# design 1

Design 1, met1 routing:
Bar = 50 um.
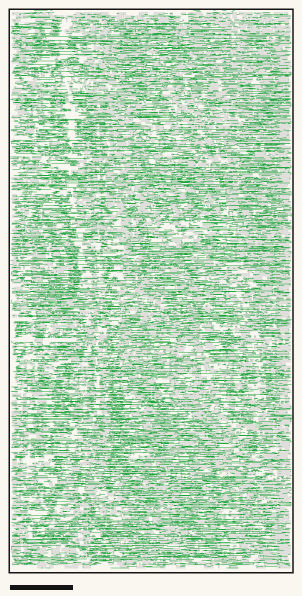
Design 1, met2 routing:
Bar = 50 um.
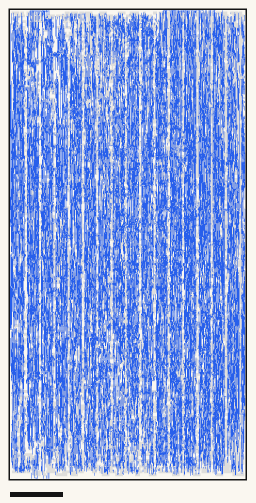
==> config.mk <==
export PLATFORM = sky130hd
export DESIGN_NAME = weighted_mean_calc
export DESIGN_NICKNAME = d
export VERILOG_FILES = /design/src/rtl/weighted_mean_pkg.sv /design/src/rtl/weighted_mean_calc_seq_div.sv /design/src/rtl/weighted_mean_calc.sv
export SDC_FILE = /design/constraint.sdc
export NUM_CORES = 2
export LEC_CHECK = 0
export ABC_CLOCK_PERIOD_IN_PS = 13100
export CAP_MARGIN = 20
export CORE_ASPECT_RATIO = 2
export CORE_UTILIZATION = 63
export DETAILED_ROUTE_END_ITERATION = 6
export GPL_TIMING_DRIVEN = 0
export PLACE_DENSITY_LB_ADDON = 0.12
export SKIP_CTS_REPAIR_TIMING = 1
export SYNTH_ARGS = -nofsm -noshare
export SYNTH_HDL_FRONTEND = slang
export SYNTH_SLANG_ARGS = --single-unit
==> constraint.sdc <==
create_clock -name clk -period 13.1 [get_ports clk]
set_input_delay 2.62 -clock clk [delete_from_list [all_inputs] [get_ports clk]]
set_output_delay 2.62 -clock clk [all_outputs]
set_load 0.02 [all_outputs]
==> src/rtl/weighted_mean_pkg.sv <==
// Shared widths and state encoding for the weighted mean calculator.
package weighted_mean_pkg;

    localparam int DW_DEF  = 32;
    localparam int NUM_DEF = 4;

    // Numerator accumulator holds four full products plus two growth bits,
    // weight sum holds four weights plus two growth bits.
    localparam int NUM_W  = 2 * DW_DEF + 2;
    localparam int WSUM_W = DW_DEF + 2;

    typedef enum logic [1:0] {
        IDLE = 2'd0,
        MAC  = 2'd1,
        DIV  = 2'd2,
        DONE = 2'd3
    } state_t;

endpackage

==> src/rtl/weighted_mean_calc_seq_div.sv <==
// Restoring unsigned divider, one quotient bit per cycle, MSB first.
// The start cycle already performs the first step, so a full division
// occupies NW consecutive edges, and done pulses the cycle after the last one.
module seq_div
    import weighted_mean_pkg::*;
#(
    parameter int NW  = NUM_W,
    parameter int DVW = WSUM_W,
    parameter int QW  = DW_DEF
) (
    input  logic           clk,
    input  logic           reset,
    input  logic           start,
    input  logic [NW-1:0]  dividend,
    input  logic [DVW-1:0] divisor,
    output logic           busy,
    output logic           done,
    output logic [QW-1:0]  quotient
);

    localparam int CW = $clog2(NW + 1);

    logic [DVW-1:0] rem_q;
    logic [DVW-1:0] divisor_q;
    logic [NW-1:0]  quot_q;
    logic [CW-1:0]  count_q;

    logic [DVW-1:0] src_rem;
    logic [NW-1:0]  src_quot;
    logic [DVW-1:0] src_div;
    logic [DVW:0]   shifted;
    logic [DVW:0]   diff;
    logic           fits;
    logic [DVW-1:0] step_rem;
    logic [NW-1:0]  step_quot;

    // One restoring step, fed from the inputs on start or from the registers otherwise
    always_comb begin
        src_rem   = start ? '0 : rem_q;
        src_quot  = start ? dividend : quot_q;
        src_div   = start ? divisor : divisor_q;
        shifted   = {src_rem, src_quot[NW-1]};
        diff      = shifted - {1'b0, src_div};
        fits      = (shifted >= {1'b0, src_div});
        step_rem  = fits ? diff[DVW-1:0] : shifted[DVW-1:0];
        step_quot = {src_quot[NW-2:0], fits};
    end

    // Step register: the dividend shifts out of quot_q while quotient bits shift in
    always_ff @(posedge clk) begin
        if (reset) begin
            rem_q     <= '0;
            divisor_q <= '0;
            quot_q    <= '0;
            count_q   <= '0;
            busy      <= 1'b0;
            done      <= 1'b0;
        end else begin
            done <= 1'b0;
            if (start) begin
                rem_q     <= step_rem;
                quot_q    <= step_quot;
                divisor_q <= divisor;
                count_q   <= CW'(NW - 1);
                busy      <= 1'b1;
            end else if (busy) begin
                rem_q   <= step_rem;
                quot_q  <= step_quot;
                count_q <= count_q - CW'(1);
                if (count_q == CW'(1)) begin
                    busy <= 1'b0;
                    done <= 1'b1;
                end
            end
        end
    end

    // Quotient is bounded by the largest sample, so only the low bits carry information
    assign quotient = quot_q[QW-1:0];

endmodule

==> src/rtl/weighted_mean_calc.sv <==
// Weighted mean: floor(sum(wi*xi) / sum(wi)) over four pairs, using a single
// time-shared multiplier for the MAC phase and a sequential divider.
module weighted_mean_calc
    import weighted_mean_pkg::*;
#(
    parameter int DW  = DW_DEF,
    parameter int NUM = NUM_DEF
) (
    input  logic          clk,
    input  logic          reset,
    input  logic [DW-1:0] x1,
    input  logic [DW-1:0] x2,
    input  logic [DW-1:0] x3,
    input  logic [DW-1:0] x4,
    input  logic [DW-1:0] w1,
    input  logic [DW-1:0] w2,
    input  logic [DW-1:0] w3,
    input  logic [DW-1:0] w4,
    input  logic          in_valid,
    output logic          in_ready,
    output logic [DW-1:0] mean,
    output logic [DW+1:0] weight_sum,
    output logic          div_by_zero,
    output logic          out_valid,
    input  logic          out_ready
);

    localparam int NW = 2 * DW + 2;
    localparam int WW = DW + 2;

    state_t state_q, state_d;

    logic [DW-1:0]   x_q [NUM];
    logic [DW-1:0]   w_q [NUM];
    logic [1:0]      step_q;
    logic [NW-1:0]   num_q;
    logic [WW-1:0]   wsum_q;

    logic [DW-1:0]   x_sel;
    logic [DW-1:0]   w_sel;
    logic [2*DW-1:0] prod;
    logic [NW-1:0]   num_next;
    logic [WW-1:0]   wsum_next;
    logic            last_step;

    logic            div_start;
    logic            div_busy;
    logic            div_done;
    logic [DW-1:0]   div_quot;

    // Single multiplier, its operands selected by the current MAC step
    always_comb begin
        x_sel     = x_q[step_q];
        w_sel     = w_q[step_q];
        prod      = {{DW{1'b0}}, x_sel} * {{DW{1'b0}}, w_sel};
        num_next  = num_q + {2'b00, prod};
        wsum_next = wsum_q + {2'b00, w_sel};
        last_step = (step_q == 2'(NUM - 1));
    end

    // State register
    always_ff @(posedge clk) begin
        if (reset) state_q <= IDLE;
        else       state_q <= state_d;
    end

    // Next-state logic
    always_comb begin
        state_d = state_q;
        case (state_q)
            IDLE: if (in_valid) state_d = MAC;
            MAC:  if (last_step) state_d = (wsum_next == '0) ? DONE : DIV;
            DIV:  if (div_done) state_d = DONE;
            DONE: if (out_ready) state_d = IDLE;
            default: state_d = IDLE;
        endcase
    end

    // Handshake outputs and divider kick-off on the final MAC step
    always_comb begin
        in_ready  = (state_q == IDLE);
        out_valid = (state_q == DONE);
        div_start = (state_q == MAC) && last_step && (wsum_next != '0);
    end

    // Input capture, accumulation and result registers
    always_ff @(posedge clk) begin
        if (reset) begin
            for (int i = 0; i < NUM; i++) begin
                x_q[i] <= '0;
                w_q[i] <= '0;
            end
            step_q      <= '0;
            num_q       <= '0;
            wsum_q      <= '0;
            mean        <= '0;
            weight_sum  <= '0;
            div_by_zero <= 1'b0;
        end else begin
            case (state_q)
                IDLE: begin
                    if (in_valid) begin
                        x_q[0] <= x1; x_q[1] <= x2; x_q[2] <= x3; x_q[3] <= x4;
                        w_q[0] <= w1; w_q[1] <= w2; w_q[2] <= w3; w_q[3] <= w4;
                        step_q <= '0;
                        num_q  <= '0;
                        wsum_q <= '0;
                    end
                end
                MAC: begin
                    num_q  <= num_next;
                    wsum_q <= wsum_next;
                    step_q <= step_q + 2'd1;
                    if (last_step && (wsum_next == '0)) begin
                        mean        <= '0;
                        weight_sum  <= '0;
                        div_by_zero <= 1'b1;
                    end
                end
                DIV: begin
                    if (div_done && !div_busy) begin
                        mean        <= div_quot;
                        weight_sum  <= wsum_q;
                        div_by_zero <= 1'b0;
                    end
                end
                default: ;
            endcase
        end
    end

    seq_div #(
        .NW  (NW),
        .DVW (WW),
        .QW  (DW)
    ) u_div (
        .clk      (clk),
        .reset    (reset),
        .start    (div_start),
        .dividend (num_next),
        .divisor  (wsum_next),
        .busy     (div_busy),
        .done     (div_done),
        .quotient (div_quot)
    );

endmodule

==> flow_summary.ini <==
; synthesis and place-and-route metrics
[placement]
hpwl_dp_um = 203000
total_placed_cells_including_tap_cells = 8202

[final_layout]
sh_comb_area_pct = 60.9
buffers = 783
area_delta_synth_final_pct = 12.9
instances_no_fill = 8355
filler_cell_count = 7595
seq_area_share_pct = 20.1
seq_cell_count = 572
reg.largest.list = w_q: 128 flops, x_q: 128 flops

[yosys]
yosys_register_bits = 572
yosys.area_share.adder_pct = 37.8
post_synth_xor_area_fraction_pct = 1.56
simple_gate_area_share_pct = 15.4
post_synth.cell_area_avg_um2 = 9.34
synth-warning-count = 0
synthMuxAreaShare_pct = 3.98
postSynthCellCount = 6617

[final_timing]
final.hold.worst_slack_ps = 474
setup_viol = 0
final_max_slew_viol_count = 0

[grt]
pin_count_of_the_biggest_net_entering_global_routing = 75
groute.usage.overall_pct = 51.0
overflow = 0
grt_antenna_before_repair = 26

[run]
maxCapViolCount = 0

[clock_network]
clock_tree_from_tritoncts = yes
clkSlewWorstSetupHoldPaths_ps = 80
cts-buffers-inserted = 52

[die]
floorplan.rows = 162
io-pin-count = 329
fp.dieH_um = 445
initial_core_util_pct = 63.5

[critical_path]
crit-reg2reg-capture = u_div.rem_q[27]$_SDFFE_PP0P_
ff2ff_setup_slack_ps = 80
critical_path.endpoint_type = flip-flop
cp_common_cell = fa_1
critical-path-top-delay-family = adder cells

[outcome]
status = finished, final reports clean

[routing]
drt_iter0_drc = 4425

[worst_hold_path]
timing.hold.worst_endpoint = num_q[59]$_SDFFE_PP0P_
About 'met1 routing' of design 1:
- longest straight run: 119 um
- wire length on this layer: 67.2 mm
- nets with wire on the layer: 8108
- share of all routed wire: 28%
via total after detailed routing: 52700
detailed-route wire length: 244000 um
met1 Track Usage GR: 46.0%

About 'met2 routing' of design 1:
- wire length on this layer: 116 mm
- main direction: vertical
met2 global-route usage: 84.8%

-- worst reg2reg max path: cells and delay by family (launching register included) --
family | cells | cell delay (ps)
multiplexers | 2 | 500
buffers and inverters | 14 | 2860
adder cells (fa/ha/maj) | 10 | 4750
flip-flops | 1 | 470
AND/OR/NAND/NOR | 5 | 700
AND-OR/OR-AND | 16 | 3640
-- routing by layer --
layer	up-vias	global-route usage (%)	part of all wire (%)
met1	25700	46.0	28
met4	8	59.1	16
met3	1646	15.0	9.0
met5	-	0	0.017
met2	3309	84.8	48
li1	22000	-	-

# design 2

Design 2, met1 routing:
Bar = 20 um.
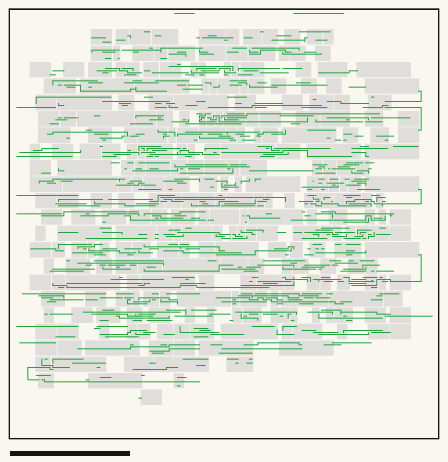
--- config.mk ---
export PLATFORM = sky130hd
export DESIGN_NAME = idp_control_unit
export DESIGN_NICKNAME = d
export VERILOG_FILES = /design/src/rtl/idp_control_unit.sv
export SDC_FILE = /design/constraint.sdc
export NUM_CORES = 1
export LEC_CHECK = 0
export CORE_MARGIN = 3
export CORE_UTILIZATION = 45
export CTS_CLUSTER_DIAMETER = 150
export DETAILED_ROUTE_END_ITERATION = 16
export GPL_TIMING_DRIVEN = 0
export PLACE_DENSITY = 0.82
export SYNTH_ARGS = -nofsm -noshare
export SYNTH_HDL_FRONTEND = slang
export SYNTH_SLANG_ARGS = --single-unit
--- constraint.sdc ---
create_clock -name clk -period 2.3 [get_ports clk]
set_input_delay 0.46 -clock clk [delete_from_list [all_inputs] [get_ports clk]]
set_output_delay 0.46 -clock clk [all_outputs]
set_load 0.005 [all_outputs]
--- src/rtl/idp_control_unit.sv ---
// idp_control_unit: multicycle control sequencer for the integer datapath.
// It fetches 16-bit instructions over a req/ack port, decodes them into
// datapath control fields and latches the datapath status flags.
//
// Ports:
//   clk, reset            rising-edge clock, async active-high reset
//   mem_req/mem_addr      fetch request, address (always PC)
//   mem_ack/mem_data      fetch complete, instruction word (valid with ack)
//   C, N, Z               live datapath ALU status flags
//   W_En, W_Adr, R_Adr,   register file write enable and addresses
//   S_Adr
//   S_Sel, DS             S-mux select (1 = DS) and immediate data
//   ALU_OP                ALU operation
//   flags                 latched {C,N,Z}
//   halted                high once a HALT instruction has executed
//
// state  | meaning
// IDLE   | one cycle after reset before the first fetch
// FETCH  | mem_req high, waiting for mem_ack; ack loads IR and bumps PC
// DECODE | IR stable, control fields settle
// EXEC   | W_En pulse, flag capture, branch PC update
// HALT   | terminal; only reset leaves it

module idp_control_unit #(
  parameter int         AW        = 8,
  parameter logic [3:0] PASS_S_OP = 4'b0000
) (
  input  logic          clk,
  input  logic          reset,
  output logic          mem_req,
  output logic [AW-1:0] mem_addr,
  input  logic          mem_ack,
  input  logic [15:0]   mem_data,
  input  logic          C,
  input  logic          N,
  input  logic          Z,
  output logic          W_En,
  output logic [2:0]    W_Adr,
  output logic [2:0]    R_Adr,
  output logic [2:0]    S_Adr,
  output logic          S_Sel,
  output logic [15:0]   DS,
  output logic [3:0]    ALU_OP,
  output logic [2:0]    flags,
  output logic          halted
);

  typedef enum logic [2:0] {
    S_IDLE   = 3'd0,
    S_FETCH  = 3'd1,
    S_DECODE = 3'd2,
    S_EXEC   = 3'd3,
    S_HALT   = 3'd4
  } state_t;

  state_t        r_state;
  state_t        w_next_state;
  logic [AW-1:0] r_pc;
  logic [15:0]   r_ir;
  logic [2:0]    r_flags;

  logic [1:0]    w_cls;
  logic          w_is_ldi;
  logic          w_is_halt;
  logic          w_writes;
  logic          w_br_taken;
  logic [AW-1:0] w_offset;

  assign w_cls     = r_ir[15:14];
  assign w_is_ldi  = (w_cls == 2'b11) && (r_ir[13:12] == 2'b10);
  assign w_is_halt = (w_cls == 2'b11) && (r_ir[13:12] == 2'b01);
  assign w_writes  = (w_cls == 2'b00) || (w_cls == 2'b01) || w_is_ldi;
  assign w_offset  = AW'($signed(r_ir[10:0]));

  // Branch conditions look at the latched flags, never the live inputs.
  always_comb begin
    w_br_taken = 1'b0;
    if (w_cls == 2'b10) begin
      case (r_ir[13:11])
        3'b000:  w_br_taken = 1'b1;
        3'b001:  w_br_taken = r_flags[0];
        3'b010:  w_br_taken = ~r_flags[0];
        3'b011:  w_br_taken = r_flags[1];
        3'b100:  w_br_taken = r_flags[2];
        default: w_br_taken = 1'b0;
      endcase
    end
  end

  // Field decode is purely from IR, independent of state.
  always_comb begin
    ALU_OP = 4'd0;
    W_Adr  = 3'd0;
    R_Adr  = 3'd0;
    S_Adr  = 3'd0;
    S_Sel  = 1'b0;
    DS     = 16'd0;
    case (w_cls)
      2'b00: begin
        ALU_OP = r_ir[13:10];
        W_Adr  = r_ir[9:7];
        R_Adr  = r_ir[6:4];
        S_Adr  = r_ir[3:1];
      end
      2'b01: begin
        ALU_OP = r_ir[13:10];
        W_Adr  = r_ir[9:7];
        R_Adr  = r_ir[6:4];
        S_Sel  = 1'b1;
        DS     = 16'($signed(r_ir[3:0]));
      end
      2'b11: begin
        if (w_is_ldi) begin
          ALU_OP = PASS_S_OP;
          W_Adr  = r_ir[11:9];
          S_Sel  = 1'b1;
          DS     = 16'($signed(r_ir[8:0]));
        end
      end
      default: ;
    endcase
  end

  always_comb begin
    w_next_state = r_state;
    mem_req      = 1'b0;
    W_En         = 1'b0;
    halted       = 1'b0;
    case (r_state)
      S_IDLE:   w_next_state = S_FETCH;
      S_FETCH: begin
        mem_req = 1'b1;
        if (mem_ack) w_next_state = S_DECODE;
      end
      S_DECODE: w_next_state = S_EXEC;
      S_EXEC: begin
        W_En         = w_writes;
        w_next_state = w_is_halt ? S_HALT : S_FETCH;
      end
      S_HALT: begin
        halted       = 1'b1;
        w_next_state = S_HALT;
      end
      default:  w_next_state = S_IDLE;
    endcase
  end

  always_ff @(posedge clk or posedge reset) begin
    if (reset) begin
      r_state <= S_IDLE;
      r_pc    <= '0;
      r_ir    <= 16'h0000;
      r_flags <= 3'b000;
    end else begin
      r_state <= w_next_state;
      if (r_state == S_FETCH && mem_ack) begin
        r_ir <= mem_data;
        r_pc <= r_pc + AW'(1);
      end
      if (r_state == S_EXEC) begin
        if (w_writes)   r_flags <= {C, N, Z};
        // Target is relative to the PC already incremented by the fetch.
        if (w_br_taken) r_pc <= r_pc + w_offset;
      end
    end
  end

  assign mem_addr = r_pc;
  assign flags    = r_flags;

endmodule
==> flow_summary.ini <==
; synthesis and place-and-route metrics
[critical_path]
setup.worst_path.start = r_ir[15]$_DFFE_PP0P_
slowest_delay_ps = 410
arrival_ps = 1790
r2r_start = mem_addr[0]$_DFF_PP0_
ff2ff_setup_slack_ps = 210
timing.critical_path.depth = 8
critical-path-top-delay-family = simple AND/OR/NAND/NOR gates
critical_path.endpoint = DS[1]
critical_path.endpoint_type = output pin
r2r.worst_path.cells = 8

[final_layout]
layout.nets = 320
largest_register_ff_count = 16
most_used_cells_in_the_layout_excluding_fill_and_tap_cells = clkdlybuf4s50_1 (44), buf_4 (29), dfrtp_1 (27), nand2_1 (21), mux2_2 (13)
finish.instance_area_um2 = 2890

[final_timing]
max_slew_margin_pct = 23.9
setup_viol = 0
timing.final.crit_share_pct = 97.7
tightestPinTransition_ps = 1140
setup-tns-final_ps = 0
worst_clock_skew_ps = 5.10

[power]
vdd_drop_max_mv = 0.837
p_seq_share_pct = 26.2
sw_frac_of_total_pct = 38.6

[grt]
grt_pass1_wl_um = 8690
groute.usage.overall_pct = 22.0
global_route.usage.met2_pct = 36.5
top_usage_layer = met2

[yosys]
synth-edff-count = 0
synth_compound_gate_area_share_pct = 10.2
yosys.area_share.adder_pct = 6.30
post_synth_xor_area_fraction_pct = 4.59
post_synth.cell_area_avg_um2 = 9.79
top_cells_by_count = dfrtp_1 (30), nand2_1 (22), mux2_2 (13), o21ai_0 (13), a21oi_1 (11)
synth-warning-count = 0
simple_gate_area_share_pct = 23.3
postSynthCellCount = 195
synth.comb.largest_family = simple AND/OR/NAND/NOR gates
synth_cell_types = 42
area_leaders = dfrtp_1 (39%), mux2_2 (7.7%), ha_1 (5.2%)
ys_chip_area_um2 = 1910
floorplan.nets = 226

[clock_network]
clock_tree.buffer_depth = 2
cts_sinks = 30
cts_resized = 23
root_buffer = clkbuf_8
clock_tree_from_tritoncts = yes
clkLatencyLatePin_ps = 290
cts-buffers-inserted = 5

[routing]
first_pass_iters = 4
drc = 0
wl_met3_um = 393
detail_route.wl_per_cell_um = 16.0

[placement]
detailed_place.area_um2 = 2620
hpwl_dp_um = 3710

[die]
initial_core_util_pct = 47.0
core_region_area_um2 = 4060
floorplan.rows = 23
chipWidth_um = 71.1

[worst_hold_path]
min_path_type = reg2reg

[outcome]
status = finished, final reports clean

[run]
maxCapViolCount = 0
Notes on 'met1 routing' of design 2 above:
- nets with wire on the layer: 281
- wire length on this layer: 2180 um
- main direction: horizontal
- share of all routed wire: 40%
- longest straight run: 25.8 um
via total after detailed routing: 1815
detailed-route wire length: 5460 um
met1 Track Usage GR: 26.5%

## power groups by stage
stage               logic [mW]  registers, mW  clock network [mW]
finish                    2.76           1.14               0.442
global placement          2.43           1.15                   0
global route              3.02           1.18               0.471
floorplan                 1.46           1.06                   0
detailed placement        2.50           1.16                   0
CTS                       2.67           1.12               0.454
## area by class of cell
cell class	count	area, um2
Multi-Input combinational cell	144	1060
Buffer	13	82.6
Timing Repair Buffer	87	805
Inverter	8	30.0
Clock buffer	7	86.3
Sequential cell	30	754
Fill cell	291	1170
Tap cell	50	62.6
Clock inverter	1	5.00

# design 3

Design 3, met1 routing:
Bar = 20 um.
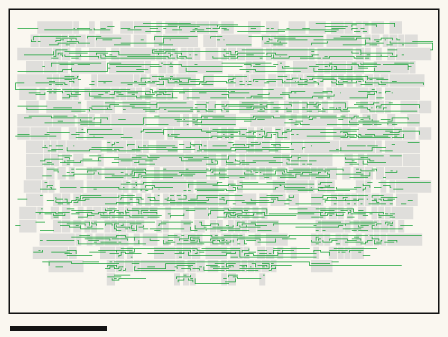
**src/rtl/seq_divider.sv**
```systemverilog
// Unsigned N-bit sequential divider using the non-restoring algorithm.
// A control FSM (IDLE/LOAD/ITER/FIX/DONE) sequences a shift/add-subtract
// datapath. It produces quotient and remainder after N iterations. A zero
// divisor skips the iterations and flags div_by_zero.
module seq_divider #(
    parameter int N     = 8,
    parameter int alpha = 3
) (
    input  logic         clk,
    input  logic         rst_n,
    input  logic         start,
    input  logic [N-1:0] data_inQ,
    input  logic [N-1:0] data_inM,
    output logic [N-1:0] quotient,
    output logic [N-1:0] remainder,
    output logic         done,
    output logic         busy,
    output logic         div_by_zero,
    output logic [2:0]   state
);

    localparam int CW = alpha + 1;

    localparam logic [2:0] S_IDLE = 3'd0;
    localparam logic [2:0] S_LOAD = 3'd1;
    localparam logic [2:0] S_ITER = 3'd2;
    localparam logic [2:0] S_FIX  = 3'd3;
    localparam logic [2:0] S_DONE = 3'd4;

    logic [2:0]    state_q, state_d;
    logic [N:0]    a_q, a_d;
    logic [N-1:0]  q_q, q_d;
    logic [N-1:0]  m_q, m_d;
    logic [CW-1:0] count_q, count_d;
    logic [N-1:0]  quotient_q, quotient_d;
    logic [N-1:0]  remainder_q, remainder_d;
    logic          dbz_q, dbz_d;

    // The datapath values for one iteration and for the final correction.
    // A is signed, so its top bit chooses between subtracting and adding M back.
    logic [N:0] shifted_a;
    logic [N:0] iter_a;
    logic [N:0] fixed_a;

    // Datapath arithmetic for the current cycle. All sums wrap modulo 2^(N+1).
    always_comb begin
        shifted_a = {a_q[N-1:0], q_q[N-1]};
        iter_a    = a_q[N] ? (shifted_a + {1'b0, m_q}) : (shifted_a - {1'b0, m_q});
        fixed_a   = a_q[N] ? (a_q + {1'b0, m_q}) : a_q;
    end

    // Next-state and register-update decode for the FSM and datapath.
    always_comb begin
        state_d     = state_q;
        a_d         = a_q;
        q_d         = q_q;
        m_d         = m_q;
        count_d     = count_q;
        quotient_d  = quotient_q;
        remainder_d = remainder_q;
        dbz_d       = dbz_q;
        case (state_q)
            S_IDLE: begin
                if (start) begin
                    state_d = S_LOAD;
                end
            end
            S_LOAD: begin
                a_d     = '0;
                q_d     = data_inQ;
                m_d     = data_inM;
                count_d = CW'(N);
                dbz_d   = 1'b0;
                if (data_inM == '0) begin
                    // A zero divisor goes straight to DONE with a saturated quotient.
                    quotient_d  = '1;
                    remainder_d = data_inQ;
                    dbz_d       = 1'b1;
                    state_d     = S_DONE;
                end else begin
                    state_d = S_ITER;
                end
            end
            S_ITER: begin
                a_d     = iter_a;
                q_d     = {q_q[N-2:0], ~iter_a[N]};
                count_d = count_q - 1'b1;
                if (count_q == CW'(1)) begin
                    state_d = S_FIX;
                end
            end
            S_FIX: begin
                // A negative partial remainder needs one final restore.
                a_d         = fixed_a;
                quotient_d  = q_q;
                remainder_d = fixed_a[N-1:0];
                state_d     = S_DONE;
            end
            S_DONE: begin
                state_d = S_IDLE;
            end
            default: begin
                state_d = S_IDLE;
            end
        endcase
    end

    // State and datapath registers, with synchronous active-low reset.
    always_ff @(posedge clk) begin
        if (!rst_n) begin
            state_q     <= S_IDLE;
            a_q         <= '0;
            q_q         <= '0;
            m_q         <= '0;
            count_q     <= '0;
            quotient_q  <= '0;
            remainder_q <= '0;
            dbz_q       <= 1'b0;
        end else begin
            state_q     <= state_d;
            a_q         <= a_d;
            q_q         <= q_d;
            m_q         <= m_d;
            count_q     <= count_d;
            quotient_q  <= quotient_d;
            remainder_q <= remainder_d;
            dbz_q       <= dbz_d;
        end
    end

    assign quotient    = quotient_q;
    assign remainder   = remainder_q;
    assign div_by_zero = dbz_q;
    assign state       = state_q;
    assign done        = (state_q == S_DONE);
    assign busy        = (state_q != S_IDLE);

endmodule

```
**config.mk**
```make
export PLATFORM = sky130hd
export DESIGN_NAME = seq_divider
export DESIGN_NICKNAME = d
export VERILOG_FILES = /design/src/rtl/seq_divider.sv
export SDC_FILE = /design/constraint.sdc
export NUM_CORES = 1
export LEC_CHECK = 0
export ABC_AREA = 1
export CORE_ASPECT_RATIO = 0.7
export CORE_UTILIZATION = 60
export DETAILED_ROUTE_END_ITERATION = 8
export PLACE_DENSITY = 0.95
export SETUP_SLACK_MARGIN = 0.02
export SYNTH_ARGS = -nofsm -noshare
export SYNTH_HDL_FRONTEND = slang
export SYNTH_SLANG_ARGS = --single-unit
export TNS_END_PERCENT = 5
```
**constraint.sdc**
```tcl
create_clock -name clk -period 3.44 [get_ports clk]
set_input_delay 1.032 -clock clk [delete_from_list [all_inputs] [get_ports clk]]
set_output_delay 1.032 -clock clk [all_outputs]
set_load 0.1 [all_outputs]
```
==> flow_summary.ini <==
; synthesis and place-and-route metrics
[outcome]
status = finished, final reports clean

[final_layout]
comb_cells = 314
finish.instance_area_um2 = 3540
seq_cell_count = 49
nNonClkInverters = 74
layout.nets = 528
seq_area_share_pct = 27.7

[yosys]
synth-warning-count = 0
synth.yosys.num_cells = 452
area_leaders = dfxtp_1 (32%), nand2_1 (9.6%), ha_1 (8.5%)
postSynthCellCount = 452

[power]
power.clock.fraction_pct = 16.3
vdd_drop_max_mv = 0.513

[routing]
drc = 0
detail_route.vias_per_cell = 5.67

[critical_path]
critical-path-top-delay-family = adder cells
setup.worst_path.start = m_q[1]$_SDFFE_PN0P_
critical_path_peak_fanout = 4
worst-path-buf-inv = 4
r2r_start = m_q[1]$_SDFFE_PN0P_
worst-setup-path-type = reg2reg

[placement]
io_buffer_count = 40

[worst_hold_path]
worst_hold_startpoint = quotient[7]$_SDFFE_PN0P_
cell_count_of_the_worst_hold_path = 2

[final_timing]
setup-tns-final_ps = 0
timing.final.crit_share_pct = 77.8
final.hold.worst_slack_ps = 474

[die]
chip_area_um2 = 5450

[grt]
overflow = 0

[clock_network]
cts_post_setup_buffers_inserted = 0
clkSlewWorstSetupHoldPaths_ps = 90
About 'met1 routing' of design 3:
- wire length on this layer: 3680 um
- share of all routed wire: 45%
- main direction: horizontal
via total after detailed routing: 3150
detailed-route wire length: 8190 um
met1 Track Usage GR: 41.5%

routing by layer:
metal,wire [um],track usage (%)
met1,3680,41.5
met5,0,0
met3,754,7.40
met2,3660,47.8
met4,97,10.5
worst min-delay path: stages, from the launching register on:
cell,delay (ps)
dfxtp_1,340
o21ai_1,70
inv_1,40
cells by family (layout without fill, tap and decap cells):
| family | Yosys count | in the layout |
|---|---|---|
| xor gates and xnor gates | 7 | 7 |
| adders and majority gates | 23 | 23 |
| DFF | 49 | 49 |
| and+or+nand+nor | 180 | 180 |
| buffers and inverters | 89 | 124 |
| AOI/OAI and AO/OA | 104 | 104 |

# design 4

File: src/rtl/vid_ctrl_pkg.sv
// -----------------------------------------------------------------------------
// vid_ctrl_pkg
// Shared definitions for the pixel-filter mode controller: filter mode
// encodings, button index assignments and the wrap-around mode stepping
// helper used by the press decoder.
// -----------------------------------------------------------------------------
package vid_ctrl_pkg;

  localparam int MODE_W = 2;

  typedef logic [MODE_W-1:0] mode_t;

  // Filter mux select encodings
  localparam mode_t MODE_PASS   = 2'd0;
  localparam mode_t MODE_GRAY   = 2'd1;
  localparam mode_t MODE_INV    = 2'd2;
  localparam mode_t MODE_THRESH = 2'd3;

  // Board button positions in the btn bus
  localparam int BTN_NEXT = 0;
  localparam int BTN_PREV = 1;
  localparam int BTN_INV  = 2;
  localparam int BTN_CLR  = 3;

  // Step a mode up or down by one; 2-bit arithmetic gives the 3<->0 wrap.
  function automatic mode_t mode_step(input mode_t m, input logic up);
    mode_t r;
    if (up) begin
      r = m + 2'd1;
    end else begin
      r = m - 2'd1;
    end
    return r;
  endfunction

endpackage

File: src/rtl/btn_debounce.sv
// -----------------------------------------------------------------------------
// btn_debounce
// One push button: 2-flop synchroniser, stability counter, debounced level
// and a one-cycle press pulse on each accepted rising edge.
//
// Ports:
//   clk      in   clock
//   n_rst    in   asynchronous active-low reset
//   btn_raw  in   raw asynchronous button level, active-high
//   o_press  out  registered one-cycle pulse when the debounced level rises
// -----------------------------------------------------------------------------
module btn_debounce #(
  parameter int DEBOUNCE_CYCLES = 1000000
) (
  input  logic clk,
  input  logic n_rst,
  input  logic btn_raw,
  output logic o_press
);

  localparam int CNT_W = (DEBOUNCE_CYCLES > 1) ? $clog2(DEBOUNCE_CYCLES) : 1;
  localparam logic [CNT_W-1:0] CNT_MAX = CNT_W'(DEBOUNCE_CYCLES - 1);

  logic             sync1_q;
  logic             sync2_q;
  logic [CNT_W-1:0] cnt_q;
  logic [CNT_W-1:0] cnt_d;
  logic             db_q;
  logic             db_d;
  logic             press_q;
  logic             press_d;

  // Next-state for the stability counter, debounced level and press pulse
  always_comb begin
    cnt_d   = cnt_q;
    db_d    = db_q;
    press_d = 1'b0;
    if (sync2_q != db_q) begin
      if (cnt_q == CNT_MAX) begin
        // Level held long enough: accept it and restart counting.
        db_d    = sync2_q;
        cnt_d   = {CNT_W{1'b0}};
        press_d = sync2_q;
      end else begin
        cnt_d = cnt_q + CNT_W'(1);
      end
    end else begin
      // Any return to the accepted level discards the partial count.
      cnt_d = {CNT_W{1'b0}};
    end
  end

  // Synchroniser and debounce state registers
  always_ff @(posedge clk or negedge n_rst) begin
    if (!n_rst) begin
      sync1_q <= 1'b0;
      sync2_q <= 1'b0;
      cnt_q   <= {CNT_W{1'b0}};
      db_q    <= 1'b0;
      press_q <= 1'b0;
    end else begin
      sync1_q <= btn_raw;
      sync2_q <= sync1_q;
      cnt_q   <= cnt_d;
      db_q    <= db_d;
      press_q <= press_d;
    end
  end

  assign o_press = press_q;

endmodule

File: src/rtl/filter_mode_ctrl.sv
// -----------------------------------------------------------------------------
// filter_mode_ctrl
// Turns debounced button presses into a pending filter mode and commits it
// to the active mode only at a vsync rising edge so the filter mux never
// switches mid-frame.
//
// Ports:
//   clk          in   pixel clock
//   n_rst        in   asynchronous active-low reset
//   btn[3:0]     in   raw push buttons (0 next, 1 prev, 2 invert, 3 clear)
//   i_vid_vsync  in   vertical sync, active-high, asynchronous
//   i_vid_VDE    in   video data enable
//   o_mode       out  active filter mode (mux select)
//   o_pending    out  mode to be committed at the next vsync
//   o_switch     out  one-cycle pulse when o_mode changes
//   o_frame_cnt  out  wrapping count of vsync rising edges
//   o_in_frame   out  registered i_vid_VDE
// -----------------------------------------------------------------------------
module filter_mode_ctrl
  import vid_ctrl_pkg::*;
#(
  parameter int DEBOUNCE_CYCLES = 1000000,
  parameter int FRAME_CNT_W     = 16
) (
  input  logic                   clk,
  input  logic                   n_rst,
  input  logic [3:0]             btn,
  input  logic                   i_vid_vsync,
  input  logic                   i_vid_VDE,
  output logic [MODE_W-1:0]      o_mode,
  output logic [MODE_W-1:0]      o_pending,
  output logic                   o_switch,
  output logic [FRAME_CNT_W-1:0] o_frame_cnt,
  output logic                   o_in_frame
);

  logic [3:0]             press_s;

  logic                   vs_sync1_q;
  logic                   vs_sync2_q;
  logic                   vs_prev_q;
  logic                   vs_rise_q;

  mode_t                  pending_q;
  mode_t                  pending_d;
  mode_t                  mode_q;
  mode_t                  mode_d;
  logic                   switch_q;
  logic                   switch_d;
  logic [FRAME_CNT_W-1:0] frame_q;
  logic [FRAME_CNT_W-1:0] frame_d;
  logic                   in_frame_q;

  for (genvar i = 0; i < 4; i++) begin : g_btn
    btn_debounce #(
      .DEBOUNCE_CYCLES (DEBOUNCE_CYCLES)
    ) u_btn_debounce (
      .clk     (clk),
      .n_rst   (n_rst),
      .btn_raw (btn[i]),
      .o_press (press_s[i])
    );
  end

  // Priority press decode: clear > invert > next > prev, one action per cycle
  always_comb begin
    pending_d = pending_q;
    if (press_s[BTN_CLR]) begin
      pending_d = MODE_PASS;
    end else if (press_s[BTN_INV]) begin
      pending_d = MODE_INV;
    end else if (press_s[BTN_NEXT]) begin
      pending_d = mode_step(pending_q, 1'b1);
    end else if (press_s[BTN_PREV]) begin
      pending_d = mode_step(pending_q, 1'b0);
    end else begin
      pending_d = pending_q;
    end
  end

  // Commit at vsync rise; a press landing in the same cycle is seen next frame
  always_comb begin
    mode_d   = mode_q;
    switch_d = 1'b0;
    frame_d  = frame_q;
    if (vs_rise_q) begin
      frame_d = frame_q + FRAME_CNT_W'(1);
      if (pending_q != mode_q) begin
        mode_d   = pending_q;
        switch_d = 1'b1;
      end else begin
        mode_d   = mode_q;
        switch_d = 1'b0;
      end
    end else begin
      frame_d = frame_q;
    end
  end

  // Vsync synchroniser, registered rise detect and mode/frame state
  always_ff @(posedge clk or negedge n_rst) begin
    if (!n_rst) begin
      vs_sync1_q <= 1'b0;
      vs_sync2_q <= 1'b0;
      vs_prev_q  <= 1'b0;
      vs_rise_q  <= 1'b0;
      pending_q  <= MODE_PASS;
      mode_q     <= MODE_PASS;
      switch_q   <= 1'b0;
      frame_q    <= {FRAME_CNT_W{1'b0}};
      in_frame_q <= 1'b0;
    end else begin
      vs_sync1_q <= i_vid_vsync;
      vs_sync2_q <= vs_sync1_q;
      vs_prev_q  <= vs_sync2_q;
      vs_rise_q  <= vs_sync2_q & ~vs_prev_q;
      pending_q  <= pending_d;
      mode_q     <= mode_d;
      switch_q   <= switch_d;
      frame_q    <= frame_d;
      in_frame_q <= i_vid_VDE;
    end
  end

  assign o_mode      = mode_q;
  assign o_pending   = pending_q;
  assign o_switch    = switch_q;
  assign o_frame_cnt = frame_q;
  assign o_in_frame  = in_frame_q;

endmodule

File: config.mk
export PLATFORM = sky130hd
export DESIGN_NAME = filter_mode_ctrl
export DESIGN_NICKNAME = d
export VERILOG_FILES = /design/src/rtl/vid_ctrl_pkg.sv /design/src/rtl/btn_debounce.sv /design/src/rtl/filter_mode_ctrl.sv
export SDC_FILE = /design/constraint.sdc
export NUM_CORES = 1
export LEC_CHECK = 0
export CORE_ASPECT_RATIO = 0.6
export CORE_MARGIN = 2
export CORE_UTILIZATION = 30
export CTS_BUF_LIST = sky130_fd_sc_hd__clkbuf_4 sky130_fd_sc_hd__clkbuf_8 sky130_fd_sc_hd__clkbuf_16
export CTS_CLUSTER_SIZE = 14
export DETAILED_ROUTE_END_ITERATION = 10
export SYNTH_ARGS = -nofsm -noshare
export SYNTH_HDL_FRONTEND = slang
export SYNTH_SLANG_ARGS = --single-unit
File: constraint.sdc
create_clock -name clk -period 1.97 [get_ports clk]
set_input_delay 0.394 -clock clk [delete_from_list [all_inputs] [get_ports clk]]
set_output_delay 0.394 -clock clk [all_outputs]
set_load 0.01 [all_outputs]
Design 4, met1 routing:
Bar = 50 um.
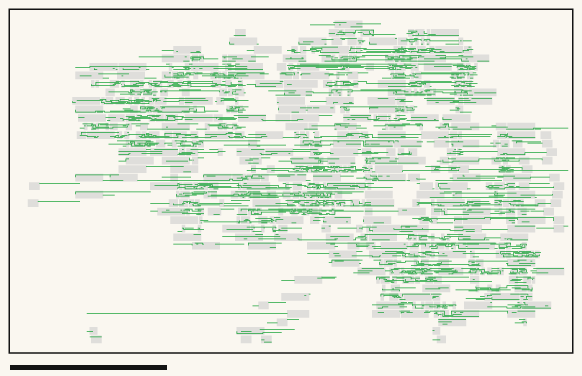
- share of all routed wire: 53%
- main direction: horizontal
- nets with wire on the layer: 569
detailed-route wire length: 11400 um
via total after detailed routing: 4125
met1 Track Usage GR: 17.2%

==> flow_summary.ini <==
; synthesis and place-and-route metrics
[worst_hold_path]
worst_hold_startpoint = g_btn[2].u_btn_debounce.sync1_q$_DFF_PN0_
cell_count_of_the_worst_hold_path = 0

[grt]
grt_antenna_before_repair = 0

[power]
power.largest_group = the clock network

[die]
n_tap_cell = 240
chipWidth_um = 179

[critical_path]
r2r.worst_path.cells = 5
crit_chain = ha_4, nand3_2, or4_4, or4_4, a21oi_2
critPathLaunchType = flip-flop
slowest_delay_ps = 590
timing.critical_path.depth = 5
critical_path.endpoint_type = flip-flop

[placement]
hpwl_dp_um = 7760

[yosys]
synth-edff-count = 0
synth.yosys.num_cells = 531
simple_gate_area_share_pct = 23.3

[clock_network]
cts_sinks = 122
cts_hold_buffers = 1
cts_post_setup_buffers_inserted = 0

[run]
openroad.warnings = 27

[final_layout]
biggestCellCategory = registers
antenna-diode-count = 0
mi_logic_area_um2 = 2430
layout.nets = 614

[outcome]
status = finished, final reports clean
metrics by stage:
step / hold slack, ps / utilization, % / TNS (ps) / cells
2_1_floorplan: 98.4 / - / 0 / 531
3_3_place_gp: 336 / 35.0 / 0 / 817
3_5_place_dp: 336 / 35.0 / 0 / 817
4_1_cts: 351 / 38.3 / 0 / 850
5_1_grt: 364 / 38.6 / -12.3 / 854
6_report: 349 / 38.6 / 0 / 854
worst reg2reg max path: stages, from the launching register on:
cell and delay [ps]:
dfrtp_1 400, ha_4 160, nand3_2 70, or4_4 590, or4_4 500, a21oi_2 130

# design 5

Design 5, met2 routing:
Bar = 50 um.
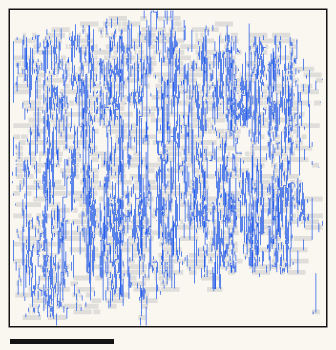
Design 5, M3 wires:
Bar = 50 um.
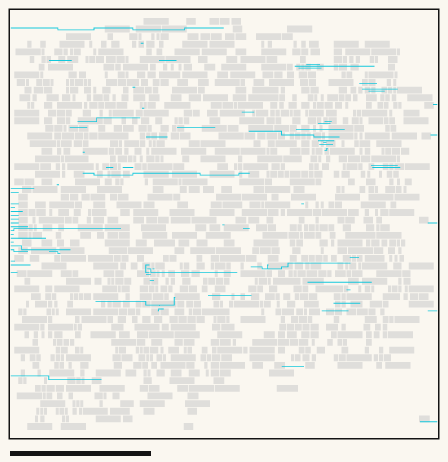
### src/rtl/timebase_ctrl.sv
// Shared timebase: one prescaler produces a base tick; four channels divide it further.
// A STOP/RUN/PAUSE FSM sequences everything; config writes are retimed onto base-tick boundaries.
module timebase_ctrl #(
    parameter int CLK_HZ  = 50_000_000,
    parameter int BASE_HZ = 1_000,
    parameter int PRE_W   = 16,
    parameter int NCH     = 4
) (
    input  logic           CLK,
    input  logic           RST,
    input  logic           start,
    input  logic           pause,
    input  logic           stop,
    input  logic           cfg_we,
    input  logic [1:0]     cfg_ch,
    input  logic [15:0]    cfg_period,
    output logic           cfg_ready,
    output logic [1:0]     run_state,
    output logic           base_tick,
    output logic [NCH-1:0] ch_tick,
    output logic [NCH-1:0] ch_sq
);

    localparam int               PRE_DIV  = CLK_HZ / BASE_HZ;
    localparam logic [PRE_W-1:0] PRE_LAST = PRE_W'(PRE_DIV - 1);

    typedef enum logic [1:0] {
        ST_STOP  = 2'b00,
        ST_RUN   = 2'b01,
        ST_PAUSE = 2'b10
    } state_t;

    state_t           state;
    state_t           state_nxt;
    logic [PRE_W-1:0] pre_cnt;
    logic             pending;
    logic [1:0]       pend_ch;
    logic [15:0]      pend_period;
    logic             apply;
    logic             accept;
    logic [15:0]      period [NCH];
    logic [15:0]      ch_cnt [NCH];

    always_ff @(posedge CLK or negedge RST) begin
        if (!RST) state <= ST_STOP;
        else      state <= state_nxt;
    end

    // stop beats pause, pause beats start
    always_comb begin
        state_nxt = state;
        if (stop) begin
            state_nxt = ST_STOP;
        end else begin
            case (state)
                ST_STOP:  if (start) state_nxt = ST_RUN;
                ST_RUN:   if (pause) state_nxt = ST_PAUSE;
                ST_PAUSE: if (start) state_nxt = ST_RUN;
                default:  state_nxt = ST_STOP;
            endcase
        end
    end

    assign run_state = state;

    always_ff @(posedge CLK or negedge RST) begin
        if (!RST) begin
            pre_cnt   <= '0;
            base_tick <= 1'b0;
        end else begin
            base_tick <= 1'b0;
            if (state == ST_RUN) begin
                if (pre_cnt == PRE_LAST) begin
                    pre_cnt   <= '0;
                    base_tick <= 1'b1;
                end else begin
                    pre_cnt <= pre_cnt + 1'b1;
                end
            end else if (state == ST_STOP) begin
                pre_cnt <= '0;
            end
        end
    end

    // Config handshake: a write is taken when cfg_we && cfg_ready; one write may be
    // pending at a time and cfg_ready stays low until it has been applied.
    assign cfg_ready = ~pending;
    assign accept    = cfg_we && !pending;
    assign apply     = pending && ((state == ST_STOP) || ((state == ST_RUN) && base_tick));

    always_ff @(posedge CLK or negedge RST) begin
        if (!RST) begin
            pending     <= 1'b0;
            pend_ch     <= '0;
            pend_period <= '0;
        end else if (apply) begin
            pending <= 1'b0;
        end else if (accept) begin
            pending     <= 1'b1;
            pend_ch     <= cfg_ch;
            pend_period <= cfg_period;
        end
    end

    // An apply replaces that channel's count update for the cycle and restarts its phase.
    always_ff @(posedge CLK or negedge RST) begin
        if (!RST) begin
            for (int i = 0; i < NCH; i++) begin
                period[i] <= '0;
                ch_cnt[i] <= '0;
            end
            ch_tick <= '0;
            ch_sq   <= '0;
        end else begin
            ch_tick <= '0;
            for (int i = 0; i < NCH; i++) begin
                if (apply && (pend_ch == 2'(i))) begin
                    period[i] <= pend_period;
                    ch_cnt[i] <= '0;
                    ch_sq[i]  <= 1'b0;
                end else if (state == ST_STOP) begin
                    ch_cnt[i] <= '0;
                    ch_sq[i]  <= 1'b0;
                end else if ((state == ST_RUN) && base_tick && (period[i] != 16'd0)) begin
                    if (ch_cnt[i] == period[i] - 16'd1) begin
                        ch_cnt[i]  <= '0;
                        ch_tick[i] <= 1'b1;
                        ch_sq[i]   <= ~ch_sq[i];
                    end else begin
                        ch_cnt[i] <= ch_cnt[i] + 16'd1;
                    end
                end
            end
        end
    end

endmodule

### config.mk
export PLATFORM = sky130hd
export DESIGN_NAME = timebase_ctrl
export DESIGN_NICKNAME = d
export VERILOG_FILES = /design/src/rtl/timebase_ctrl.sv
export SDC_FILE = /design/constraint.sdc
export NUM_CORES = 1
export LEC_CHECK = 0
export ABC_CLOCK_PERIOD_IN_PS = 3000
export CORE_UTILIZATION = 45
export DETAILED_ROUTE_END_ITERATION = 8
export HOLD_SLACK_MARGIN = 0.02
export PLACE_DENSITY_LB_ADDON = 0.15
export SETUP_SLACK_MARGIN = 0.3
export SLEW_MARGIN = 20
export SYNTH_ARGS = -nofsm -noshare
export SYNTH_HDL_FRONTEND = slang
export SYNTH_SLANG_ARGS = --single-unit
### constraint.sdc
create_clock -name CLK -period 3 [get_ports CLK]
set_input_delay 0.6 -clock CLK [delete_from_list [all_inputs] [get_ports CLK]]
set_output_delay 0.6 -clock CLK [all_outputs]
set_load 0.03 [all_outputs]
==> flow_summary.ini <==
; synthesis and place-and-route metrics
[outcome]
status = finished, final reports clean

[yosys]
post_synth.cell_area_avg_um2 = 9.39
post_synth_xor_area_fraction_pct = 8.62
commonest_register_cell_after_synthesis = dfrtp_1
postSynthCellCount = 1082
yosys_register_bits = 174
synthMuxAreaShare_pct = 8.56
synth.comb.largest_family = simple AND/OR/NAND/NOR gates
seq_area_frac_synth_pct = 42.9
synth.yosys.num_cells = 1082
mappedNetlistArea_um2 = 10200
synthDominantAreaCellType = dfrtp_1
ys_chip_area_um2 = 10200
simple_gate_area_share_pct = 24.0
yosys.area_share.adder_pct = 1.11
area_leaders = dfrtp_1 (43%), mux2_2 (7.9%), xor2_1 (4.9%)

[clock_network]
cts-buffers-inserted = 17
cts_hold_buffers = 0
root_buffer = clkbuf_16
cts_post_setup_buffers_inserted = 13
clkLatencyLatePin_ps = 440
clkSlewWorstSetupHoldPaths_ps = 70

[critical_path]
ff2ff_setup_slack_ps = 240
setup.worst_path.start = period[35]$_DFFE_PN0P_
critical_path.endpoint_type = flip-flop
crit_path_top_delay_cell = or4_4
worstPathRequired_ps = 3360
critical_path_peak_fanout = 8
timing.critical_path.depth = 8
r2r.worst_path.cells = 8
slowest_delay_ps = 580
worst-setup-path-type = reg2reg

[final_layout]
instances_no_fill = 1458
buffers = 116
antenna-diode-count = 0
final_core_util_pct = 57.6
sh_comb_area_pct = 48.5
area_delta_synth_final_pct = 24.4
seq_area_share_pct = 34.5
clkCellAreaFrac_pct = 5.02
clockBufferCount = 18
fraction_of_cell_area_in_non_clock_buffers_pct = 8.46

[routing]
final_antenna_net_count = 0
highest_layer = met4
drt_iter0_drc = 501
first_pass_iters = 5
wl_met3_um = 731

[placement]
hpwl_dp_um = 17300
finalWeightedCongestion = 0.826
detailed_place.area_um2 = 11200

[power]
design_power_total_mw = 9.87
power.density_cell_area_nw_per_um2 = 781

[final_timing]
final.setup.worst_slack_ps = 237
setup-tns-final_ps = 0
setup_viol = 0
timing.fmax_mhz = 362
max_slew_margin_pct = 54.3
fin_crit_ps = 2760
worst_clock_skew_ps = 15.0
final_max_slew_viol_count = 0

[run]
maxCapViolCount = 0

[die]
fp.dieH_um = 152
n_tap_cell = 280
core_region_area_um2 = 22000
io-pin-count = 36

[grt]
via_count_of_the_first_global_routing_pass = 7905
top_usage_layer = met2
grt_antenna_before_repair = 0

[worst_hold_path]
min_path_type = in2async
## Picture notes: 'met2 routing' of design 5
- share of all routed wire: 49%
- nets with wire on the layer: 1002
- wire length on this layer: 12300 um
- longest straight run: 53.4 um
detailed-route wire length: 25400 um
met2 global-route usage: 36.4%
via total after detailed routing: 8349

## Picture notes: 'M3 wires' of design 5
- main direction: horizontal
- share of all routed wire: 2.9%
- wire length on this layer: 732 um
- nets with wire on the layer: 58
- longest straight run: 38.0 um
met3 GRT Util: 3.81%

==> power breakdown <==
group | leakage, nW | switching, mW | internal (mW)
clock | 0.310 | 1.04 | 1.37
sequential | 2.26 | 0.892 | 2.89
combinational | 2.46 | 1.81 | 1.87
total | 5.03 | 3.75 | 6.13
==> sequential cells by signal (all words and copies together) (netlist names) <==
signal	flops
base_tick	1
run_state	2
pend_period	16
pending	1
ch_sq	4
period	64
pend_ch	2
ch_cnt	64
pre_cnt	16
ch_tick	4

# design 6

$ cat src/rtl/seq_detect_param.sv
// seq_detect_param
//   Serial bit-pattern detector with a loadable pattern, selectable
//   overlapping or non-overlapping detection, and a saturating match counter.
//
// Ports
//   clk         : clock; all state updates on its rising edge
//   rst_n       : asynchronous active-low reset
//   in_valid    : in_bit is sampled this cycle
//   in_bit      : serial data bit
//   load        : latch pat_in, flush history (same-cycle in_bit is dropped)
//   pat_in      : new pattern; bit PAT_W-1 is the oldest bit of the sequence
//   overlap     : 1 = overlapping detection, 0 = non-overlapping
//   clr_cnt     : synchronous clear of match_count (wins over an increment)
//   match       : registered one-cycle pulse on detection
//   match_count : saturating detection count
//   armed       : history holds at least PAT_W valid bits
//
// state | meaning
// ------+-----------------------------------------------
// FILL  | fewer than PAT_W bits accepted since flush/hit
// ARMED | PAT_W valid bits held; every accepted bit can hit
module seq_detect_param #(
  parameter int              PAT_W   = 4,
  parameter int              CNT_W   = 8,
  parameter logic [PAT_W-1:0] PAT_RST = PAT_W'(4'b1001)
) (
  input  logic             clk,
  input  logic             rst_n,
  input  logic             in_valid,
  input  logic             in_bit,
  input  logic             load,
  input  logic [PAT_W-1:0] pat_in,
  input  logic             overlap,
  input  logic             clr_cnt,
  output logic             match,
  output logic [CNT_W-1:0] match_count,
  output logic             armed
);

  localparam int FW = $clog2(PAT_W + 1);
  localparam logic [FW-1:0]    FILL_FULL = FW'(PAT_W);
  localparam logic [CNT_W-1:0] CNT_MAX   = {CNT_W{1'b1}};

  typedef enum logic {
    ST_FILL  = 1'b0,
    ST_ARMED = 1'b1
  } state_t;

  state_t           state_q, state_d;
  logic [PAT_W-1:0] hist_q, hist_d;
  logic [PAT_W-1:0] pat_q, pat_d;
  logic [FW-1:0]    fill_q, fill_d;
  logic [CNT_W-1:0] cnt_q, cnt_d;
  logic             match_q, match_d;

  logic [PAT_W-1:0] hist_nx;
  logic [FW-1:0]    fill_nx;
  logic             hit;

  always_ff @(posedge clk or negedge rst_n) begin
    if (!rst_n) begin
      state_q <= ST_FILL;
      hist_q  <= '0;
      pat_q   <= PAT_RST;
      fill_q  <= '0;
      cnt_q   <= '0;
      match_q <= 1'b0;
    end else begin
      state_q <= state_d;
      hist_q  <= hist_d;
      pat_q   <= pat_d;
      fill_q  <= fill_d;
      cnt_q   <= cnt_d;
      match_q <= match_d;
    end
  end

  always_comb begin
    state_d = state_q;
    hist_d  = hist_q;
    pat_d   = pat_q;
    fill_d  = fill_q;
    cnt_d   = cnt_q;
    match_d = 1'b0;
    hit     = 1'b0;

    // Candidate history/fill as if this cycle's bit were accepted; detection
    // looks at these so the completing bit itself takes part in the compare.
    hist_nx = {hist_q[PAT_W-2:0], in_bit};
    fill_nx = (fill_q == FILL_FULL) ? fill_q : fill_q + 1'b1;

    if (load) begin
      pat_d  = pat_in;
      hist_d = '0;
      fill_d = '0;
    end else if (in_valid) begin
      hist_d = hist_nx;
      fill_d = fill_nx;
      hit    = (fill_nx == FILL_FULL) && (hist_nx == pat_q);
      if (hit) begin
        match_d = 1'b1;
        if (cnt_q != CNT_MAX) cnt_d = cnt_q + 1'b1;
        // Non-overlapping: stale history bits are shifted out before fill
        // can reach PAT_W again, so only fill needs clearing.
        if (!overlap) fill_d = '0;
      end
    end

    if (clr_cnt) cnt_d = '0;

    case (state_q)
      ST_FILL: begin
        if (!load && in_valid && fill_d == FILL_FULL) state_d = ST_ARMED;
      end
      ST_ARMED: begin
        if (load || (hit && !overlap)) state_d = ST_FILL;
      end
      default: state_d = ST_FILL;
    endcase
  end

  assign match       = match_q;
  assign match_count = cnt_q;
  assign armed       = (state_q == ST_ARMED);

endmodule

$ cat config.mk
export PLATFORM = sky130hd
export DESIGN_NAME = seq_detect_param
export DESIGN_NICKNAME = d
export VERILOG_FILES = /design/src/rtl/seq_detect_param.sv
export SDC_FILE = /design/constraint.sdc
export NUM_CORES = 1
export LEC_CHECK = 0
export ABC_AREA = 1
export CAP_MARGIN = 20
export CORE_ASPECT_RATIO = 1.75
export CORE_MARGIN = 3
export CORE_UTILIZATION = 45
export CTS_CLUSTER_DIAMETER = 40
export DETAILED_ROUTE_END_ITERATION = 12
export GPL_TIMING_DRIVEN = 0
export PLACE_DENSITY = 0.72
export SETUP_SLACK_MARGIN = 0.05
export SYNTH_ARGS = -nofsm -noshare
export SYNTH_HDL_FRONTEND = slang
export SYNTH_SLANG_ARGS = --single-unit
$ cat constraint.sdc
create_clock -name clk -period 3.17 [get_ports clk]
set_input_delay 0.7925 -clock clk [delete_from_list [all_inputs] [get_ports clk]]
set_output_delay 0.7925 -clock clk [all_outputs]
set_load 0.05 [all_outputs]
Design 6, met1 routing:
Bar = 10 um.
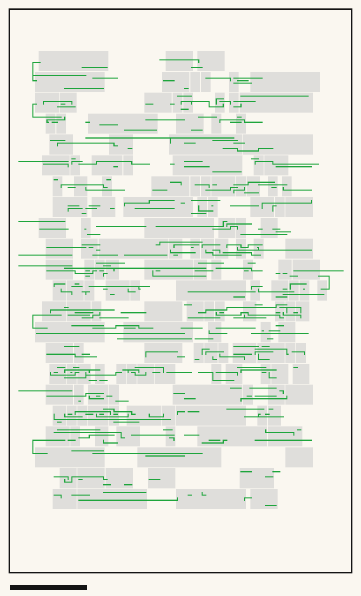
- wire length on this layer: 968 um
- main direction: horizontal
detailed-route wire length: 2330 um
met1 Track Usage GR: 20.3%
via total after detailed routing: 966

Design 6, met2 routing:
Bar = 10 um.
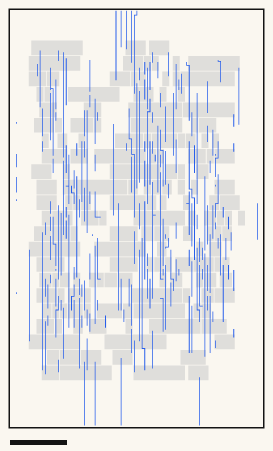
- share of all routed wire: 54%
- nets with wire on the layer: 144
met2 global-route usage: 30.9%

==> flow_summary.ini <==
; synthesis and place-and-route metrics
[power]
power_combinational_uw = 124
vdd_drop_max_mv = 0.297
power.internal_uw = 489
sw_frac_of_total_pct = 26.2
power.largest_group = sequential cells
total_leakage_power_nw = 0.712
power.density_cell_area_nw_per_um2 = 451
design_power_total_uw = 662

[yosys]
synthDominantAreaCellType = dfrtp_1
synth-warning-count = 0
synth-edff-count = 0
post_synth.cell_area_avg_um2 = 8.20
floorplan.nets = 156
ys_chip_area_um2 = 1160
seq_area_frac_synth_pct = 43.2
post-synth-top-count-cell = nand2_1
synth_cell_types = 27
top_area_share_pct = 38.7
mappedNetlistArea_um2 = 1160
top_cells_by_count = nand2_1 (41), dfrtp_1 (18), inv_1 (17)

[grt]
grt_pass1_wl_um = 4330
grt_antenna_before_repair = 0
via_count_of_the_first_global_routing_pass = 1046
groute.usage.overall_pct = 17.5
pin_count_of_the_biggest_net_entering_global_routing = 21

[final_timing]
final.hold.worst_slack_ps = 482
grt_setup_unrepaired = no

[worst_hold_path]
timing.hold.worst_endpoint = pat_q[0]$_DFFE_PN1P_
cell_count_of_the_worst_hold_path = 2

[routing]
detail_route.wl_per_cell_um = 12.2
drt_iter0_drc = 14
final_antenna_net_count = 0
detail_route.vias_per_cell = 5.06
first_pass_iters = 4

[critical_path]
critical_path.endpoint = match_count[3]
critical_path.endpoint_type = output pin
slowest_delay_ps = 840
arrival_ps = 1550
setup.worst_path.start = match_count[3]$_DFFE_PN0P_
worst-path-buf-inv = 1
worstPathRequired_ps = 2380

[final_layout]
area_delta_synth_final_pct = 26.0
finish.instance_area_um2 = 1470
nNonClkInverters = 20
largest_register_ff_count = 8
sh_comb_area_pct = 38.9
layout.nets = 181
filler_cell_count = 225
drive_above_1_share_pct = 20.5
final_core_util_pct = 61.4

[clock_network]
cts_post_setup_buffers_inserted = 0
cts-buffers-inserted = 3
clock_tree_from_tritoncts = yes
cts_resized = 0

[placement]
io_buffer_count = 20
finalWeightedCongestion = 0.851

[die]
floorplan.rows = 23
chipWidth_um = 44.5
core_region_area_um2 = 2390
initial_core_util_pct = 48.8

[outcome]
status = finished, final reports clean

[run]
openroad.warnings = 27
## cells by family (layout without fill, tap and decap cells)
kind of cell	Yosys count	in the layout	synth area share [%]
fa+ha+maj	3	3	3.22
xor+xnor	4	4	3.01
flops	20	20	43.2
buf+inv	22	46	7.84
simple gates	75	75	31.4
compound gates	18	18	11.4
## layer usage
metal	GRT usage [%]	vias up	share of wire, %	routed length [um]
met3	2.45	4	2.3	54
met5	0	-	0	0
li1	-	500	-	-
met2	30.9	14	54	1260
met4	7.05	0	1.8	43
met1	20.3	448	42	967

# design 7

Design 7, met1 routing:
Bar = 20 um.
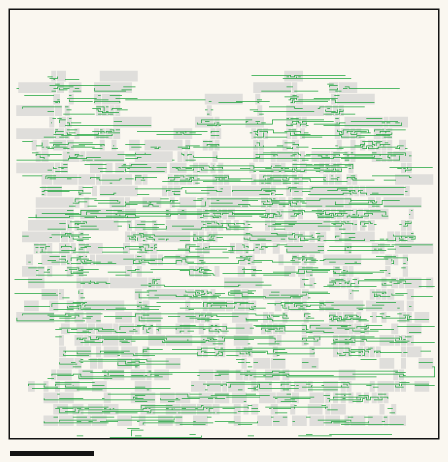
`config.mk`:
```
export PLATFORM = sky130hd
export DESIGN_NAME = tx_frame_arbiter
export DESIGN_NICKNAME = d
export VERILOG_FILES = /design/src/rtl/tx_frame_arbiter.sv
export SDC_FILE = /design/constraint.sdc
export NUM_CORES = 1
export LEC_CHECK = 0
export ABC_AREA = 1
export CORE_UTILIZATION = 36
export CTS_BUF_LIST = sky130_fd_sc_hd__clkbuf_4
export DETAILED_ROUTE_END_ITERATION = 10
export GPL_TIMING_DRIVEN = 0
export PLACE_DENSITY = 0.68
export SKIP_LAST_GASP = 1
export SLEW_MARGIN = 20
export SYNTH_ARGS = -nofsm -noshare
export SYNTH_HDL_FRONTEND = slang
export SYNTH_SLANG_ARGS = --single-unit
```
`constraint.sdc`:
```
create_clock -name i_clk -period 3 [get_ports i_clk]
set_input_delay 0.75 -clock i_clk [delete_from_list [all_inputs] [get_ports i_clk]]
set_output_delay 0.75 -clock i_clk [all_outputs]
set_load 0.1 [all_outputs]
```
`src/rtl/tx_frame_arbiter.sv`:
```
// Frame-granular 2:1 arbiter in front of the TX interface read port.
// Port 0 (control) has priority; port 1 (data) is protected from starvation.
module tx_frame_arbiter #(
  parameter int unsigned IFG_CYCLES = 4,
  parameter int unsigned MAX_P0_RUN = 3,
  parameter int unsigned GAP_W      = 8
) (
  input  logic        i_clk,
  input  logic        i_rst_n,
  input  logic        i_p0_val,
  input  logic        i_p0_sof,
  input  logic        i_p0_eof,
  input  logic [7:0]  i_p0_data,
  input  logic [14:0] i_p0_frame_len,
  input  logic        i_p0_frame_len_val,
  output logic        o_p0_ack,
  input  logic        i_p1_val,
  input  logic        i_p1_sof,
  input  logic        i_p1_eof,
  input  logic [7:0]  i_p1_data,
  input  logic [14:0] i_p1_frame_len,
  input  logic        i_p1_frame_len_val,
  output logic        o_p1_ack,
  output logic        o_ari_val,
  output logic        o_ari_sof,
  output logic        o_ari_eof,
  output logic [7:0]  o_ari_data,
  output logic [14:0] o_ari_frame_len,
  output logic        o_ari_frame_len_val,
  input  logic        i_ari_ack,
  output logic [1:0]  o_grant,
  output logic        o_len_err
);

  localparam int unsigned RUN_W = (MAX_P0_RUN > 0) ? $clog2(MAX_P0_RUN + 1) : 1;

  typedef enum logic [1:0] {IDLE, XFER, GAP} state_t;

  state_t            state_q, state_d;
  logic [GAP_W-1:0]  gap_q;
  logic [RUN_W-1:0]  p0_run;
  logic [14:0]       beat_cnt;
  logic [14:0]       len_q;
  logic              req0, req1, win1, xfer;
  logic [14:0]       eff_len;
  logic [15:0]       beat_inc;

  assign req0 = i_p0_val & i_p0_sof & i_p0_frame_len_val;
  assign req1 = i_p1_val & i_p1_sof & i_p1_frame_len_val;
  assign win1 = req1 & (~req0 | (p0_run == RUN_W'(MAX_P0_RUN)));
  assign xfer = o_ari_val & i_ari_ack;

  // A single-beat frame carries sof and eof together, so its length is not latched yet.
  assign eff_len  = o_ari_sof ? o_ari_frame_len : len_q;
  assign beat_inc = {1'b0, beat_cnt} + 16'd1;

  always_ff @(posedge i_clk or negedge i_rst_n) begin
    if (!i_rst_n) state_q <= IDLE;
    else          state_q <= state_d;
  end

  always_comb begin
    state_d = state_q;
    unique case (state_q)
      IDLE: if (req0 | req1) state_d = XFER;
      XFER: if (xfer & o_ari_eof) state_d = (IFG_CYCLES > 0) ? GAP : IDLE;
      GAP:  if (gap_q == GAP_W'(IFG_CYCLES - 1)) state_d = IDLE;
      default: state_d = IDLE;
    endcase
  end

  always_comb begin
    o_ari_val           = 1'b0;
    o_ari_sof           = 1'b0;
    o_ari_eof           = 1'b0;
    o_ari_data          = '0;
    o_ari_frame_len     = '0;
    o_ari_frame_len_val = 1'b0;
    if (o_grant[0]) begin
      o_ari_val           = i_p0_val;
      o_ari_sof           = i_p0_sof;
      o_ari_eof           = i_p0_eof;
      o_ari_data          = i_p0_data;
      o_ari_frame_len     = i_p0_frame_len;
      o_ari_frame_len_val = i_p0_frame_len_val;
    end else if (o_grant[1]) begin
      o_ari_val           = i_p1_val;
      o_ari_sof           = i_p1_sof;
      o_ari_eof           = i_p1_eof;
      o_ari_data          = i_p1_data;
      o_ari_frame_len     = i_p1_frame_len;
      o_ari_frame_len_val = i_p1_frame_len_val;
    end
    o_p0_ack = o_grant[0] & i_ari_ack & i_p0_val;
    o_p1_ack = o_grant[1] & i_ari_ack & i_p1_val;
  end

  always_ff @(posedge i_clk or negedge i_rst_n) begin
    if (!i_rst_n) begin
      o_grant   <= '0;
      o_len_err <= 1'b0;
      gap_q     <= '0;
      p0_run    <= '0;
      beat_cnt  <= '0;
      len_q     <= '0;
    end else begin
      o_len_err <= 1'b0;
      unique case (state_q)
        IDLE: begin
          if (req0 | req1) begin
            o_grant  <= win1 ? 2'b10 : 2'b01;
            beat_cnt <= '0;
            if (win1 || !req1)
              p0_run <= '0;
            else if (p0_run != RUN_W'(MAX_P0_RUN))
              p0_run <= p0_run + RUN_W'(1);
          end
        end
        XFER: begin
          if (xfer) begin
            if (beat_cnt != '1) beat_cnt <= beat_cnt + 15'd1;
            if (o_ari_sof) len_q <= o_ari_frame_len;
            if (o_ari_eof) begin
              o_grant   <= '0;
              gap_q     <= '0;
              o_len_err <= (beat_inc != {1'b0, eff_len});
            end
          end
        end
        GAP: gap_q <= gap_q + GAP_W'(1);
        default: ;
      endcase
    end
  end

endmodule

```
==> flow_summary.ini <==
; synthesis and place-and-route metrics
[outcome]
status = finished, final reports clean

[yosys]
post_synth.cell_area_avg_um2 = 6.55
asyncSetResetFlopFracSynth_pct = 100

[final_timing]
tightestPinTransition_ps = 985
final.hold.worst_slack_ps = 300
setup-tns-final_ps = 0

[grt]
pin_count_of_the_biggest_net_entering_global_routing = 31

[run]
openroad.warnings = 27

[final_layout]
finish.instance_area_um2 = 4660
comb_cells = 418
drive_above_1_share_pct = 15.2
biggestCellCategory = combinational gates
instances_no_fill = 768

[power]
total_leakage_power_nw = 2.39

[placement]
hpwl_dp_um = 8950
finalWeightedCongestion = 0.934

[routing]
wl_met3_um = 421

[clock_network]
clkSlewWorstSetupHoldPaths_ps = 130
root_buffer = clkbuf_4
clock_tree.buffer_depth = 2
cts_post_setup_buffers_inserted = 0
cts_hold_buffers = 0

[die]
initial_core_util_pct = 37.7

[critical_path]
crit-reg2reg-capture = o_len_err$_DFF_PN0_
critPathLaunchType = primary input
About 'met1 routing' of design 7:
- wire length on this layer: 5270 um
- main direction: horizontal
- share of all routed wire: 48%
- nets with wire on the layer: 645
- longest straight run: 43.0 um
met1 Track Usage GR: 31.8%
via total after detailed routing: 3909
detailed-route wire length: 11000 um

==> critical path: stages <==
cell	delay (ps)
clkdlybuf4s50_1	450
nand2_1	50
nand2_1	80
clkdlybuf4s15_1	820
==> report_power, final <==
part,total (mW),switching [mW],internal (mW)
clock,0.385,0.203,0.183
combinational,0.372,0.250,0.122
sequential,0.607,0,0.607
==> kinds of logic (layout without fill, tap and decap cells) <==
family	Yosys count	in the layout	synth area share [%]
fa+ha+maj	3	3	1.06
compound gates	56	56	11.0
xor+xnor	2	2	0.493
simple gates	357	357	45.2
flops	45	45	31.7
buf+inv	79	176	10.5

# design 8

<file path="config.mk">
export PLATFORM = sky130hd
export DESIGN_NAME = bcd_seg_scanner
export DESIGN_NICKNAME = d
export VERILOG_FILES = /design/src/rtl/bcd_seg_scanner_pkg.sv /design/src/rtl/bcd_seg_scanner_decode.sv /design/src/rtl/bcd_seg_scanner.sv
export SDC_FILE = /design/constraint.sdc
export NUM_CORES = 1
export LEC_CHECK = 0
export ABC_AREA = 1
export CORE_UTILIZATION = 50
export CTS_BUF_LIST = sky130_fd_sc_hd__clkbuf_2 sky130_fd_sc_hd__clkbuf_4 sky130_fd_sc_hd__clkbuf_8
export DETAILED_ROUTE_END_ITERATION = 7
export GPL_TIMING_DRIVEN = 0
export HOLD_SLACK_MARGIN = 0.1
export MAX_ROUTING_LAYER = met4
export PLACE_DENSITY = 0.72
export RECOVER_POWER = 100
export REMOVE_ABC_BUFFERS = 1
export SYNTH_ARGS = -nofsm -noshare
export SYNTH_HDL_FRONTEND = slang
export SYNTH_SLANG_ARGS = --single-unit
</file>
<file path="constraint.sdc">
create_clock -name clk -period 3 [get_ports clk]
set_clock_uncertainty 0.05 [all_clocks]
set_input_delay 0.3 -clock clk [delete_from_list [all_inputs] [get_ports clk]]
set_output_delay 0.3 -clock clk [all_outputs]
set_load 0.02 [all_outputs]
</file>
<file path="src/rtl/bcd_seg_scanner_pkg.sv">
// Shared types and constants for the two-digit multiplexed 7-segment scanner.
// Segment patterns are active-high, bit order {g,f,e,d,c,b,a}.
package bcd_seg_scanner_pkg;

  localparam int SEG_W = 7;
  localparam int DIG_W = 2;

  typedef enum logic {
    DIG0 = 1'b0,
    DIG1 = 1'b1
  } state_t;

  localparam logic [SEG_W-1:0] SEG_0     = 7'h3F;
  localparam logic [SEG_W-1:0] SEG_1     = 7'h06;
  localparam logic [SEG_W-1:0] SEG_2     = 7'h5B;
  localparam logic [SEG_W-1:0] SEG_3     = 7'h4F;
  localparam logic [SEG_W-1:0] SEG_4     = 7'h66;
  localparam logic [SEG_W-1:0] SEG_5     = 7'h6D;
  localparam logic [SEG_W-1:0] SEG_6     = 7'h7D;
  localparam logic [SEG_W-1:0] SEG_7     = 7'h07;
  localparam logic [SEG_W-1:0] SEG_8     = 7'h7F;
  localparam logic [SEG_W-1:0] SEG_9     = 7'h6F;
  localparam logic [SEG_W-1:0] SEG_DASH  = 7'h40;
  localparam logic [SEG_W-1:0] SEG_BLANK = 7'h00;

endpackage

</file>
<file path="src/rtl/bcd_seg_scanner_decode.sv">
// Combinational BCD to active-high 7-segment decoder; non-decimal codes show a dash.
module bcd_to_7seg
  import bcd_seg_scanner_pkg::*;
(
  input  logic [3:0]       i_code,
  output logic [SEG_W-1:0] o_seg
);

  always_comb begin
    o_seg = SEG_DASH;
    case (i_code)
      4'd0:    o_seg = SEG_0;
      4'd1:    o_seg = SEG_1;
      4'd2:    o_seg = SEG_2;
      4'd3:    o_seg = SEG_3;
      4'd4:    o_seg = SEG_4;
      4'd5:    o_seg = SEG_5;
      4'd6:    o_seg = SEG_6;
      4'd7:    o_seg = SEG_7;
      4'd8:    o_seg = SEG_8;
      4'd9:    o_seg = SEG_9;
      default: o_seg = SEG_DASH;
    endcase
  end

endmodule

</file>
<file path="src/rtl/bcd_seg_scanner.sv">
// Two-digit multiplexed 7-segment scanner: prescaled slot timer, DIG0/DIG1 FSM,
// frame-wide input snapshot and registered, polarity-selectable segment/anode outputs.
module bcd_seg_scanner
  import bcd_seg_scanner_pkg::*;
#(
  parameter int REFRESH_DIV = 50000,
  parameter bit BLANK_LZ    = 1'b1,
  parameter bit ACTIVE_LOW  = 1'b1
) (
  input  logic             clk,
  input  logic             rst_,
  input  logic             en,
  input  logic [3:0]       bcd0,
  input  logic [3:0]       bcd1,
  output logic [SEG_W-1:0] seg,
  output logic [DIG_W-1:0] an,
  output logic             frame_tick
);

  localparam int               CNT_W    = $clog2(REFRESH_DIV);
  localparam logic [CNT_W-1:0] CNT_LAST = CNT_W'(REFRESH_DIV - 1);
  localparam logic [SEG_W-1:0] SEG_OFF  = ACTIVE_LOW ? 7'h7F : 7'h00;
  localparam logic [DIG_W-1:0] AN_OFF   = ACTIVE_LOW ? 2'b11 : 2'b00;

  logic [CNT_W-1:0] r_cnt;
  state_t           r_state;
  state_t           w_nextState;
  logic [7:0]       r_snap;
  logic [SEG_W-1:0] r_seg;
  logic [DIG_W-1:0] r_an;
  logic             r_frameTick;

  logic             w_slotEnd;
  logic             w_capture;
  logic [3:0]       w_digit;
  logic [SEG_W-1:0] w_pattern;
  logic [SEG_W-1:0] w_segHigh;
  logic [DIG_W-1:0] w_anHigh;
  logic [SEG_W-1:0] w_segNext;
  logic [DIG_W-1:0] w_anNext;

  assign w_slotEnd = (r_cnt == CNT_LAST);
  assign w_capture = w_slotEnd && (r_state == DIG1);
  assign w_digit   = (r_state == DIG1) ? r_snap[7:4] : r_snap[3:0];

  bcd_to_7seg u_decode (
    .i_code (w_digit),
    .o_seg  (w_pattern)
  );

  always_ff @(posedge clk or negedge rst_) begin
    if (!rst_) begin
      r_cnt   <= '0;
      r_state <= DIG0;
    end else begin
      r_cnt   <= w_slotEnd ? '0 : r_cnt + 1'b1;
      r_state <= w_nextState;
    end
  end

  always_comb begin
    w_nextState = r_state;
    if (w_slotEnd) begin
      w_nextState = (r_state == DIG0) ? DIG1 : DIG0;
    end
  end

  // Output decode works in active-high terms; polarity is applied only at the end.
  always_comb begin
    w_segHigh = w_pattern;
    w_anHigh  = '0;
    if (BLANK_LZ && (r_state == DIG1) && (r_snap[7:4] == 4'd0)) begin
      w_segHigh = SEG_BLANK;
    end
    if (!en) begin
      w_segHigh = SEG_BLANK;
    end
    if (en && (r_cnt != '0)) begin
      w_anHigh = (r_state == DIG1) ? 2'b10 : 2'b01;
    end
    w_segNext = ACTIVE_LOW ? ~w_segHigh : w_segHigh;
    w_anNext  = ACTIVE_LOW ? ~w_anHigh  : w_anHigh;
  end

  always_ff @(posedge clk or negedge rst_) begin
    if (!rst_) begin
      r_snap      <= '0;
      r_seg       <= SEG_OFF;
      r_an        <= AN_OFF;
      r_frameTick <= 1'b0;
    end else begin
      if (w_capture) begin
        r_snap <= {bcd1, bcd0};
      end
      r_seg       <= w_segNext;
      r_an        <= w_anNext;
      r_frameTick <= w_capture;
    end
  end

  assign seg        = r_seg;
  assign an         = r_an;
  assign frame_tick = r_frameTick;

endmodule

</file>
Design 8, met1 routing:
Bar = 20 um.
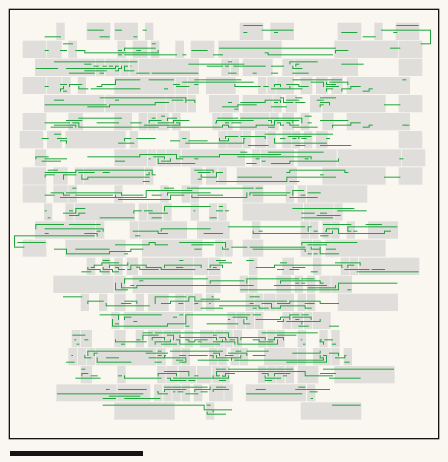
- main direction: horizontal
- nets with wire on the layer: 255
- wire length on this layer: 1760 um
- longest straight run: 17.5 um
via total after detailed routing: 1561
met1 Track Usage GR: 26.7%
detailed-route wire length: 3420 um

Design 8, met2 routing:
Bar = 20 um.
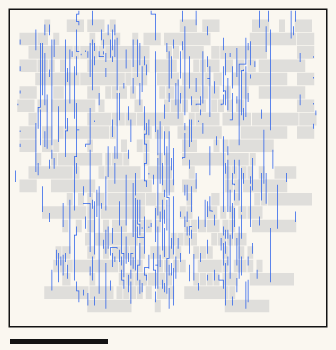
- share of all routed wire: 43%
- nets with wire on the layer: 215
- main direction: vertical
- wire length on this layer: 1470 um
- longest straight run: 21.8 um
met2 global-route usage: 28.3%

==> flow_summary.ini <==
; synthesis and place-and-route metrics
[outcome]
status = finished with violations
failed_checks = capacitance limit, slew limit

[routing]
final_antenna_net_count = 0

[final_layout]
instances_no_fill = 316
biggestCellCategory = registers
filler_cell_count = 346

[die]
chipWidth_um = 64.4

[power]
power.largest_group = sequential cells
power_combinational_uw = 28.1
switchingPower_uw = 181
power.internal_uw = 659
comb_power_share_pct = 3.3

[final_timing]
timing.final.crit_share_pct = 79.0
tightestPinTransition_ps = 1810
final_max_slew_viol_count = 36
max_slew_margin_pct = -20.4

[yosys]
postSynthCellCount = 241
synthMuxAreaShare_pct = 0

[clock_network]
cts_sinks = 35

[grt]
grt_antenna_before_repair = 0

[run]
maxCapViolCount = 1

[worst_hold_path]
cell_count_of_the_worst_hold_path = 2
==> sequential cells by signal (all words and copies together), names as in the netlist <==
signal	flops
an	2
frame_tick	1
r_cnt	16
r_snap	8
r_state	1
seg	7
==> layer usage <==
| layer | wire [um] | track usage, % | up-vias |
|---|---|---|---|
| li1 | - | - | 803 |
| met1 | 1760 | 26.7 | 721 |
| met2 | 1470 | 28.3 | 32 |
| met3 | 117 | 5.36 | 5 |
| met4 | 62 | 7.50 | 0 |
| met5 | 0 | - | - |

# design 9

File: config.mk
export PLATFORM = sky130hd
export DESIGN_NAME = led_pwm_shaper
export DESIGN_NICKNAME = d
export VERILOG_FILES = /design/src/rtl/led_pkg.sv /design/src/rtl/led_pwm_timebase.sv /design/src/rtl/led_pwm_shaper.sv
export SDC_FILE = /design/constraint.sdc
export NUM_CORES = 1
export LEC_CHECK = 0
export CAP_MARGIN = 5
export CORE_MARGIN = 1
export CORE_UTILIZATION = 40
export DETAILED_ROUTE_END_ITERATION = 6
export GPL_TIMING_DRIVEN = 0
export HOLD_SLACK_MARGIN = 0.08
export PLACE_DENSITY = 0.58
export SLEW_MARGIN = 20
export SYNTH_ARGS = -nofsm -noshare
export SYNTH_HDL_FRONTEND = slang
export SYNTH_SLANG_ARGS = --single-unit
export TNS_END_PERCENT = 5
File: constraint.sdc
create_clock -name ledclk -period 4.9 [get_ports ledclk]
set_input_delay 0.49 -clock ledclk [delete_from_list [all_inputs] [get_ports ledclk]]
set_output_delay 0.49 -clock ledclk [all_outputs]
set_load 0.05 [all_outputs]
File: src/rtl/led_pkg.sv
// Shared constants, types and the duty compare used by the LED PWM shaper.
package led_pkg;
    localparam int PWM_STEPS = 16;
    localparam int DUTY_W    = 4;
    localparam int LED_W     = 16;
    localparam int HL_CNT_W  = 8;
    localparam int DIV_CNT_W = 16;

    localparam logic [DUTY_W-1:0] DUTY_FULL  = 4'hF;
    localparam logic [DUTY_W-1:0] BRIGHT_RST = 4'd8;

    typedef logic [LED_W-1:0]    led_word_t;
    typedef logic [DUTY_W-1:0]   duty_t;
    typedef logic [HL_CNT_W-1:0] hl_cnt_t;

    // Full duty is always on; otherwise on for phases 0..duty (duty+1 of 16).
    function automatic logic pwm_on(input duty_t duty, input duty_t phase);
        return (duty == DUTY_FULL) || (phase <= duty);
    endfunction
endpackage

File: src/rtl/led_pwm_timebase.sv
// Prescaler and 16-step phase counter that pace the LED brightness PWM.
module led_pwm_timebase
    import led_pkg::*;
#(
    parameter int PWM_DIV = 390
) (
    input  logic              ledclk,
    input  logic              ledrst_n,
    output logic              tick,
    output logic [DUTY_W-1:0] phase,
    output logic              period_end
);
    localparam logic [DIV_CNT_W-1:0] DIV_LAST   = DIV_CNT_W'(PWM_DIV - 1);
    localparam logic [DUTY_W-1:0]    PHASE_LAST = DUTY_W'(PWM_STEPS - 1);

    logic [DIV_CNT_W-1:0] div_cnt;

    assign tick       = (div_cnt == DIV_LAST);
    assign period_end = tick & (phase == PHASE_LAST);

    always_ff @(posedge ledclk) begin
        if (!ledrst_n) begin
            div_cnt <= '0;
            phase   <= '0;
        end else if (tick) begin
            div_cnt <= '0;
            phase   <= phase + 1'b1;
        end else begin
            div_cnt <= div_cnt + 1'b1;
        end
    end
endmodule

File: src/rtl/led_pwm_shaper.sv
// LED pin stage: global brightness PWM with a timed full-brightness highlight
// on bits that recently changed.
module led_pwm_shaper
    import led_pkg::*;
#(
    parameter int PWM_DIV    = 390,
    parameter int HL_PERIODS = 200
) (
    input  logic              ledclk,
    input  logic              ledrst_n,
    input  logic [LED_W-1:0]  ledin,
    input  logic              brt_we,
    input  logic [DUTY_W-1:0] brt_wdata,
    output logic [LED_W-1:0]  ledpin,
    output logic              hl_active
);
    localparam hl_cnt_t HL_LOAD = HL_CNT_W'(HL_PERIODS);

    logic        tick;
    duty_t       phase;
    logic        period_end;
    logic        period_step;

    led_word_t   ledq;
    duty_t       bright;
    hl_cnt_t     hl_cnt;
    led_word_t   hl_mask;

    led_word_t   chg;
    hl_cnt_t     hl_cnt_nxt;
    led_word_t   hl_mask_nxt;
    led_word_t   pin_nxt;

    led_pwm_timebase #(
        .PWM_DIV(PWM_DIV)
    ) u_timebase (
        .ledclk    (ledclk),
        .ledrst_n  (ledrst_n),
        .tick      (tick),
        .phase     (phase),
        .period_end(period_end)
    );

    assign chg         = ledin ^ ledq;
    assign period_step = tick & period_end;

    // A fresh change always wins over the period-end countdown.
    always_comb begin
        hl_cnt_nxt  = hl_cnt;
        hl_mask_nxt = hl_mask;
        if (chg != '0) begin
            hl_mask_nxt = hl_mask | chg;
            hl_cnt_nxt  = HL_LOAD;
        end else if (period_step && (hl_cnt != '0)) begin
            hl_cnt_nxt = hl_cnt - 1'b1;
            if (hl_cnt == hl_cnt_t'(1)) begin
                hl_mask_nxt = '0;
            end
        end
    end

    always_comb begin
        pin_nxt = '0;
        for (int i = 0; i < LED_W; i++) begin
            pin_nxt[i] = ledq[i] & pwm_on(hl_mask[i] ? DUTY_FULL : bright, phase);
        end
    end

    always_ff @(posedge ledclk) begin
        if (!ledrst_n) begin
            ledq      <= '0;
            bright    <= BRIGHT_RST;
            hl_cnt    <= '0;
            hl_mask   <= '0;
            ledpin    <= '0;
            hl_active <= 1'b0;
        end else begin
            ledq      <= ledin;
            if (brt_we) begin
                bright <= brt_wdata;
            end
            hl_cnt    <= hl_cnt_nxt;
            hl_mask   <= hl_mask_nxt;
            ledpin    <= pin_nxt;
            hl_active <= (hl_cnt_nxt != '0);
        end
    end
endmodule

==> flow_summary.ini <==
; synthesis and place-and-route metrics
[outcome]
status = finished, final reports clean

[final_timing]
hold_viol_final = 0
worst_clock_skew_ps = 5.43
timing.fmax_mhz = 334
setup_viol = 0
timing.final.crit_share_pct = 61.1
final_max_slew_viol_count = 0

[die]
chip_area_um2 = 13100
chipWidth_um = 114
n_tap_cell = 168

[clock_network]
cts_sinks = 81
clock_tree.buffer_depth = 2
cts_hold_buffers = 0
clkLatencyLatePin_ps = 350
max_h_tree_level = 3

[yosys]
mappedNetlistArea_um2 = 5040
synthDominantAreaCellType = dfxtp_1
top_cells_by_count = dfxtp_1 (81), nor2_1 (80), ha_1 (70)
post_synth_xor_area_fraction_pct = 6.25
post-synth-top-count-cell = dfxtp_1
ys_chip_area_um2 = 5040
commonest_register_cell_after_synthesis = dfxtp_1
floorplan.nets = 682
synth-edff-count = 0
area_leaders = dfxtp_1 (32%), ha_1 (17%), nor2_1 (6.0%)
synthMuxAreaShare_pct = 1.22
synth_cell_types = 49
synth.comb.largest_family = simple AND/OR/NAND/NOR gates

[critical_path]
arrival_ps = 3210
r2r.worst_path.cells = 6
critical-path-top-delay-family = flip-flops
crit_path_top_delay_cell = dfxtp_1
slowest_delay_ps = 1060
critPathLaunchType = flip-flop
r2r_start = u_timebase.phase[1]$_SDFFE_PN0P_

[grt]
top_usage_layer = met2
groute.usage.overall_pct = 22.0
overflow = 0
grt_antenna_before_repair = 0
via_count_of_the_first_global_routing_pass = 4435
gr-usage-met1_pct = 28.8
grt_pass1_wl_um = 22200
pin_count_of_the_biggest_net_entering_global_routing = 22
grtUsageMet3_pct = 3.65

[final_layout]
mi_logic_area_um2 = 3300
area_delta_synth_final_pct = 17.2
mostFrequentLayoutCell = nor2_1
clockBufferCount = 11
buffers = 61
seq_area_share_pct = 27.5
drive_above_1_share_pct = 8.09
seq_cell_count = 81
instances_no_fill = 811
biggestCellCategory = combinational gates

[routing]
met2WireLength_um = 6420
detail_route.vias_per_cell = 5.45
first_pass_iters = 4
highest_layer = met4
m1WireLength_um = 6260

[power]
sw_frac_of_total_pct = 29.2
total_leakage_power_nw = 2.53
switchingPower_uw = 487
power.density_cell_area_nw_per_um2 = 282
design_power_total_mw = 1.67

[placement]
finalWeightedCongestion = 0.811
io_buffer_count = 38

[worst_hold_path]
timing.hold.worst_endpoint = ledpin[0]$_SDFF_PN0_
min_path_type = reg2reg
worst_hold_startpoint = ledq[0]$_SDFF_PN0_
-- metrics by stage --
step	setup slack [ps]	hold slack (ps)	util [%]	instance area, um2
floorplan	2620	424	-	5040
global placement	1770	444	46.3	5640
detailed placement	1720	437	46.3	5640
CTS	1950	451	48.6	5910
global route	1750	477	48.6	5910
finish	1910	451	48.6	5910
-- state kept, by name, summed over array words and instances, names as in the netlist --
register            count
hl_active               1
u_timebase.phase        4
ledq                   16
u_timebase.div_cnt     16
hl_cnt                  8
ledpin                 16
hl_mask                16
bright                  4
Design 9, met1 routing:
Bar = 20 um.
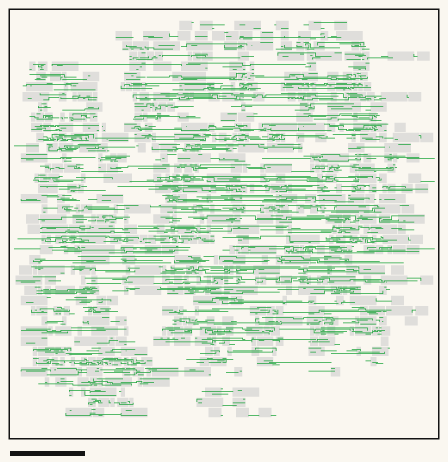
- share of all routed wire: 46%
- main direction: horizontal
detailed-route wire length: 13500 um
via total after detailed routing: 4424


# design 10

Design 10, met1 routing:
Bar = 20 um.
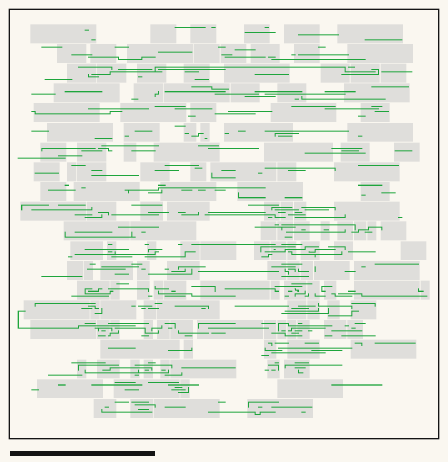
Design 10, met2 routing:
Bar = 20 um.
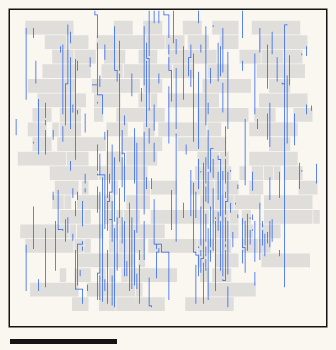
Design 10, M3 wires:
Bar = 20 um.
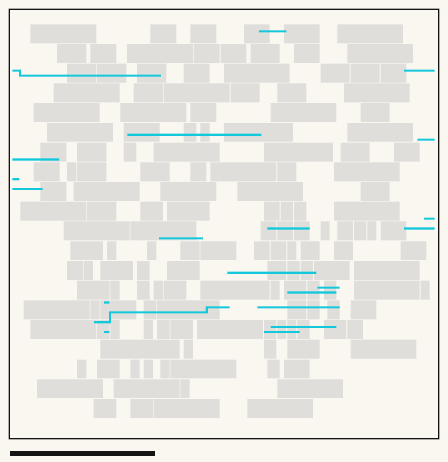
===== src/rtl/uart_rx.sv =====
// UART receiver: 2-flop synchronized line, mid-bit sampling, one-byte holding
// register with framing-error pulse and sticky overrun.
module uart_rx #(
  parameter int D = 234,
  parameter int L = 8
) (
  input  logic         i_clk,
  input  logic         i_rst,
  input  logic         i_rxd,
  input  logic         i_re,
  output logic [L-1:0] o_data,
  output logic         o_valid,
  output logic         o_ferr,
  output logic         o_ovr,
  output logic         o_busy
);
  localparam int CW = $clog2(D);
  localparam int IW = $clog2(L + 1);

  localparam logic [1:0] IDLE  = 2'd0;
  localparam logic [1:0] START = 2'd1;
  localparam logic [1:0] DATA  = 2'd2;
  localparam logic [1:0] STOP  = 2'd3;

  localparam logic [CW-1:0] HALF_M1  = CW'(D / 2 - 1);
  localparam logic [CW-1:0] BIT_M1   = CW'(D - 1);
  localparam logic [IW-1:0] IDX_LAST = IW'(L - 1);

  logic          s1_q, rxs_q;
  logic [1:0]    state_q, state_d;
  logic [CW-1:0] cnt_q, cnt_d;
  logic [IW-1:0] idx_q, idx_d;
  logic [L-1:0]  sh_q, sh_d;
  logic          arm_q, arm_d;
  logic [L-1:0]  data_q, data_d;
  logic          valid_q, valid_d;
  logic          ferr_q, ferr_d;
  logic          ovr_q, ovr_d;
  logic          got_byte, got_err;

  always_ff @(posedge i_clk or posedge i_rst) begin
    if (i_rst) begin
      s1_q  <= 1'b1;
      rxs_q <= 1'b1;
    end else begin
      s1_q  <= i_rxd;
      rxs_q <= s1_q;
    end
  end

  always_comb begin
    state_d  = state_q;
    cnt_d    = cnt_q;
    idx_d    = idx_q;
    sh_d     = sh_q;
    arm_d    = arm_q;
    got_byte = 1'b0;
    got_err  = 1'b0;
    case (state_q)
      IDLE: begin
        cnt_d = '0;
        idx_d = '0;
        // A start is only accepted after the line has been seen high, so a
        // held-low break or a line low out of reset never retriggers.
        if (rxs_q) begin
          arm_d = 1'b1;
        end else if (arm_q) begin
          arm_d   = 1'b0;
          state_d = START;
        end
      end
      START: begin
        if (cnt_q == HALF_M1) begin
          cnt_d   = '0;
          state_d = rxs_q ? IDLE : DATA;
        end else begin
          cnt_d = cnt_q + 1'b1;
        end
      end
      DATA: begin
        if (cnt_q == BIT_M1) begin
          cnt_d = '0;
          sh_d  = {rxs_q, sh_q[L-1:1]};
          if (idx_q == IDX_LAST) begin
            idx_d   = '0;
            state_d = STOP;
          end else begin
            idx_d = idx_q + 1'b1;
          end
        end else begin
          cnt_d = cnt_q + 1'b1;
        end
      end
      default: begin
        if (cnt_q == BIT_M1) begin
          cnt_d    = '0;
          state_d  = IDLE;
          got_byte = rxs_q;
          got_err  = ~rxs_q;
        end else begin
          cnt_d = cnt_q + 1'b1;
        end
      end
    endcase
  end

  // Output side never back-pressures the receiver; a read coinciding with a
  // new byte counts as consumed, so no overrun is flagged.
  always_comb begin
    data_d  = data_q;
    valid_d = valid_q;
    ovr_d   = ovr_q;
    ferr_d  = got_err;
    if (got_byte) begin
      data_d  = sh_q;
      valid_d = 1'b1;
      ovr_d   = valid_q & ~i_re;
    end else if (i_re && valid_q) begin
      valid_d = 1'b0;
      ovr_d   = 1'b0;
    end
  end

  always_ff @(posedge i_clk or posedge i_rst) begin
    if (i_rst) begin
      state_q <= IDLE;
      cnt_q   <= '0;
      idx_q   <= '0;
      sh_q    <= '0;
      arm_q   <= 1'b0;
      data_q  <= '0;
      valid_q <= 1'b0;
      ferr_q  <= 1'b0;
      ovr_q   <= 1'b0;
    end else begin
      state_q <= state_d;
      cnt_q   <= cnt_d;
      idx_q   <= idx_d;
      sh_q    <= sh_d;
      arm_q   <= arm_d;
      data_q  <= data_d;
      valid_q <= valid_d;
      ferr_q  <= ferr_d;
      ovr_q   <= ovr_d;
    end
  end

  assign o_data  = data_q;
  assign o_valid = valid_q;
  assign o_ferr  = ferr_q;
  assign o_ovr   = ovr_q;
  assign o_busy  = (state_q != IDLE);

endmodule


===== config.mk =====
export PLATFORM = sky130hd
export DESIGN_NAME = uart_rx
export DESIGN_NICKNAME = d
export VERILOG_FILES = /design/src/rtl/uart_rx.sv
export SDC_FILE = /design/constraint.sdc
export NUM_CORES = 1
export LEC_CHECK = 0
export ABC_CLOCK_PERIOD_IN_PS = 3100
export CORE_UTILIZATION = 50
export CTS_BUF_LIST = sky130_fd_sc_hd__clkbuf_8 sky130_fd_sc_hd__clkbuf_16
export DETAILED_ROUTE_END_ITERATION = 8
export GPL_TIMING_DRIVEN = 0
export HOLD_SLACK_MARGIN = 0.12
export MAX_ROUTING_LAYER = met4
export PLACE_DENSITY_LB_ADDON = 0.1
export SETUP_SLACK_MARGIN = 0.15
export SYNTH_ARGS = -nofsm -noshare
export SYNTH_HDL_FRONTEND = slang
export SYNTH_SLANG_ARGS = --single-unit

===== constraint.sdc =====
create_clock -name i_clk -period 3.1 [get_ports i_clk]
set_input_delay 0.62 -clock i_clk [delete_from_list [all_inputs] [get_ports i_clk]]
set_output_delay 0.62 -clock i_clk [all_outputs]
set_load 0.005 [all_outputs]

==> flow_summary.ini <==
; synthesis and place-and-route metrics
[power]
power.largest_group = sequential cells
power.density_cell_area_nw_per_um2 = 622
power.clock.fraction_pct = 34.2
power.internal_uw = 856
p_seq_share_pct = 47.9
sw_frac_of_total_pct = 29.2
switchingPower_uw = 352

[final_layout]
instances_no_fill = 197
area_delta_synth_final_pct = 19.5
buffers = 18
mostFrequentLayoutCell = dfrtp_1
comb_cells = 85
seq_cell_count = 36

[yosys]
synthDominantAreaCellType = dfrtp_1
synthMuxAreaShare_pct = 12.3
yosys.area_share.adder_pct = 3.08
synth_compound_gate_area_share_pct = 6.54
mappedNetlistArea_um2 = 1630
synth.comb.largest_family = simple AND/OR/NAND/NOR gates
commonest_register_cell_after_synthesis = dfrtp_1
post_synth_xor_area_fraction_pct = 3.77
floorplan.nets = 138

[die]
chipWidth_um = 59.0

[clock_network]
cts_resized = 0
max_h_tree_level = 2
clkSlewWorstSetupHoldPaths_ps = 80
cts_hold_buffers = 0

[run]
maxCapViolCount = 0

[critical_path]
crit_chain = clkbuf_1, or2_2, clkdlybuf4s50_1
critical_path_peak_fanout = 10
crit_path_top_delay_cell = clkdlybuf4s50_1
ff2ff_setup_slack_ps = 1150
critical_path.endpoint_type = output pin
critical_path.endpoint = o_busy

[routing]
m1WireLength_um = 1200
detail_route.wl_per_cell_um = 14.1
met2WireLength_um = 1380
drc = 0
final_antenna_net_count = 0
highest_layer = met4

[outcome]
status = finished, final reports clean

[final_timing]
tightestPinTransition_ps = 717
final.setup.worst_slack_ps = 695
grt_setup_unrepaired = no
timing.fmax_mhz = 416

[worst_hold_path]
min_path_type = reg2reg
cell_count_of_the_worst_hold_path = 0
timing.hold.worst_endpoint = rxs_q$_DFF_PP1_
Notes on 'met1 routing' of design 10 above:
- main direction: horizontal
- nets with wire on the layer: 146
via total after detailed routing: 1051
detailed-route wire length: 2790 um
met1 Track Usage GR: 23.6%

Notes on 'met2 routing' of design 10 above:
- share of all routed wire: 50%
- wire length on this layer: 1380 um
- nets with wire on the layer: 139
- longest straight run: 49.0 um
met2 global-route usage: 28.1%

Notes on 'M3 wires' of design 10 above:
- main direction: horizontal
- longest straight run: 19.3 um
- nets with wire on the layer: 15
- share of all routed wire: 5.1%
met3 GRT Util: 7.64%

## sequential cells by signal (all words and copies together) (netlist names)
| name | flops |
|---|---|
| o_valid | 1 |
| idx_q | 4 |
| arm_q | 1 |
| o_data | 8 |
| state_q | 2 |
| sh_q | 8 |
| o_ferr | 1 |
| cnt_q | 8 |
| o_ovr | 1 |
| rxs_q | 1 |
| s1_q | 1 |
## per-layer routing
| metal | vias up | global-route usage [%] |
|---|---|---|
| met3 | 7 | 7.64 |
| li1 | 499 | - |
| met5 | - | - |
| met1 | 514 | 23.6 |
| met2 | 31 | 28.1 |
| met4 | 0 | 10.2 |

# design 11

Design 11, met1 routing:
Bar = 20 um.
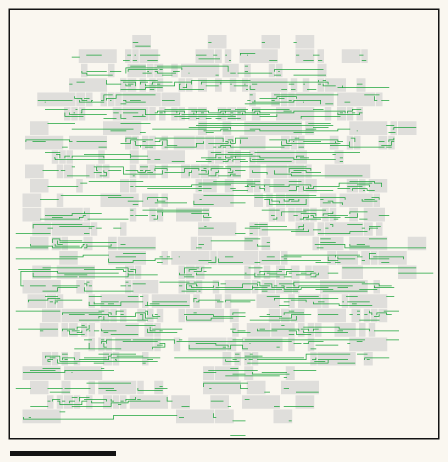
File: config.mk
export PLATFORM = sky130hd
export DESIGN_NAME = spi_controller
export DESIGN_NICKNAME = d
export VERILOG_FILES = /design/src/rtl/spi_controller.sv
export SDC_FILE = /design/constraint.sdc
export NUM_CORES = 1
export LEC_CHECK = 0
export ABC_AREA = 1
export ABC_CLOCK_PERIOD_IN_PS = 2050
export CAP_MARGIN = 15
export CORE_MARGIN = 2
export CORE_UTILIZATION = 40
export DETAILED_ROUTE_END_ITERATION = 16
export GPL_TIMING_DRIVEN = 0
export SYNTH_ARGS = -nofsm -noshare
export SYNTH_HDL_FRONTEND = slang
export SYNTH_SLANG_ARGS = --single-unit
File: constraint.sdc
create_clock -name clk -period 2.05 [get_ports clk]
set_input_delay 0.3075 -clock clk [delete_from_list [all_inputs] [get_ports clk]]
set_output_delay 0.3075 -clock clk [all_outputs]
set_load 0.05 [all_outputs]
File: src/rtl/spi_controller.sv
// SPI mode-0 initiator: latches one {rw,addr,wdata} frame per start and shifts it MSB-first
// on copi while capturing cipo; sclk and ncs are generated from clk, all outputs registered.
module spi_controller #(
  parameter int unsigned CLK_DIV = 4,
  parameter int unsigned GAP     = 2
) (
  input  logic       clk,
  input  logic       rst,
  input  logic       start,
  input  logic       rw,
  input  logic [6:0] addr,
  input  logic [7:0] wdata,
  output logic       busy,
  output logic       done,
  output logic [7:0] rdata,
  output logic       sclk,
  output logic       ncs,
  output logic       copi,
  input  logic       cipo
);

  localparam int unsigned HW = $clog2(CLK_DIV + 1);
  localparam int unsigned GW = $clog2(GAP + 1);
  localparam logic [HW-1:0] HALF_LAST = HW'(CLK_DIV - 1);
  localparam logic [GW-1:0] GAP_LAST  = GW'(GAP - 1);

  typedef enum logic [1:0] {ST_IDLE, ST_SHIFT, ST_HOLD, ST_GAP} state_t;

  state_t          state_q, state_d;
  logic [HW-1:0]   half_q, half_d;
  logic [GW-1:0]   gap_q, gap_d;
  logic [4:0]      bit_q, bit_d;
  logic            high_q, high_d;
  logic [15:0]     frame_q, frame_d;
  // Only the last 8 cipo samples (frame bits 7:0) are ever observable, so only those are kept.
  logic [7:0]      sin_q, sin_d;
  logic            busy_q, busy_d;
  logic            done_q, done_d;
  logic [7:0]      rdata_q, rdata_d;
  logic            sclk_q, sclk_d;
  logic            ncs_q, ncs_d;
  logic            copi_q, copi_d;

  always_ff @(posedge clk) begin
    if (rst) begin
      state_q <= ST_IDLE;
      half_q  <= '0;
      gap_q   <= '0;
      bit_q   <= '0;
      high_q  <= 1'b0;
      frame_q <= '0;
      sin_q   <= '0;
      busy_q  <= 1'b0;
      done_q  <= 1'b0;
      rdata_q <= '0;
      sclk_q  <= 1'b0;
      ncs_q   <= 1'b1;
      copi_q  <= 1'b0;
    end else begin
      state_q <= state_d;
      half_q  <= half_d;
      gap_q   <= gap_d;
      bit_q   <= bit_d;
      high_q  <= high_d;
      frame_q <= frame_d;
      sin_q   <= sin_d;
      busy_q  <= busy_d;
      done_q  <= done_d;
      rdata_q <= rdata_d;
      sclk_q  <= sclk_d;
      ncs_q   <= ncs_d;
      copi_q  <= copi_d;
    end
  end

  always_comb begin
    state_d = state_q;
    half_d  = half_q;
    gap_d   = gap_q;
    bit_d   = bit_q;
    high_d  = high_q;
    frame_d = frame_q;
    sin_d   = sin_q;
    case (state_q)
      ST_IDLE: begin
        if (start) begin
          state_d = ST_SHIFT;
          frame_d = {rw, addr, wdata};
          half_d  = '0;
          gap_d   = '0;
          bit_d   = '0;
          high_d  = 1'b0;
        end
      end
      ST_SHIFT: begin
        if (half_q == HALF_LAST) begin
          half_d = '0;
          if (!high_q) begin
            high_d = 1'b1;
          end else begin
            // End of a high half: sample cipo and move to the next bit.
            high_d = 1'b0;
            sin_d  = {sin_q[6:0], cipo};
            bit_d  = bit_q + 5'd1;
            if (bit_q == 5'd15) state_d = ST_HOLD;
          end
        end else begin
          half_d = half_q + 1'b1;
        end
      end
      ST_HOLD: begin
        if (half_q == HALF_LAST) begin
          half_d  = '0;
          state_d = ST_GAP;
        end else begin
          half_d = half_q + 1'b1;
        end
      end
      ST_GAP: begin
        if (gap_q == GAP_LAST) begin
          gap_d   = '0;
          state_d = ST_IDLE;
        end else begin
          gap_d = gap_q + 1'b1;
        end
      end
      default: state_d = ST_IDLE;
    endcase
  end

  // Outputs are computed from the next state so that the registered pins line up with it.
  always_comb begin
    busy_d  = (state_d != ST_IDLE);
    ncs_d   = !((state_d == ST_SHIFT) || (state_d == ST_HOLD));
    sclk_d  = (state_d == ST_SHIFT) && high_d;
    copi_d  = 1'b0;
    if (state_d == ST_SHIFT) copi_d = frame_d[4'd15 - bit_d[3:0]];
    else if (state_d == ST_HOLD) copi_d = copi_q;
    done_d  = (state_q == ST_GAP) && (gap_q == GAP_LAST);
    rdata_d = rdata_q;
    if (done_d && !frame_q[15]) rdata_d = sin_q;
  end

  assign busy  = busy_q;
  assign done  = done_q;
  assign rdata = rdata_q;
  assign sclk  = sclk_q;
  assign ncs   = ncs_q;
  assign copi  = copi_q;

endmodule

==> flow_summary.ini <==
; synthesis and place-and-route metrics
[final_timing]
final.setup.worst_slack_ps = 107
worst_clock_skew_ps = 7.24
fin_crit_ps = 1940
setup-tns-final_ps = 0

[final_layout]
biggestCellCategory = combinational gates
area_delta_synth_final_pct = 25.2
filler_cell_count = 588
clockBufferCount = 5
instances_no_fill = 445

[power]
total_leakage_power_nw = 1.28
design_power_total_mw = 2.04
vdd_drop_max_mv = 0.392
pwr.group.sequential_mw = 1.02

[critical_path]
slowest_delay_ps = 380

[run]
maxCapViolCount = 0
openroad.warnings = 29

[die]
chipWidth_um = 80.8
chip_area_um2 = 6530
floorplan.rows = 27

[yosys]
post-synth-top-count-cell = nor2_1
asyncSetResetFlopFracSynth_pct = 0

[routing]
final_antenna_net_count = 0
drt_iter0_drc = 98

[grt]
groute.usage.overall_pct = 17.4
grtUsageMet3_pct = 3.00

[placement]
hpwl_dp_um = 3750
detailed_place.area_um2 = 2770

[clock_network]
clock_tree.buffer_depth = 2

[outcome]
status = finished, final reports clean
## Picture notes: 'met1 routing' of design 11
- nets with wire on the layer: 376
- share of all routed wire: 53%
- wire length on this layer: 2840 um
- main direction: horizontal
- longest straight run: 25.8 um
met1 Track Usage GR: 25.9%
detailed-route wire length: 5390 um
via total after detailed routing: 2155

-- logic make-up (layout without fill, tap and decap cells) --
kind of cell,count (synthesis),after routing,share of synthesized area [%]
simple gates,154,154,29.1
buf+inv,64,105,10.9
compound gates,55,55,12.8
flops,50,50,42.4
fa+ha+maj,9,9,4.77
-- worst reg2reg max path: cells and delay by family, from the launching register on --
family,cells,cell delay [ps]
flip-flops,1,380
adder cells (fa/ha/maj),3,680
AND/OR/NAND/NOR,3,400
AND-OR/OR-AND,3,320
buffers and inverters,1,80

# design 12

Design 12, met1 routing:
Bar = 20 um.
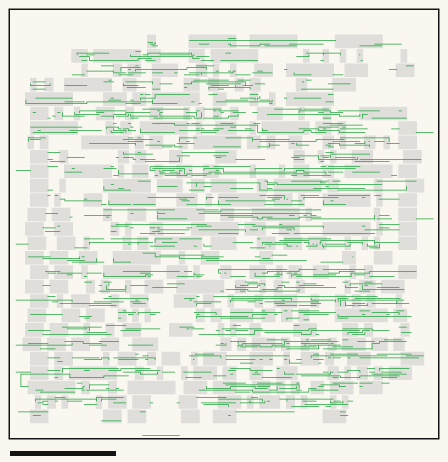
Design 12, met2 routing:
Bar = 20 um.
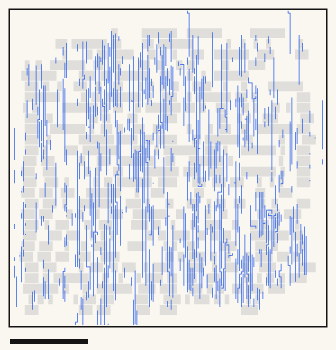
Design 12, M3 wires:
Bar = 20 um.
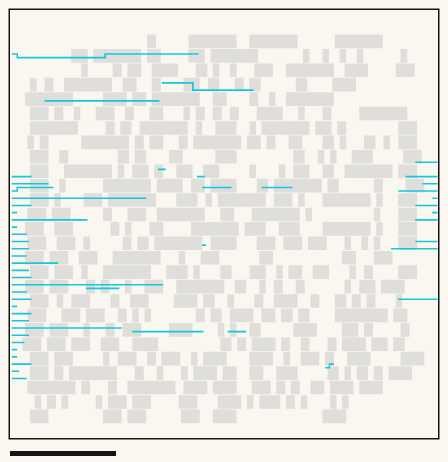
===== config.mk =====
export PLATFORM = sky130hd
export DESIGN_NAME = uart_tx_sched
export DESIGN_NICKNAME = d
export VERILOG_FILES = /design/src/rtl/uart_tx_sched_pkg.sv /design/src/rtl/uart_tx_sched_rr_pick.sv /design/src/rtl/uart_tx_sched.sv
export SDC_FILE = /design/constraint.sdc
export NUM_CORES = 1
export LEC_CHECK = 0
export CAP_MARGIN = 30
export CELL_PAD_IN_SITES_DETAIL_PLACEMENT = 1
export CELL_PAD_IN_SITES_GLOBAL_PLACEMENT = 1
export CORE_MARGIN = 2
export CORE_UTILIZATION = 42
export DETAILED_ROUTE_END_ITERATION = 12
export PLACE_DENSITY_LB_ADDON = 0.12
export RECOVER_POWER = 100
export SLEW_MARGIN = 25
export SYNTH_ARGS = -nofsm -noshare
export SYNTH_HDL_FRONTEND = slang
export SYNTH_HIERARCHICAL = 1
export SYNTH_SLANG_ARGS = --single-unit

===== constraint.sdc =====
create_clock -name i_wb_clk -period 8.3 [get_ports i_wb_clk]
set_clock_uncertainty 0.05 [all_clocks]
set_input_delay 1.245 -clock i_wb_clk [delete_from_list [all_inputs] [get_ports i_wb_clk]]
set_output_delay 1.245 -clock i_wb_clk [all_outputs]
set_load 0.02 [all_outputs]

===== src/rtl/uart_tx_sched_pkg.sv =====
// uart_tx_sched_pkg: shared types and constants for the UART transmit scheduler.
//   state_t           scheduler FSM states
//   DEF_LOCK_TIMEOUT  default stall cycles before a mid-frame grant is revoked
//   DEF_BUSY_WAIT     default cycles to wait for the transmitter to go busy
//   clog2()           ceil(log2(v)), never less than 1
package uart_tx_sched_pkg;

   typedef enum logic [2:0] {IDLE, ISSUE, SEND, WAIT_BUSY, WAIT_DONE} state_t;

   localparam int DEF_LOCK_TIMEOUT = 1024;
   localparam int DEF_BUSY_WAIT    = 4;

   function automatic int clog2(input int v);
      int r;
      r = 1;
      for (int i = 1; i < 31; i++) if ((1 << i) < v) r = i + 1;
      return r;
   endfunction

endpackage


===== src/rtl/uart_tx_sched_rr_pick.sv =====
// rr_pick: combinational round-robin picker.
//   i_valid   request vector
//   i_ptr     index that has highest priority this round
//   o_onehot  one-hot winner (zero when no request)
//   o_idx     binary index of the winner
module rr_pick
   import uart_tx_sched_pkg::*;
#(
   parameter int N  = 3,
   parameter int IW = clog2(N)
) (
   input  logic [N-1:0]  i_valid,
   input  logic [IW-1:0] i_ptr,
   output logic [N-1:0]  o_onehot,
   output logic [IW-1:0] o_idx
);

   int w_best;
   int w_dist;

   // Winner is the valid requester at the smallest circular distance from i_ptr.
   always_comb begin
      o_onehot = '0;
      o_idx    = '0;
      w_best   = N;
      w_dist   = 0;
      for (int k = 0; k < N; k++) begin
         w_dist = (k + N - int'(i_ptr)) % N;
         if (i_valid[k] && w_dist < w_best) begin
            w_best      = w_dist;
            o_idx       = IW'(k);
            o_onehot    = '0;
            o_onehot[k] = 1'b1;
         end
      end
   end

endmodule


===== src/rtl/uart_tx_sched.sv =====
// uart_tx_sched: shares one UART transmitter between N_REQ byte-stream requesters,
// arbitrating per frame and sequencing the transmitter send/ready handshake.
//   i_wb_clk, i_wb_rst_n          clock, async active-low reset
//   i_req_valid/data/last         per-requester byte stream (data k at [8k+7:8k])
//   o_req_ready                   byte of requester k accepted this cycle
//   o_tx_data, o_tx_send          registered byte and one-cycle send strobe
//   i_tx_ready                    transmitter idle
//   o_grant, o_busy               one-hot owner, FSM not idle
//   o_timeout, i_timeout_clr      sticky grant-revoked flag and its clear
// Build option: define UART_TX_SCHED_PRIO_EN to give requester 0 absolute
// priority at frame boundaries; otherwise pure round-robin.
module uart_tx_sched
   import uart_tx_sched_pkg::*;
#(
   parameter int N_REQ        = 3,
   parameter int LOCK_TIMEOUT = DEF_LOCK_TIMEOUT,
   parameter int BUSY_WAIT    = DEF_BUSY_WAIT
) (
   input  logic               i_wb_clk,
   input  logic               i_wb_rst_n,
   input  logic [N_REQ-1:0]   i_req_valid,
   input  logic [8*N_REQ-1:0] i_req_data,
   input  logic [N_REQ-1:0]   i_req_last,
   output logic [N_REQ-1:0]   o_req_ready,
   output logic [7:0]         o_tx_data,
   output logic               o_tx_send,
   input  logic               i_tx_ready,
   output logic [N_REQ-1:0]   o_grant,
   output logic               o_busy,
   output logic               o_timeout,
   input  logic               i_timeout_clr
);

   localparam int IW = clog2(N_REQ);
   localparam int TW = clog2(LOCK_TIMEOUT + 1);
   localparam int BW = clog2(BUSY_WAIT + 1);
   localparam logic [N_REQ-1:0] REQ0 = 1;

   state_t           r_state, w_next;
   logic [N_REQ-1:0] r_grant, w_pick_valid, w_win;
   logic [IW-1:0]    r_gidx, r_ptr, w_win_idx, w_ptr_next;
   logic [7:0]       r_tx_data;
   logic             r_last, r_timeout;
   logic [TW-1:0]    r_stall;
   logic [BW-1:0]    r_bw;
   logic             w_valid_g, w_accept, w_revoke, w_done;

`ifdef UART_TX_SCHED_PRIO_EN
   // Requester 0 alone when it is valid; otherwise round-robin over the rest.
   assign w_pick_valid = i_req_valid[0] ? REQ0 : (i_req_valid & ~REQ0);
`else
   assign w_pick_valid = i_req_valid;
`endif

   rr_pick #(.N(N_REQ), .IW(IW)) u_pick (
      .i_valid  (w_pick_valid),
      .i_ptr    (r_ptr),
      .o_onehot (w_win),
      .o_idx    (w_win_idx)
   );

   assign w_valid_g  = i_req_valid[r_gidx];
   assign w_accept   = |o_req_ready;
   assign w_revoke   = r_state == ISSUE && !w_valid_g && r_stall == TW'(LOCK_TIMEOUT - 1);
   assign w_done     = r_state == WAIT_DONE && i_tx_ready && r_last;
   assign w_ptr_next = (r_gidx == IW'(N_REQ - 1)) ? '0 : r_gidx + 1'b1;

   always_ff @(posedge i_wb_clk or negedge i_wb_rst_n) begin
      if (!i_wb_rst_n) r_state <= IDLE;
      else             r_state <= w_next;
   end

   always_comb begin
      w_next = r_state;
      case (r_state)
         IDLE:      w_next = |i_req_valid ? ISSUE : IDLE;
         ISSUE:     w_next = w_accept ? SEND : (w_revoke ? IDLE : ISSUE);
         SEND:      w_next = WAIT_BUSY;
         // A transmitter that never drops ready is treated as already done.
         WAIT_BUSY: w_next = (!i_tx_ready || r_bw == BW'(BUSY_WAIT - 1)) ? WAIT_DONE : WAIT_BUSY;
         WAIT_DONE: w_next = i_tx_ready ? (r_last ? IDLE : ISSUE) : WAIT_DONE;
         default:   w_next = IDLE;
      endcase
   end

   always_comb begin
      o_req_ready = (r_state == ISSUE && i_tx_ready) ? (r_grant & i_req_valid) : '0;
      o_tx_send   = r_state == SEND;
      o_busy      = r_state != IDLE;
   end

   always_ff @(posedge i_wb_clk or negedge i_wb_rst_n) begin
      if (!i_wb_rst_n) begin
         r_grant   <= '0;
         r_gidx    <= '0;
         r_ptr     <= '0;
         r_tx_data <= '0;
         r_last    <= 1'b0;
         r_stall   <= '0;
         r_bw      <= '0;
         r_timeout <= 1'b0;
      end else begin
         if (r_state == IDLE && |i_req_valid) begin
            r_grant <= w_win;
            r_gidx  <= w_win_idx;
         end else if (w_done || w_revoke) begin
            r_grant <= '0;
            r_ptr   <= w_ptr_next;
         end
         if (w_accept) begin
            r_tx_data <= i_req_data[8*r_gidx +: 8];
            r_last    <= i_req_last[r_gidx];
         end
         r_stall   <= (r_state != ISSUE || w_accept || w_revoke) ? '0 :
                      (!w_valid_g ? r_stall + 1'b1 : r_stall);
         r_bw      <= (r_state == WAIT_BUSY) ? r_bw + 1'b1 : '0;
         // A revoke in the same cycle as a clear leaves the flag set.
         r_timeout <= w_revoke | (r_timeout & ~i_timeout_clr);
      end
   end

   assign o_grant   = r_grant;
   assign o_tx_data = r_tx_data;
   assign o_timeout = r_timeout;

endmodule


==> flow_summary.ini <==
; synthesis and place-and-route metrics
[placement]
detailed_place.area_um2 = 3040
finalWeightedCongestion = 0.873
io_buffer_count = 50
pre_cts_ws_ps = 3210

[die]
floorplan.rows = 27
initial_core_util_pct = 44.1
n_tap_cell = 72
fp.dieH_um = 80.7

[outcome]
status = finished with violations
failed_checks = capacitance limit, slew limit

[yosys]
synth.comb.largest_family = simple AND/OR/NAND/NOR gates
yosys.area_share.adder_pct = 11.6
post_synth.cell_area_avg_um2 = 9.23
seq_area_frac_synth_pct = 34.4
mappedNetlistArea_um2 = 2470
simple_gate_area_share_pct = 21.7
floorplan.nets = 325
commonest_register_cell_after_synthesis = dfrtp_1
asyncSetResetFlopFracSynth_pct = 100
post-synth-top-count-cell = nor2_1
area_leaders = dfrtp_1 (34%), ha_1 (12%), a21oi_1 (6.3%)

[final_layout]
sh_comb_area_pct = 48.0
fraction_of_cell_area_in_non_clock_buffers_pct = 16.5
biggestCellCategory = combinational gates
most_used_cells_in_the_layout_excluding_fill_and_tap_cells = nor2_1 (37), dfrtp_1 (34), a21oi_1 (31), clkdlybuf4s50_1 (30), ha_1 (23)
clkCellAreaFrac_pct = 3.10
largest_register_ff_count = 11
flop_area_um2 = 851
nNonClkInverters = 14
filler_cell_count = 677
final_core_util_pct = 54.8
finish.instance_area_um2 = 3070
area_delta_synth_final_pct = 24.2
reg_with_most_ffs = r_stall

[worst_hold_path]
timing.hold.worst_endpoint = r_bw[0]$_DFF_PN0_
min_path_type = reg2reg

[final_timing]
grt_setup_unrepaired = no
max_slew_margin_pct = -27.4
final.hold.worst_slack_ps = 391
fin_crit_ps = 4960
final_max_slew_viol_count = 35

[clock_network]
cts_post_setup_buffers_inserted = 0
max_h_tree_level = 2
cts_hold_buffers = 0
cts_resized = 0
clkSlewWorstSetupHoldPaths_ps = 70

[grt]
via_count_of_the_first_global_routing_pass = 2346
groute.usage.overall_pct = 21.3
pin_count_of_the_biggest_net_entering_global_routing = 35
grt_pass1_wl_um = 10800

[routing]
detail_route.wl_per_cell_um = 16.1
drc = 0
drt_iter0_drc = 91
first_pass_iters = 4

[critical_path]
r2r_start = r_ptr[1]$_DFFE_PN0P_
critical_path.endpoint = r_gidx[0]$_DFFE_PN0P_
critical-path-top-delay-family = AND-OR/OR-AND gates
slowest_delay_ps = 710
critPathLaunchType = primary input
ff2ff_setup_slack_ps = 3720
crit_chain = dlygate4sd3_1, nor2b_1, ha_1, a21boi_0, or4_1, nand2_1, o21ai_0, ha_1, and4_1, a221oi_1, a21oi_1, o32ai_1, a211oi_1, mux2_1
critical_path.endpoint_type = flip-flop
crit-reg2reg-capture = r_gidx[0]$_DFFE_PN0P_
critical_path_peak_fanout = 7
r2r.worst_path.cells = 16

[run]
maxCapViolCount = 1

[power]
switchingPower_uw = 376
## Picture notes: 'met1 routing' of design 12
- wire length on this layer: 2990 um
- main direction: horizontal
via total after detailed routing: 2199
detailed-route wire length: 6300 um
met1 Track Usage GR: 27.2%

## Picture notes: 'met2 routing' of design 12
- wire length on this layer: 2920 um
- longest straight run: 29.6 um
- main direction: vertical
- nets with wire on the layer: 318
- share of all routed wire: 46%
met2 global-route usage: 34.9%

## Picture notes: 'M3 wires' of design 12
- nets with wire on the layer: 47
- main direction: horizontal
- share of all routed wire: 5.2%
met3 GRT Util: 5.84%

metal layers:
metal  vias up  track usage (%)  wire, um
met5         -                0         0
met4         0             6.78        63
met3         7             5.84       325
met2        56             34.9      2920
met1      1054             27.2      2990
li1       1082                -         -
power groups by stage:
stage                     sequential [mW]  combinational (mW)  clock, mW
after floorplan                     0.274               0.333          0
after global routing                0.273               0.510      0.141
after CTS                           0.268               0.488      0.134
after global placement              0.270               0.471          0
final                               0.264               0.457      0.132
after detailed placement            0.271               0.485          0

# design 13

Design 13, met1 routing:
Bar = 20 um.
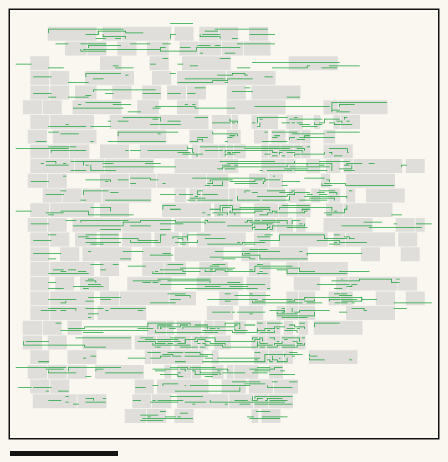
Design 13, met2 routing:
Bar = 20 um.
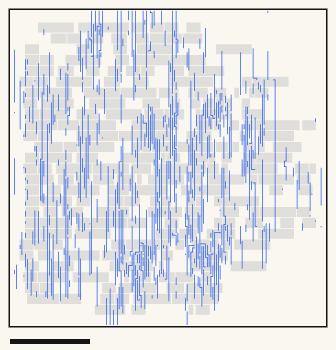
Design 13, M3 wires:
Bar = 20 um.
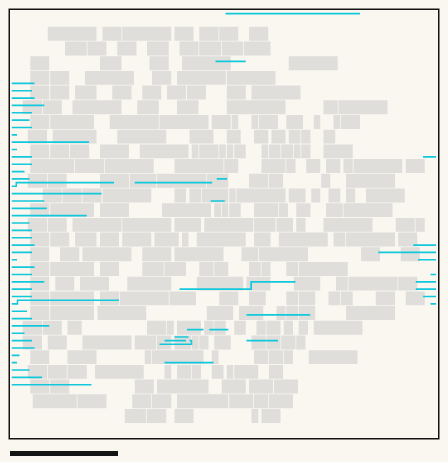
$ cat config.mk
export PLATFORM = sky130hd
export DESIGN_NAME = spi_arbiter
export DESIGN_NICKNAME = d
export VERILOG_FILES = /design/src/rtl/spi_pkg.sv /design/src/rtl/rr_pick.sv /design/src/rtl/spi_arbiter.sv
export SDC_FILE = /design/constraint.sdc
export NUM_CORES = 1
export LEC_CHECK = 0
export CAP_MARGIN = 30
export CORE_MARGIN = 2
export CORE_UTILIZATION = 45
export DETAILED_ROUTE_END_ITERATION = 10
export GPL_ROUTABILITY_DRIVEN = 0
export PLACE_DENSITY = 0.79
export SLEW_MARGIN = 15
export SYNTH_ARGS = -nofsm -noshare
export SYNTH_HDL_FRONTEND = slang
export SYNTH_HIERARCHICAL = 1
export SYNTH_SLANG_ARGS = --single-unit
export TNS_END_PERCENT = 30
$ cat constraint.sdc
create_clock -name clk -period 7.5 [get_ports clk]
set_input_delay 1.125 -clock clk [delete_from_list [all_inputs] [get_ports clk]]
set_output_delay 1.125 -clock clk [all_outputs]
set_load 0.005 [all_outputs]
$ cat src/rtl/spi_pkg.sv
`default_nettype none
// +-------------------------------------------------------------+
// | spi_pkg : shared types/constants for the SPI channel arbiter |
// | Rev 1.0                                                      |
// +-------------------------------------------------------------+
package spi_pkg;

  typedef enum logic [2:0] {
    IDLE   = 3'd0,
    ARB    = 3'd1,
    LAUNCH = 3'd2,
    WAIT   = 3'd3,
    ACK    = 3'd4
  } spi_arb_state_t;

  localparam int SPI_BYTE_W = 8;

endpackage
`default_nettype wire

$ cat src/rtl/rr_pick.sv
`default_nettype none
// +-------------------------------------------------------------+
// | rr_pick : first set request at or after ptr, wrapping        |
// | Rev 1.0                                                      |
// +-------------------------------------------------------------+
module rr_pick #(
  parameter int N_REQ = 4,
  parameter int PTR_W = 2
) (
  input  logic [N_REQ-1:0] req,
  input  logic [PTR_W-1:0] ptr,
  output logic [N_REQ-1:0] onehot,
  output logic [PTR_W-1:0] idx,
  output logic             valid
);

  always_comb begin
    int cand;
    cand   = 0;
    onehot = '0;
    idx    = '0;
    valid  = 1'b0;
    for (int i = 0; i < N_REQ; i++) begin
      cand = int'(ptr) + i;
      if (cand >= N_REQ) cand = cand - N_REQ;
      if (!valid && req[cand]) begin
        valid        = 1'b1;
        onehot[cand] = 1'b1;
        idx          = PTR_W'(cand);
      end
    end
  end

endmodule
`default_nettype wire

$ cat src/rtl/spi_arbiter.sv
`default_nettype none
// +-------------------------------------------------------------+
// | spi_arbiter : round-robin sharing of one SPI master channel  |
// | Rev 1.0                                                      |
// +-------------------------------------------------------------+
module spi_arbiter
  import spi_pkg::*;
#(
  parameter int N_REQ       = 4,
  parameter int DATA_W      = SPI_BYTE_W,
  parameter int TIMEOUT_CYC = 256
) (
  input  logic                    clk,
  input  logic                    rst_n,
  input  logic [N_REQ-1:0]        req,
  input  logic [N_REQ*DATA_W-1:0] req_data,
  output logic [N_REQ-1:0]        gnt,
  output logic [N_REQ-1:0]        ack,
  output logic                    err,
  output logic [DATA_W-1:0]       rx_data,
  output logic                    m_tx_en,
  output logic [DATA_W-1:0]       m_tx_data,
  input  logic                    m_done,
  input  logic [DATA_W-1:0]       m_rx_data
);

  localparam int PTR_W = (N_REQ > 1) ? $clog2(N_REQ) : 1;
  localparam int TMO_W = $clog2(TIMEOUT_CYC + 1);

  spi_arb_state_t    r_state;
  spi_arb_state_t    w_next;
  logic [PTR_W-1:0]  r_ptr;
  logic [PTR_W-1:0]  r_win_idx;
  logic [TMO_W-1:0]  r_tmo_cnt;
  logic [N_REQ-1:0]  w_pick_onehot;
  logic [PTR_W-1:0]  w_pick_idx;
  logic              w_pick_valid;
  logic              w_tmo_hit;
  logic [DATA_W-1:0] w_slice [N_REQ];

  for (genvar gi = 0; gi < N_REQ; gi++) begin : g_slice
    assign w_slice[gi] = req_data[gi*DATA_W +: DATA_W];
  end

  rr_pick #(
    .N_REQ (N_REQ),
    .PTR_W (PTR_W)
  ) u_rr_pick (
    .req    (req),
    .ptr    (r_ptr),
    .onehot (w_pick_onehot),
    .idx    (w_pick_idx),
    .valid  (w_pick_valid)
  );

  assign w_tmo_hit = (r_tmo_cnt == TMO_W'(TIMEOUT_CYC - 1));

  always_comb begin
    w_next = r_state;
    case (r_state)
      IDLE:    if (|req) w_next = ARB;
      ARB:     w_next = w_pick_valid ? LAUNCH : IDLE;
      LAUNCH:  w_next = WAIT;
      WAIT:    if (m_done || w_tmo_hit) w_next = ACK;
      ACK:     w_next = IDLE;
      default: w_next = IDLE;
    endcase
  end

  always_ff @(posedge clk or negedge rst_n) begin
    if (!rst_n) begin
      r_state   <= IDLE;
      r_ptr     <= '0;
      r_win_idx <= '0;
      r_tmo_cnt <= '0;
      gnt       <= '0;
      ack       <= '0;
      err       <= 1'b0;
      rx_data   <= '0;
      m_tx_en   <= 1'b0;
      m_tx_data <= '0;
    end else begin
      r_state <= w_next;
      m_tx_en <= 1'b0;
      ack     <= '0;
      err     <= 1'b0;
      case (r_state)
        ARB: begin
          if (w_pick_valid) begin
            gnt       <= w_pick_onehot;
            r_win_idx <= w_pick_idx;
            m_tx_data <= w_slice[w_pick_idx];
          end
        end
        LAUNCH: begin
          m_tx_en   <= 1'b1;
          r_tmo_cnt <= '0;
        end
        WAIT: begin
          // A completion in the same cycle as the timeout is a clean finish.
          if (m_done) begin
            rx_data <= m_rx_data;
            ack     <= gnt;
          end else if (w_tmo_hit) begin
            ack <= gnt;
            err <= 1'b1;
          end else begin
            r_tmo_cnt <= r_tmo_cnt + TMO_W'(1);
          end
        end
        ACK: begin
          gnt   <= '0;
          r_ptr <= (r_win_idx == PTR_W'(N_REQ - 1)) ? '0 : r_win_idx + PTR_W'(1);
        end
        default: ;
      endcase
    end
  end

endmodule
`default_nettype wire
==> flow_summary.ini <==
; synthesis and place-and-route metrics
[final_timing]
tightestPinTransition_ps = 614
setup-tns-final_ps = 0
final.hold.worst_slack_ps = 508
timing.final.crit_share_pct = 50.9
max_slew_margin_pct = 59.0
worst_clock_skew_ps = 2.79

[critical_path]
crit-reg2reg-capture = m_tx_data[0]$_DFFE_PN0P_
arrival_ps = 4000
worst-setup-path-type = in2reg
r2r.worst_path.cells = 9
critPathLaunchType = primary input
ff2ff_setup_slack_ps = 3920
critical_path.endpoint_type = flip-flop
critical_path_peak_fanout = 13

[die]
io-pin-count = 73
chip_area_um2 = 6270
floorplan.rows = 27
initial_core_util_pct = 46.5
chipWidth_um = 79.2

[clock_network]
clkSlewWorstSetupHoldPaths_ps = 80
clock_tree_from_tritoncts = yes
cts_post_setup_buffers_inserted = 0
root_buffer = clkbuf_8
max_h_tree_level = 2
clock_tree.buffer_depth = 2
cts-buffers-inserted = 5
cts_sinks = 42
cts_resized = 0
clkLatencyLatePin_ps = 290

[grt]
top_usage_layer = met2
groute.usage.overall_pct = 18.2
pin_count_of_the_biggest_net_entering_global_routing = 43
via_count_of_the_first_global_routing_pass = 1968
grt_pass1_wl_um = 8980
overflow = 0

[worst_hold_path]
worst_hold_startpoint = rx_data[6]$_DFFE_PN0P_
timing.hold.worst_endpoint = rx_data[6]$_DFFE_PN0P_
cell_count_of_the_worst_hold_path = 1

[routing]
highest_layer = met4
m1WireLength_um = 2300
detail_route.vias_per_cell = 5.69
wl_met3_um = 364

[power]
vdd_drop_max_mv = 0.238
total_leakage_power_nw = 1.43

[yosys]
commonest_register_cell_after_synthesis = dfrtp_1
area_leaders = dfrtp_1 (41%), mux4_2 (8.0%), mux2_2 (5.8%)
postSynthCellCount = 202
asyncSetResetFlopFracSynth_pct = 100
simple_gate_area_share_pct = 14.2
post_synth.cell_area_avg_um2 = 12.6
seq_area_frac_synth_pct = 41.3
post_synth_xor_area_fraction_pct = 0
yosys.area_share.adder_pct = 5.41
post-synth-top-count-cell = dfrtp_1
synth.comb.largest_family = multiplexers
synth-warning-count = 6
floorplan.nets = 260

[placement]
total_placed_cells_including_tap_cells = 337
hpwl_dp_um = 4020
io_buffer_count = 72

[final_layout]
area_delta_synth_final_pct = 34.3
final_core_util_pct = 62.4
reg.largest.list = r_tmo_cnt: 9 flops, m_tx_data: 8 flops, rx_data: 8 flops
instances_no_fill = 345
reg_with_most_ffs = r_tmo_cnt

[outcome]
status = finished, final reports clean
About 'met1 routing' of design 13:
- wire length on this layer: 2300 um
- main direction: horizontal
- share of all routed wire: 43%
via total after detailed routing: 1962
detailed-route wire length: 5350 um
met1 Track Usage GR: 22.3%

About 'met2 routing' of design 13:
- main direction: vertical
- nets with wire on the layer: 294
met2 global-route usage: 30.5%

About 'M3 wires' of design 13:
- wire length on this layer: 365 um
- share of all routed wire: 6.8%
met3 GRT Util: 5.23%

[power by group]
part / switching, mW / total (mW) / internal [mW]
Clock: 0.0763 / 0.183 / 0.107
Combinational: 0.307 / 0.755 / 0.448
Sequential: 0.0941 / 0.407 / 0.313
Total: 0.477 / 1.34 / 0.868
[cell type report]
class	instances	area [um2]
clock buffer	6	82.6
clock inverter	1	30.0
fill	451	2060
inverter	6	23.8
multi-input combinational	144	1400
sequential	42	1050
tap	72	90.1
timing repair buffer	74	743
[worst max-delay path, cell delays in order]
cell and delay, ps:
clkdlybuf4s50_1 490, mux4_1 780, o31ai_2 560, buf_4 270, mux4_2 500, mux2_2 270


==> gallery <==
Met2 routing.
panel A
Bar = 20 um.
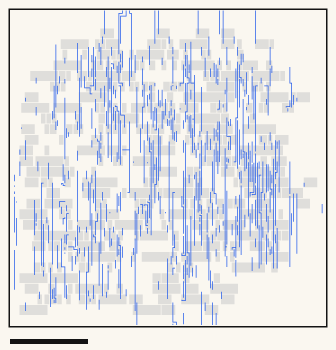
panel B
Bar = 20 um.
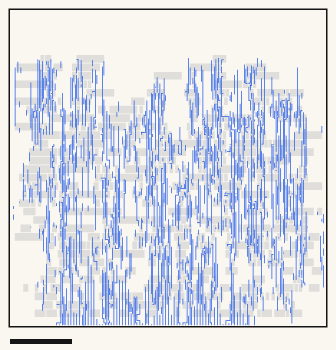
panel C
Bar = 20 um.
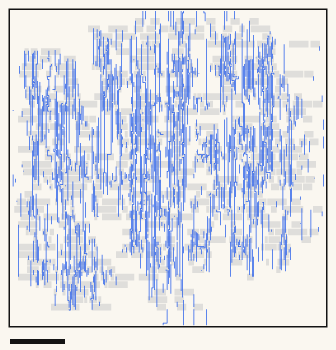
panel D
Bar = 20 um.
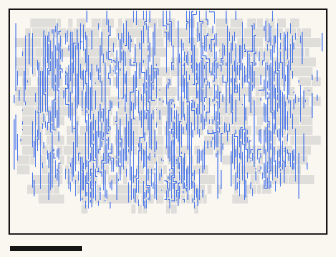
panel E
Bar = 50 um.
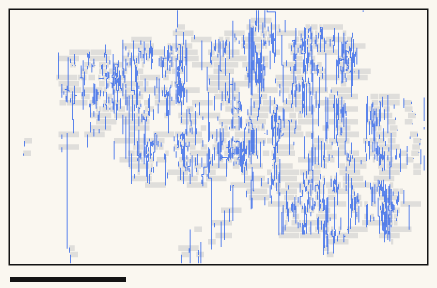
panel F
Bar = 20 um.
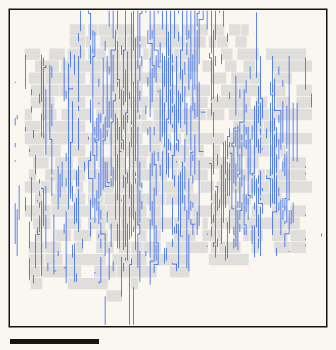
- design 4 = panel E
- design 3 = panel D
- design 2 = panel F
- design 7 = panel B
- design 11 = panel A
- design 9 = panel C
- largest die: panel E

Key to panel D:
- longest straight run: 34.8 um
- wire length on this layer: 3660 um


==> screenshots <==
M3 wires.
(a)
Bar = 50 um.
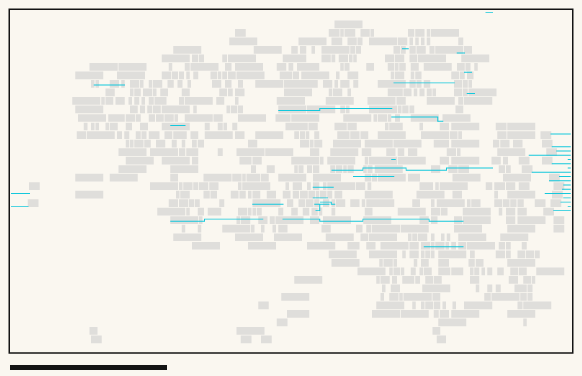
(b)
Bar = 20 um.
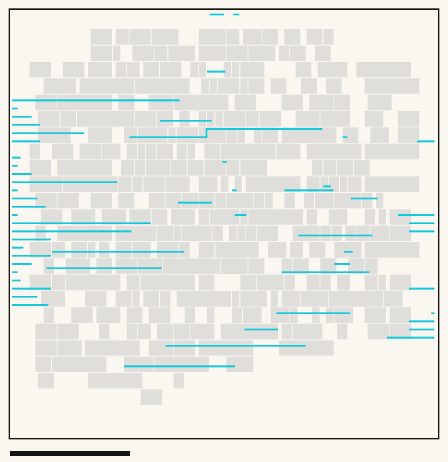
(c)
Bar = 20 um.
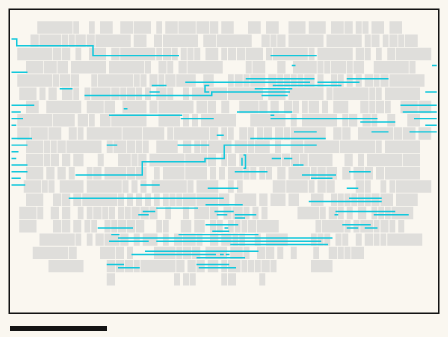
(d)
Bar = 50 um.
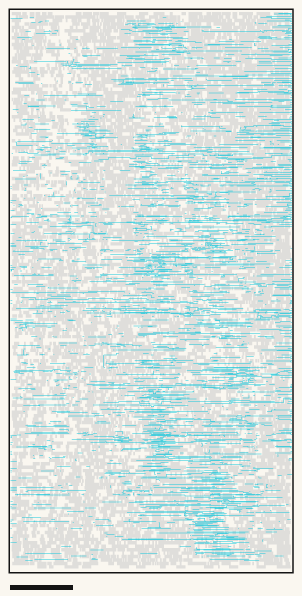
(e)
Bar = 20 um.
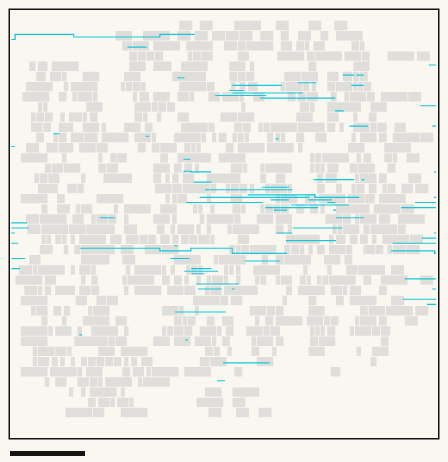
(f)
Bar = 20 um.
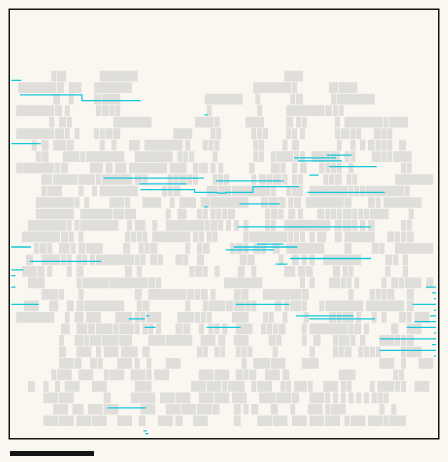
- design 9 = (e)
- design 3 = (c)
- design 1 = (d)
- design 4 = (a)
- design 7 = (f)
- design 2 = (b)
- largest die: (d)

Key to (f):
- wire length on this layer: 422 um
- share of all routed wire: 3.8%

No activity file was given, so power comes from the tool's default toggle rates.
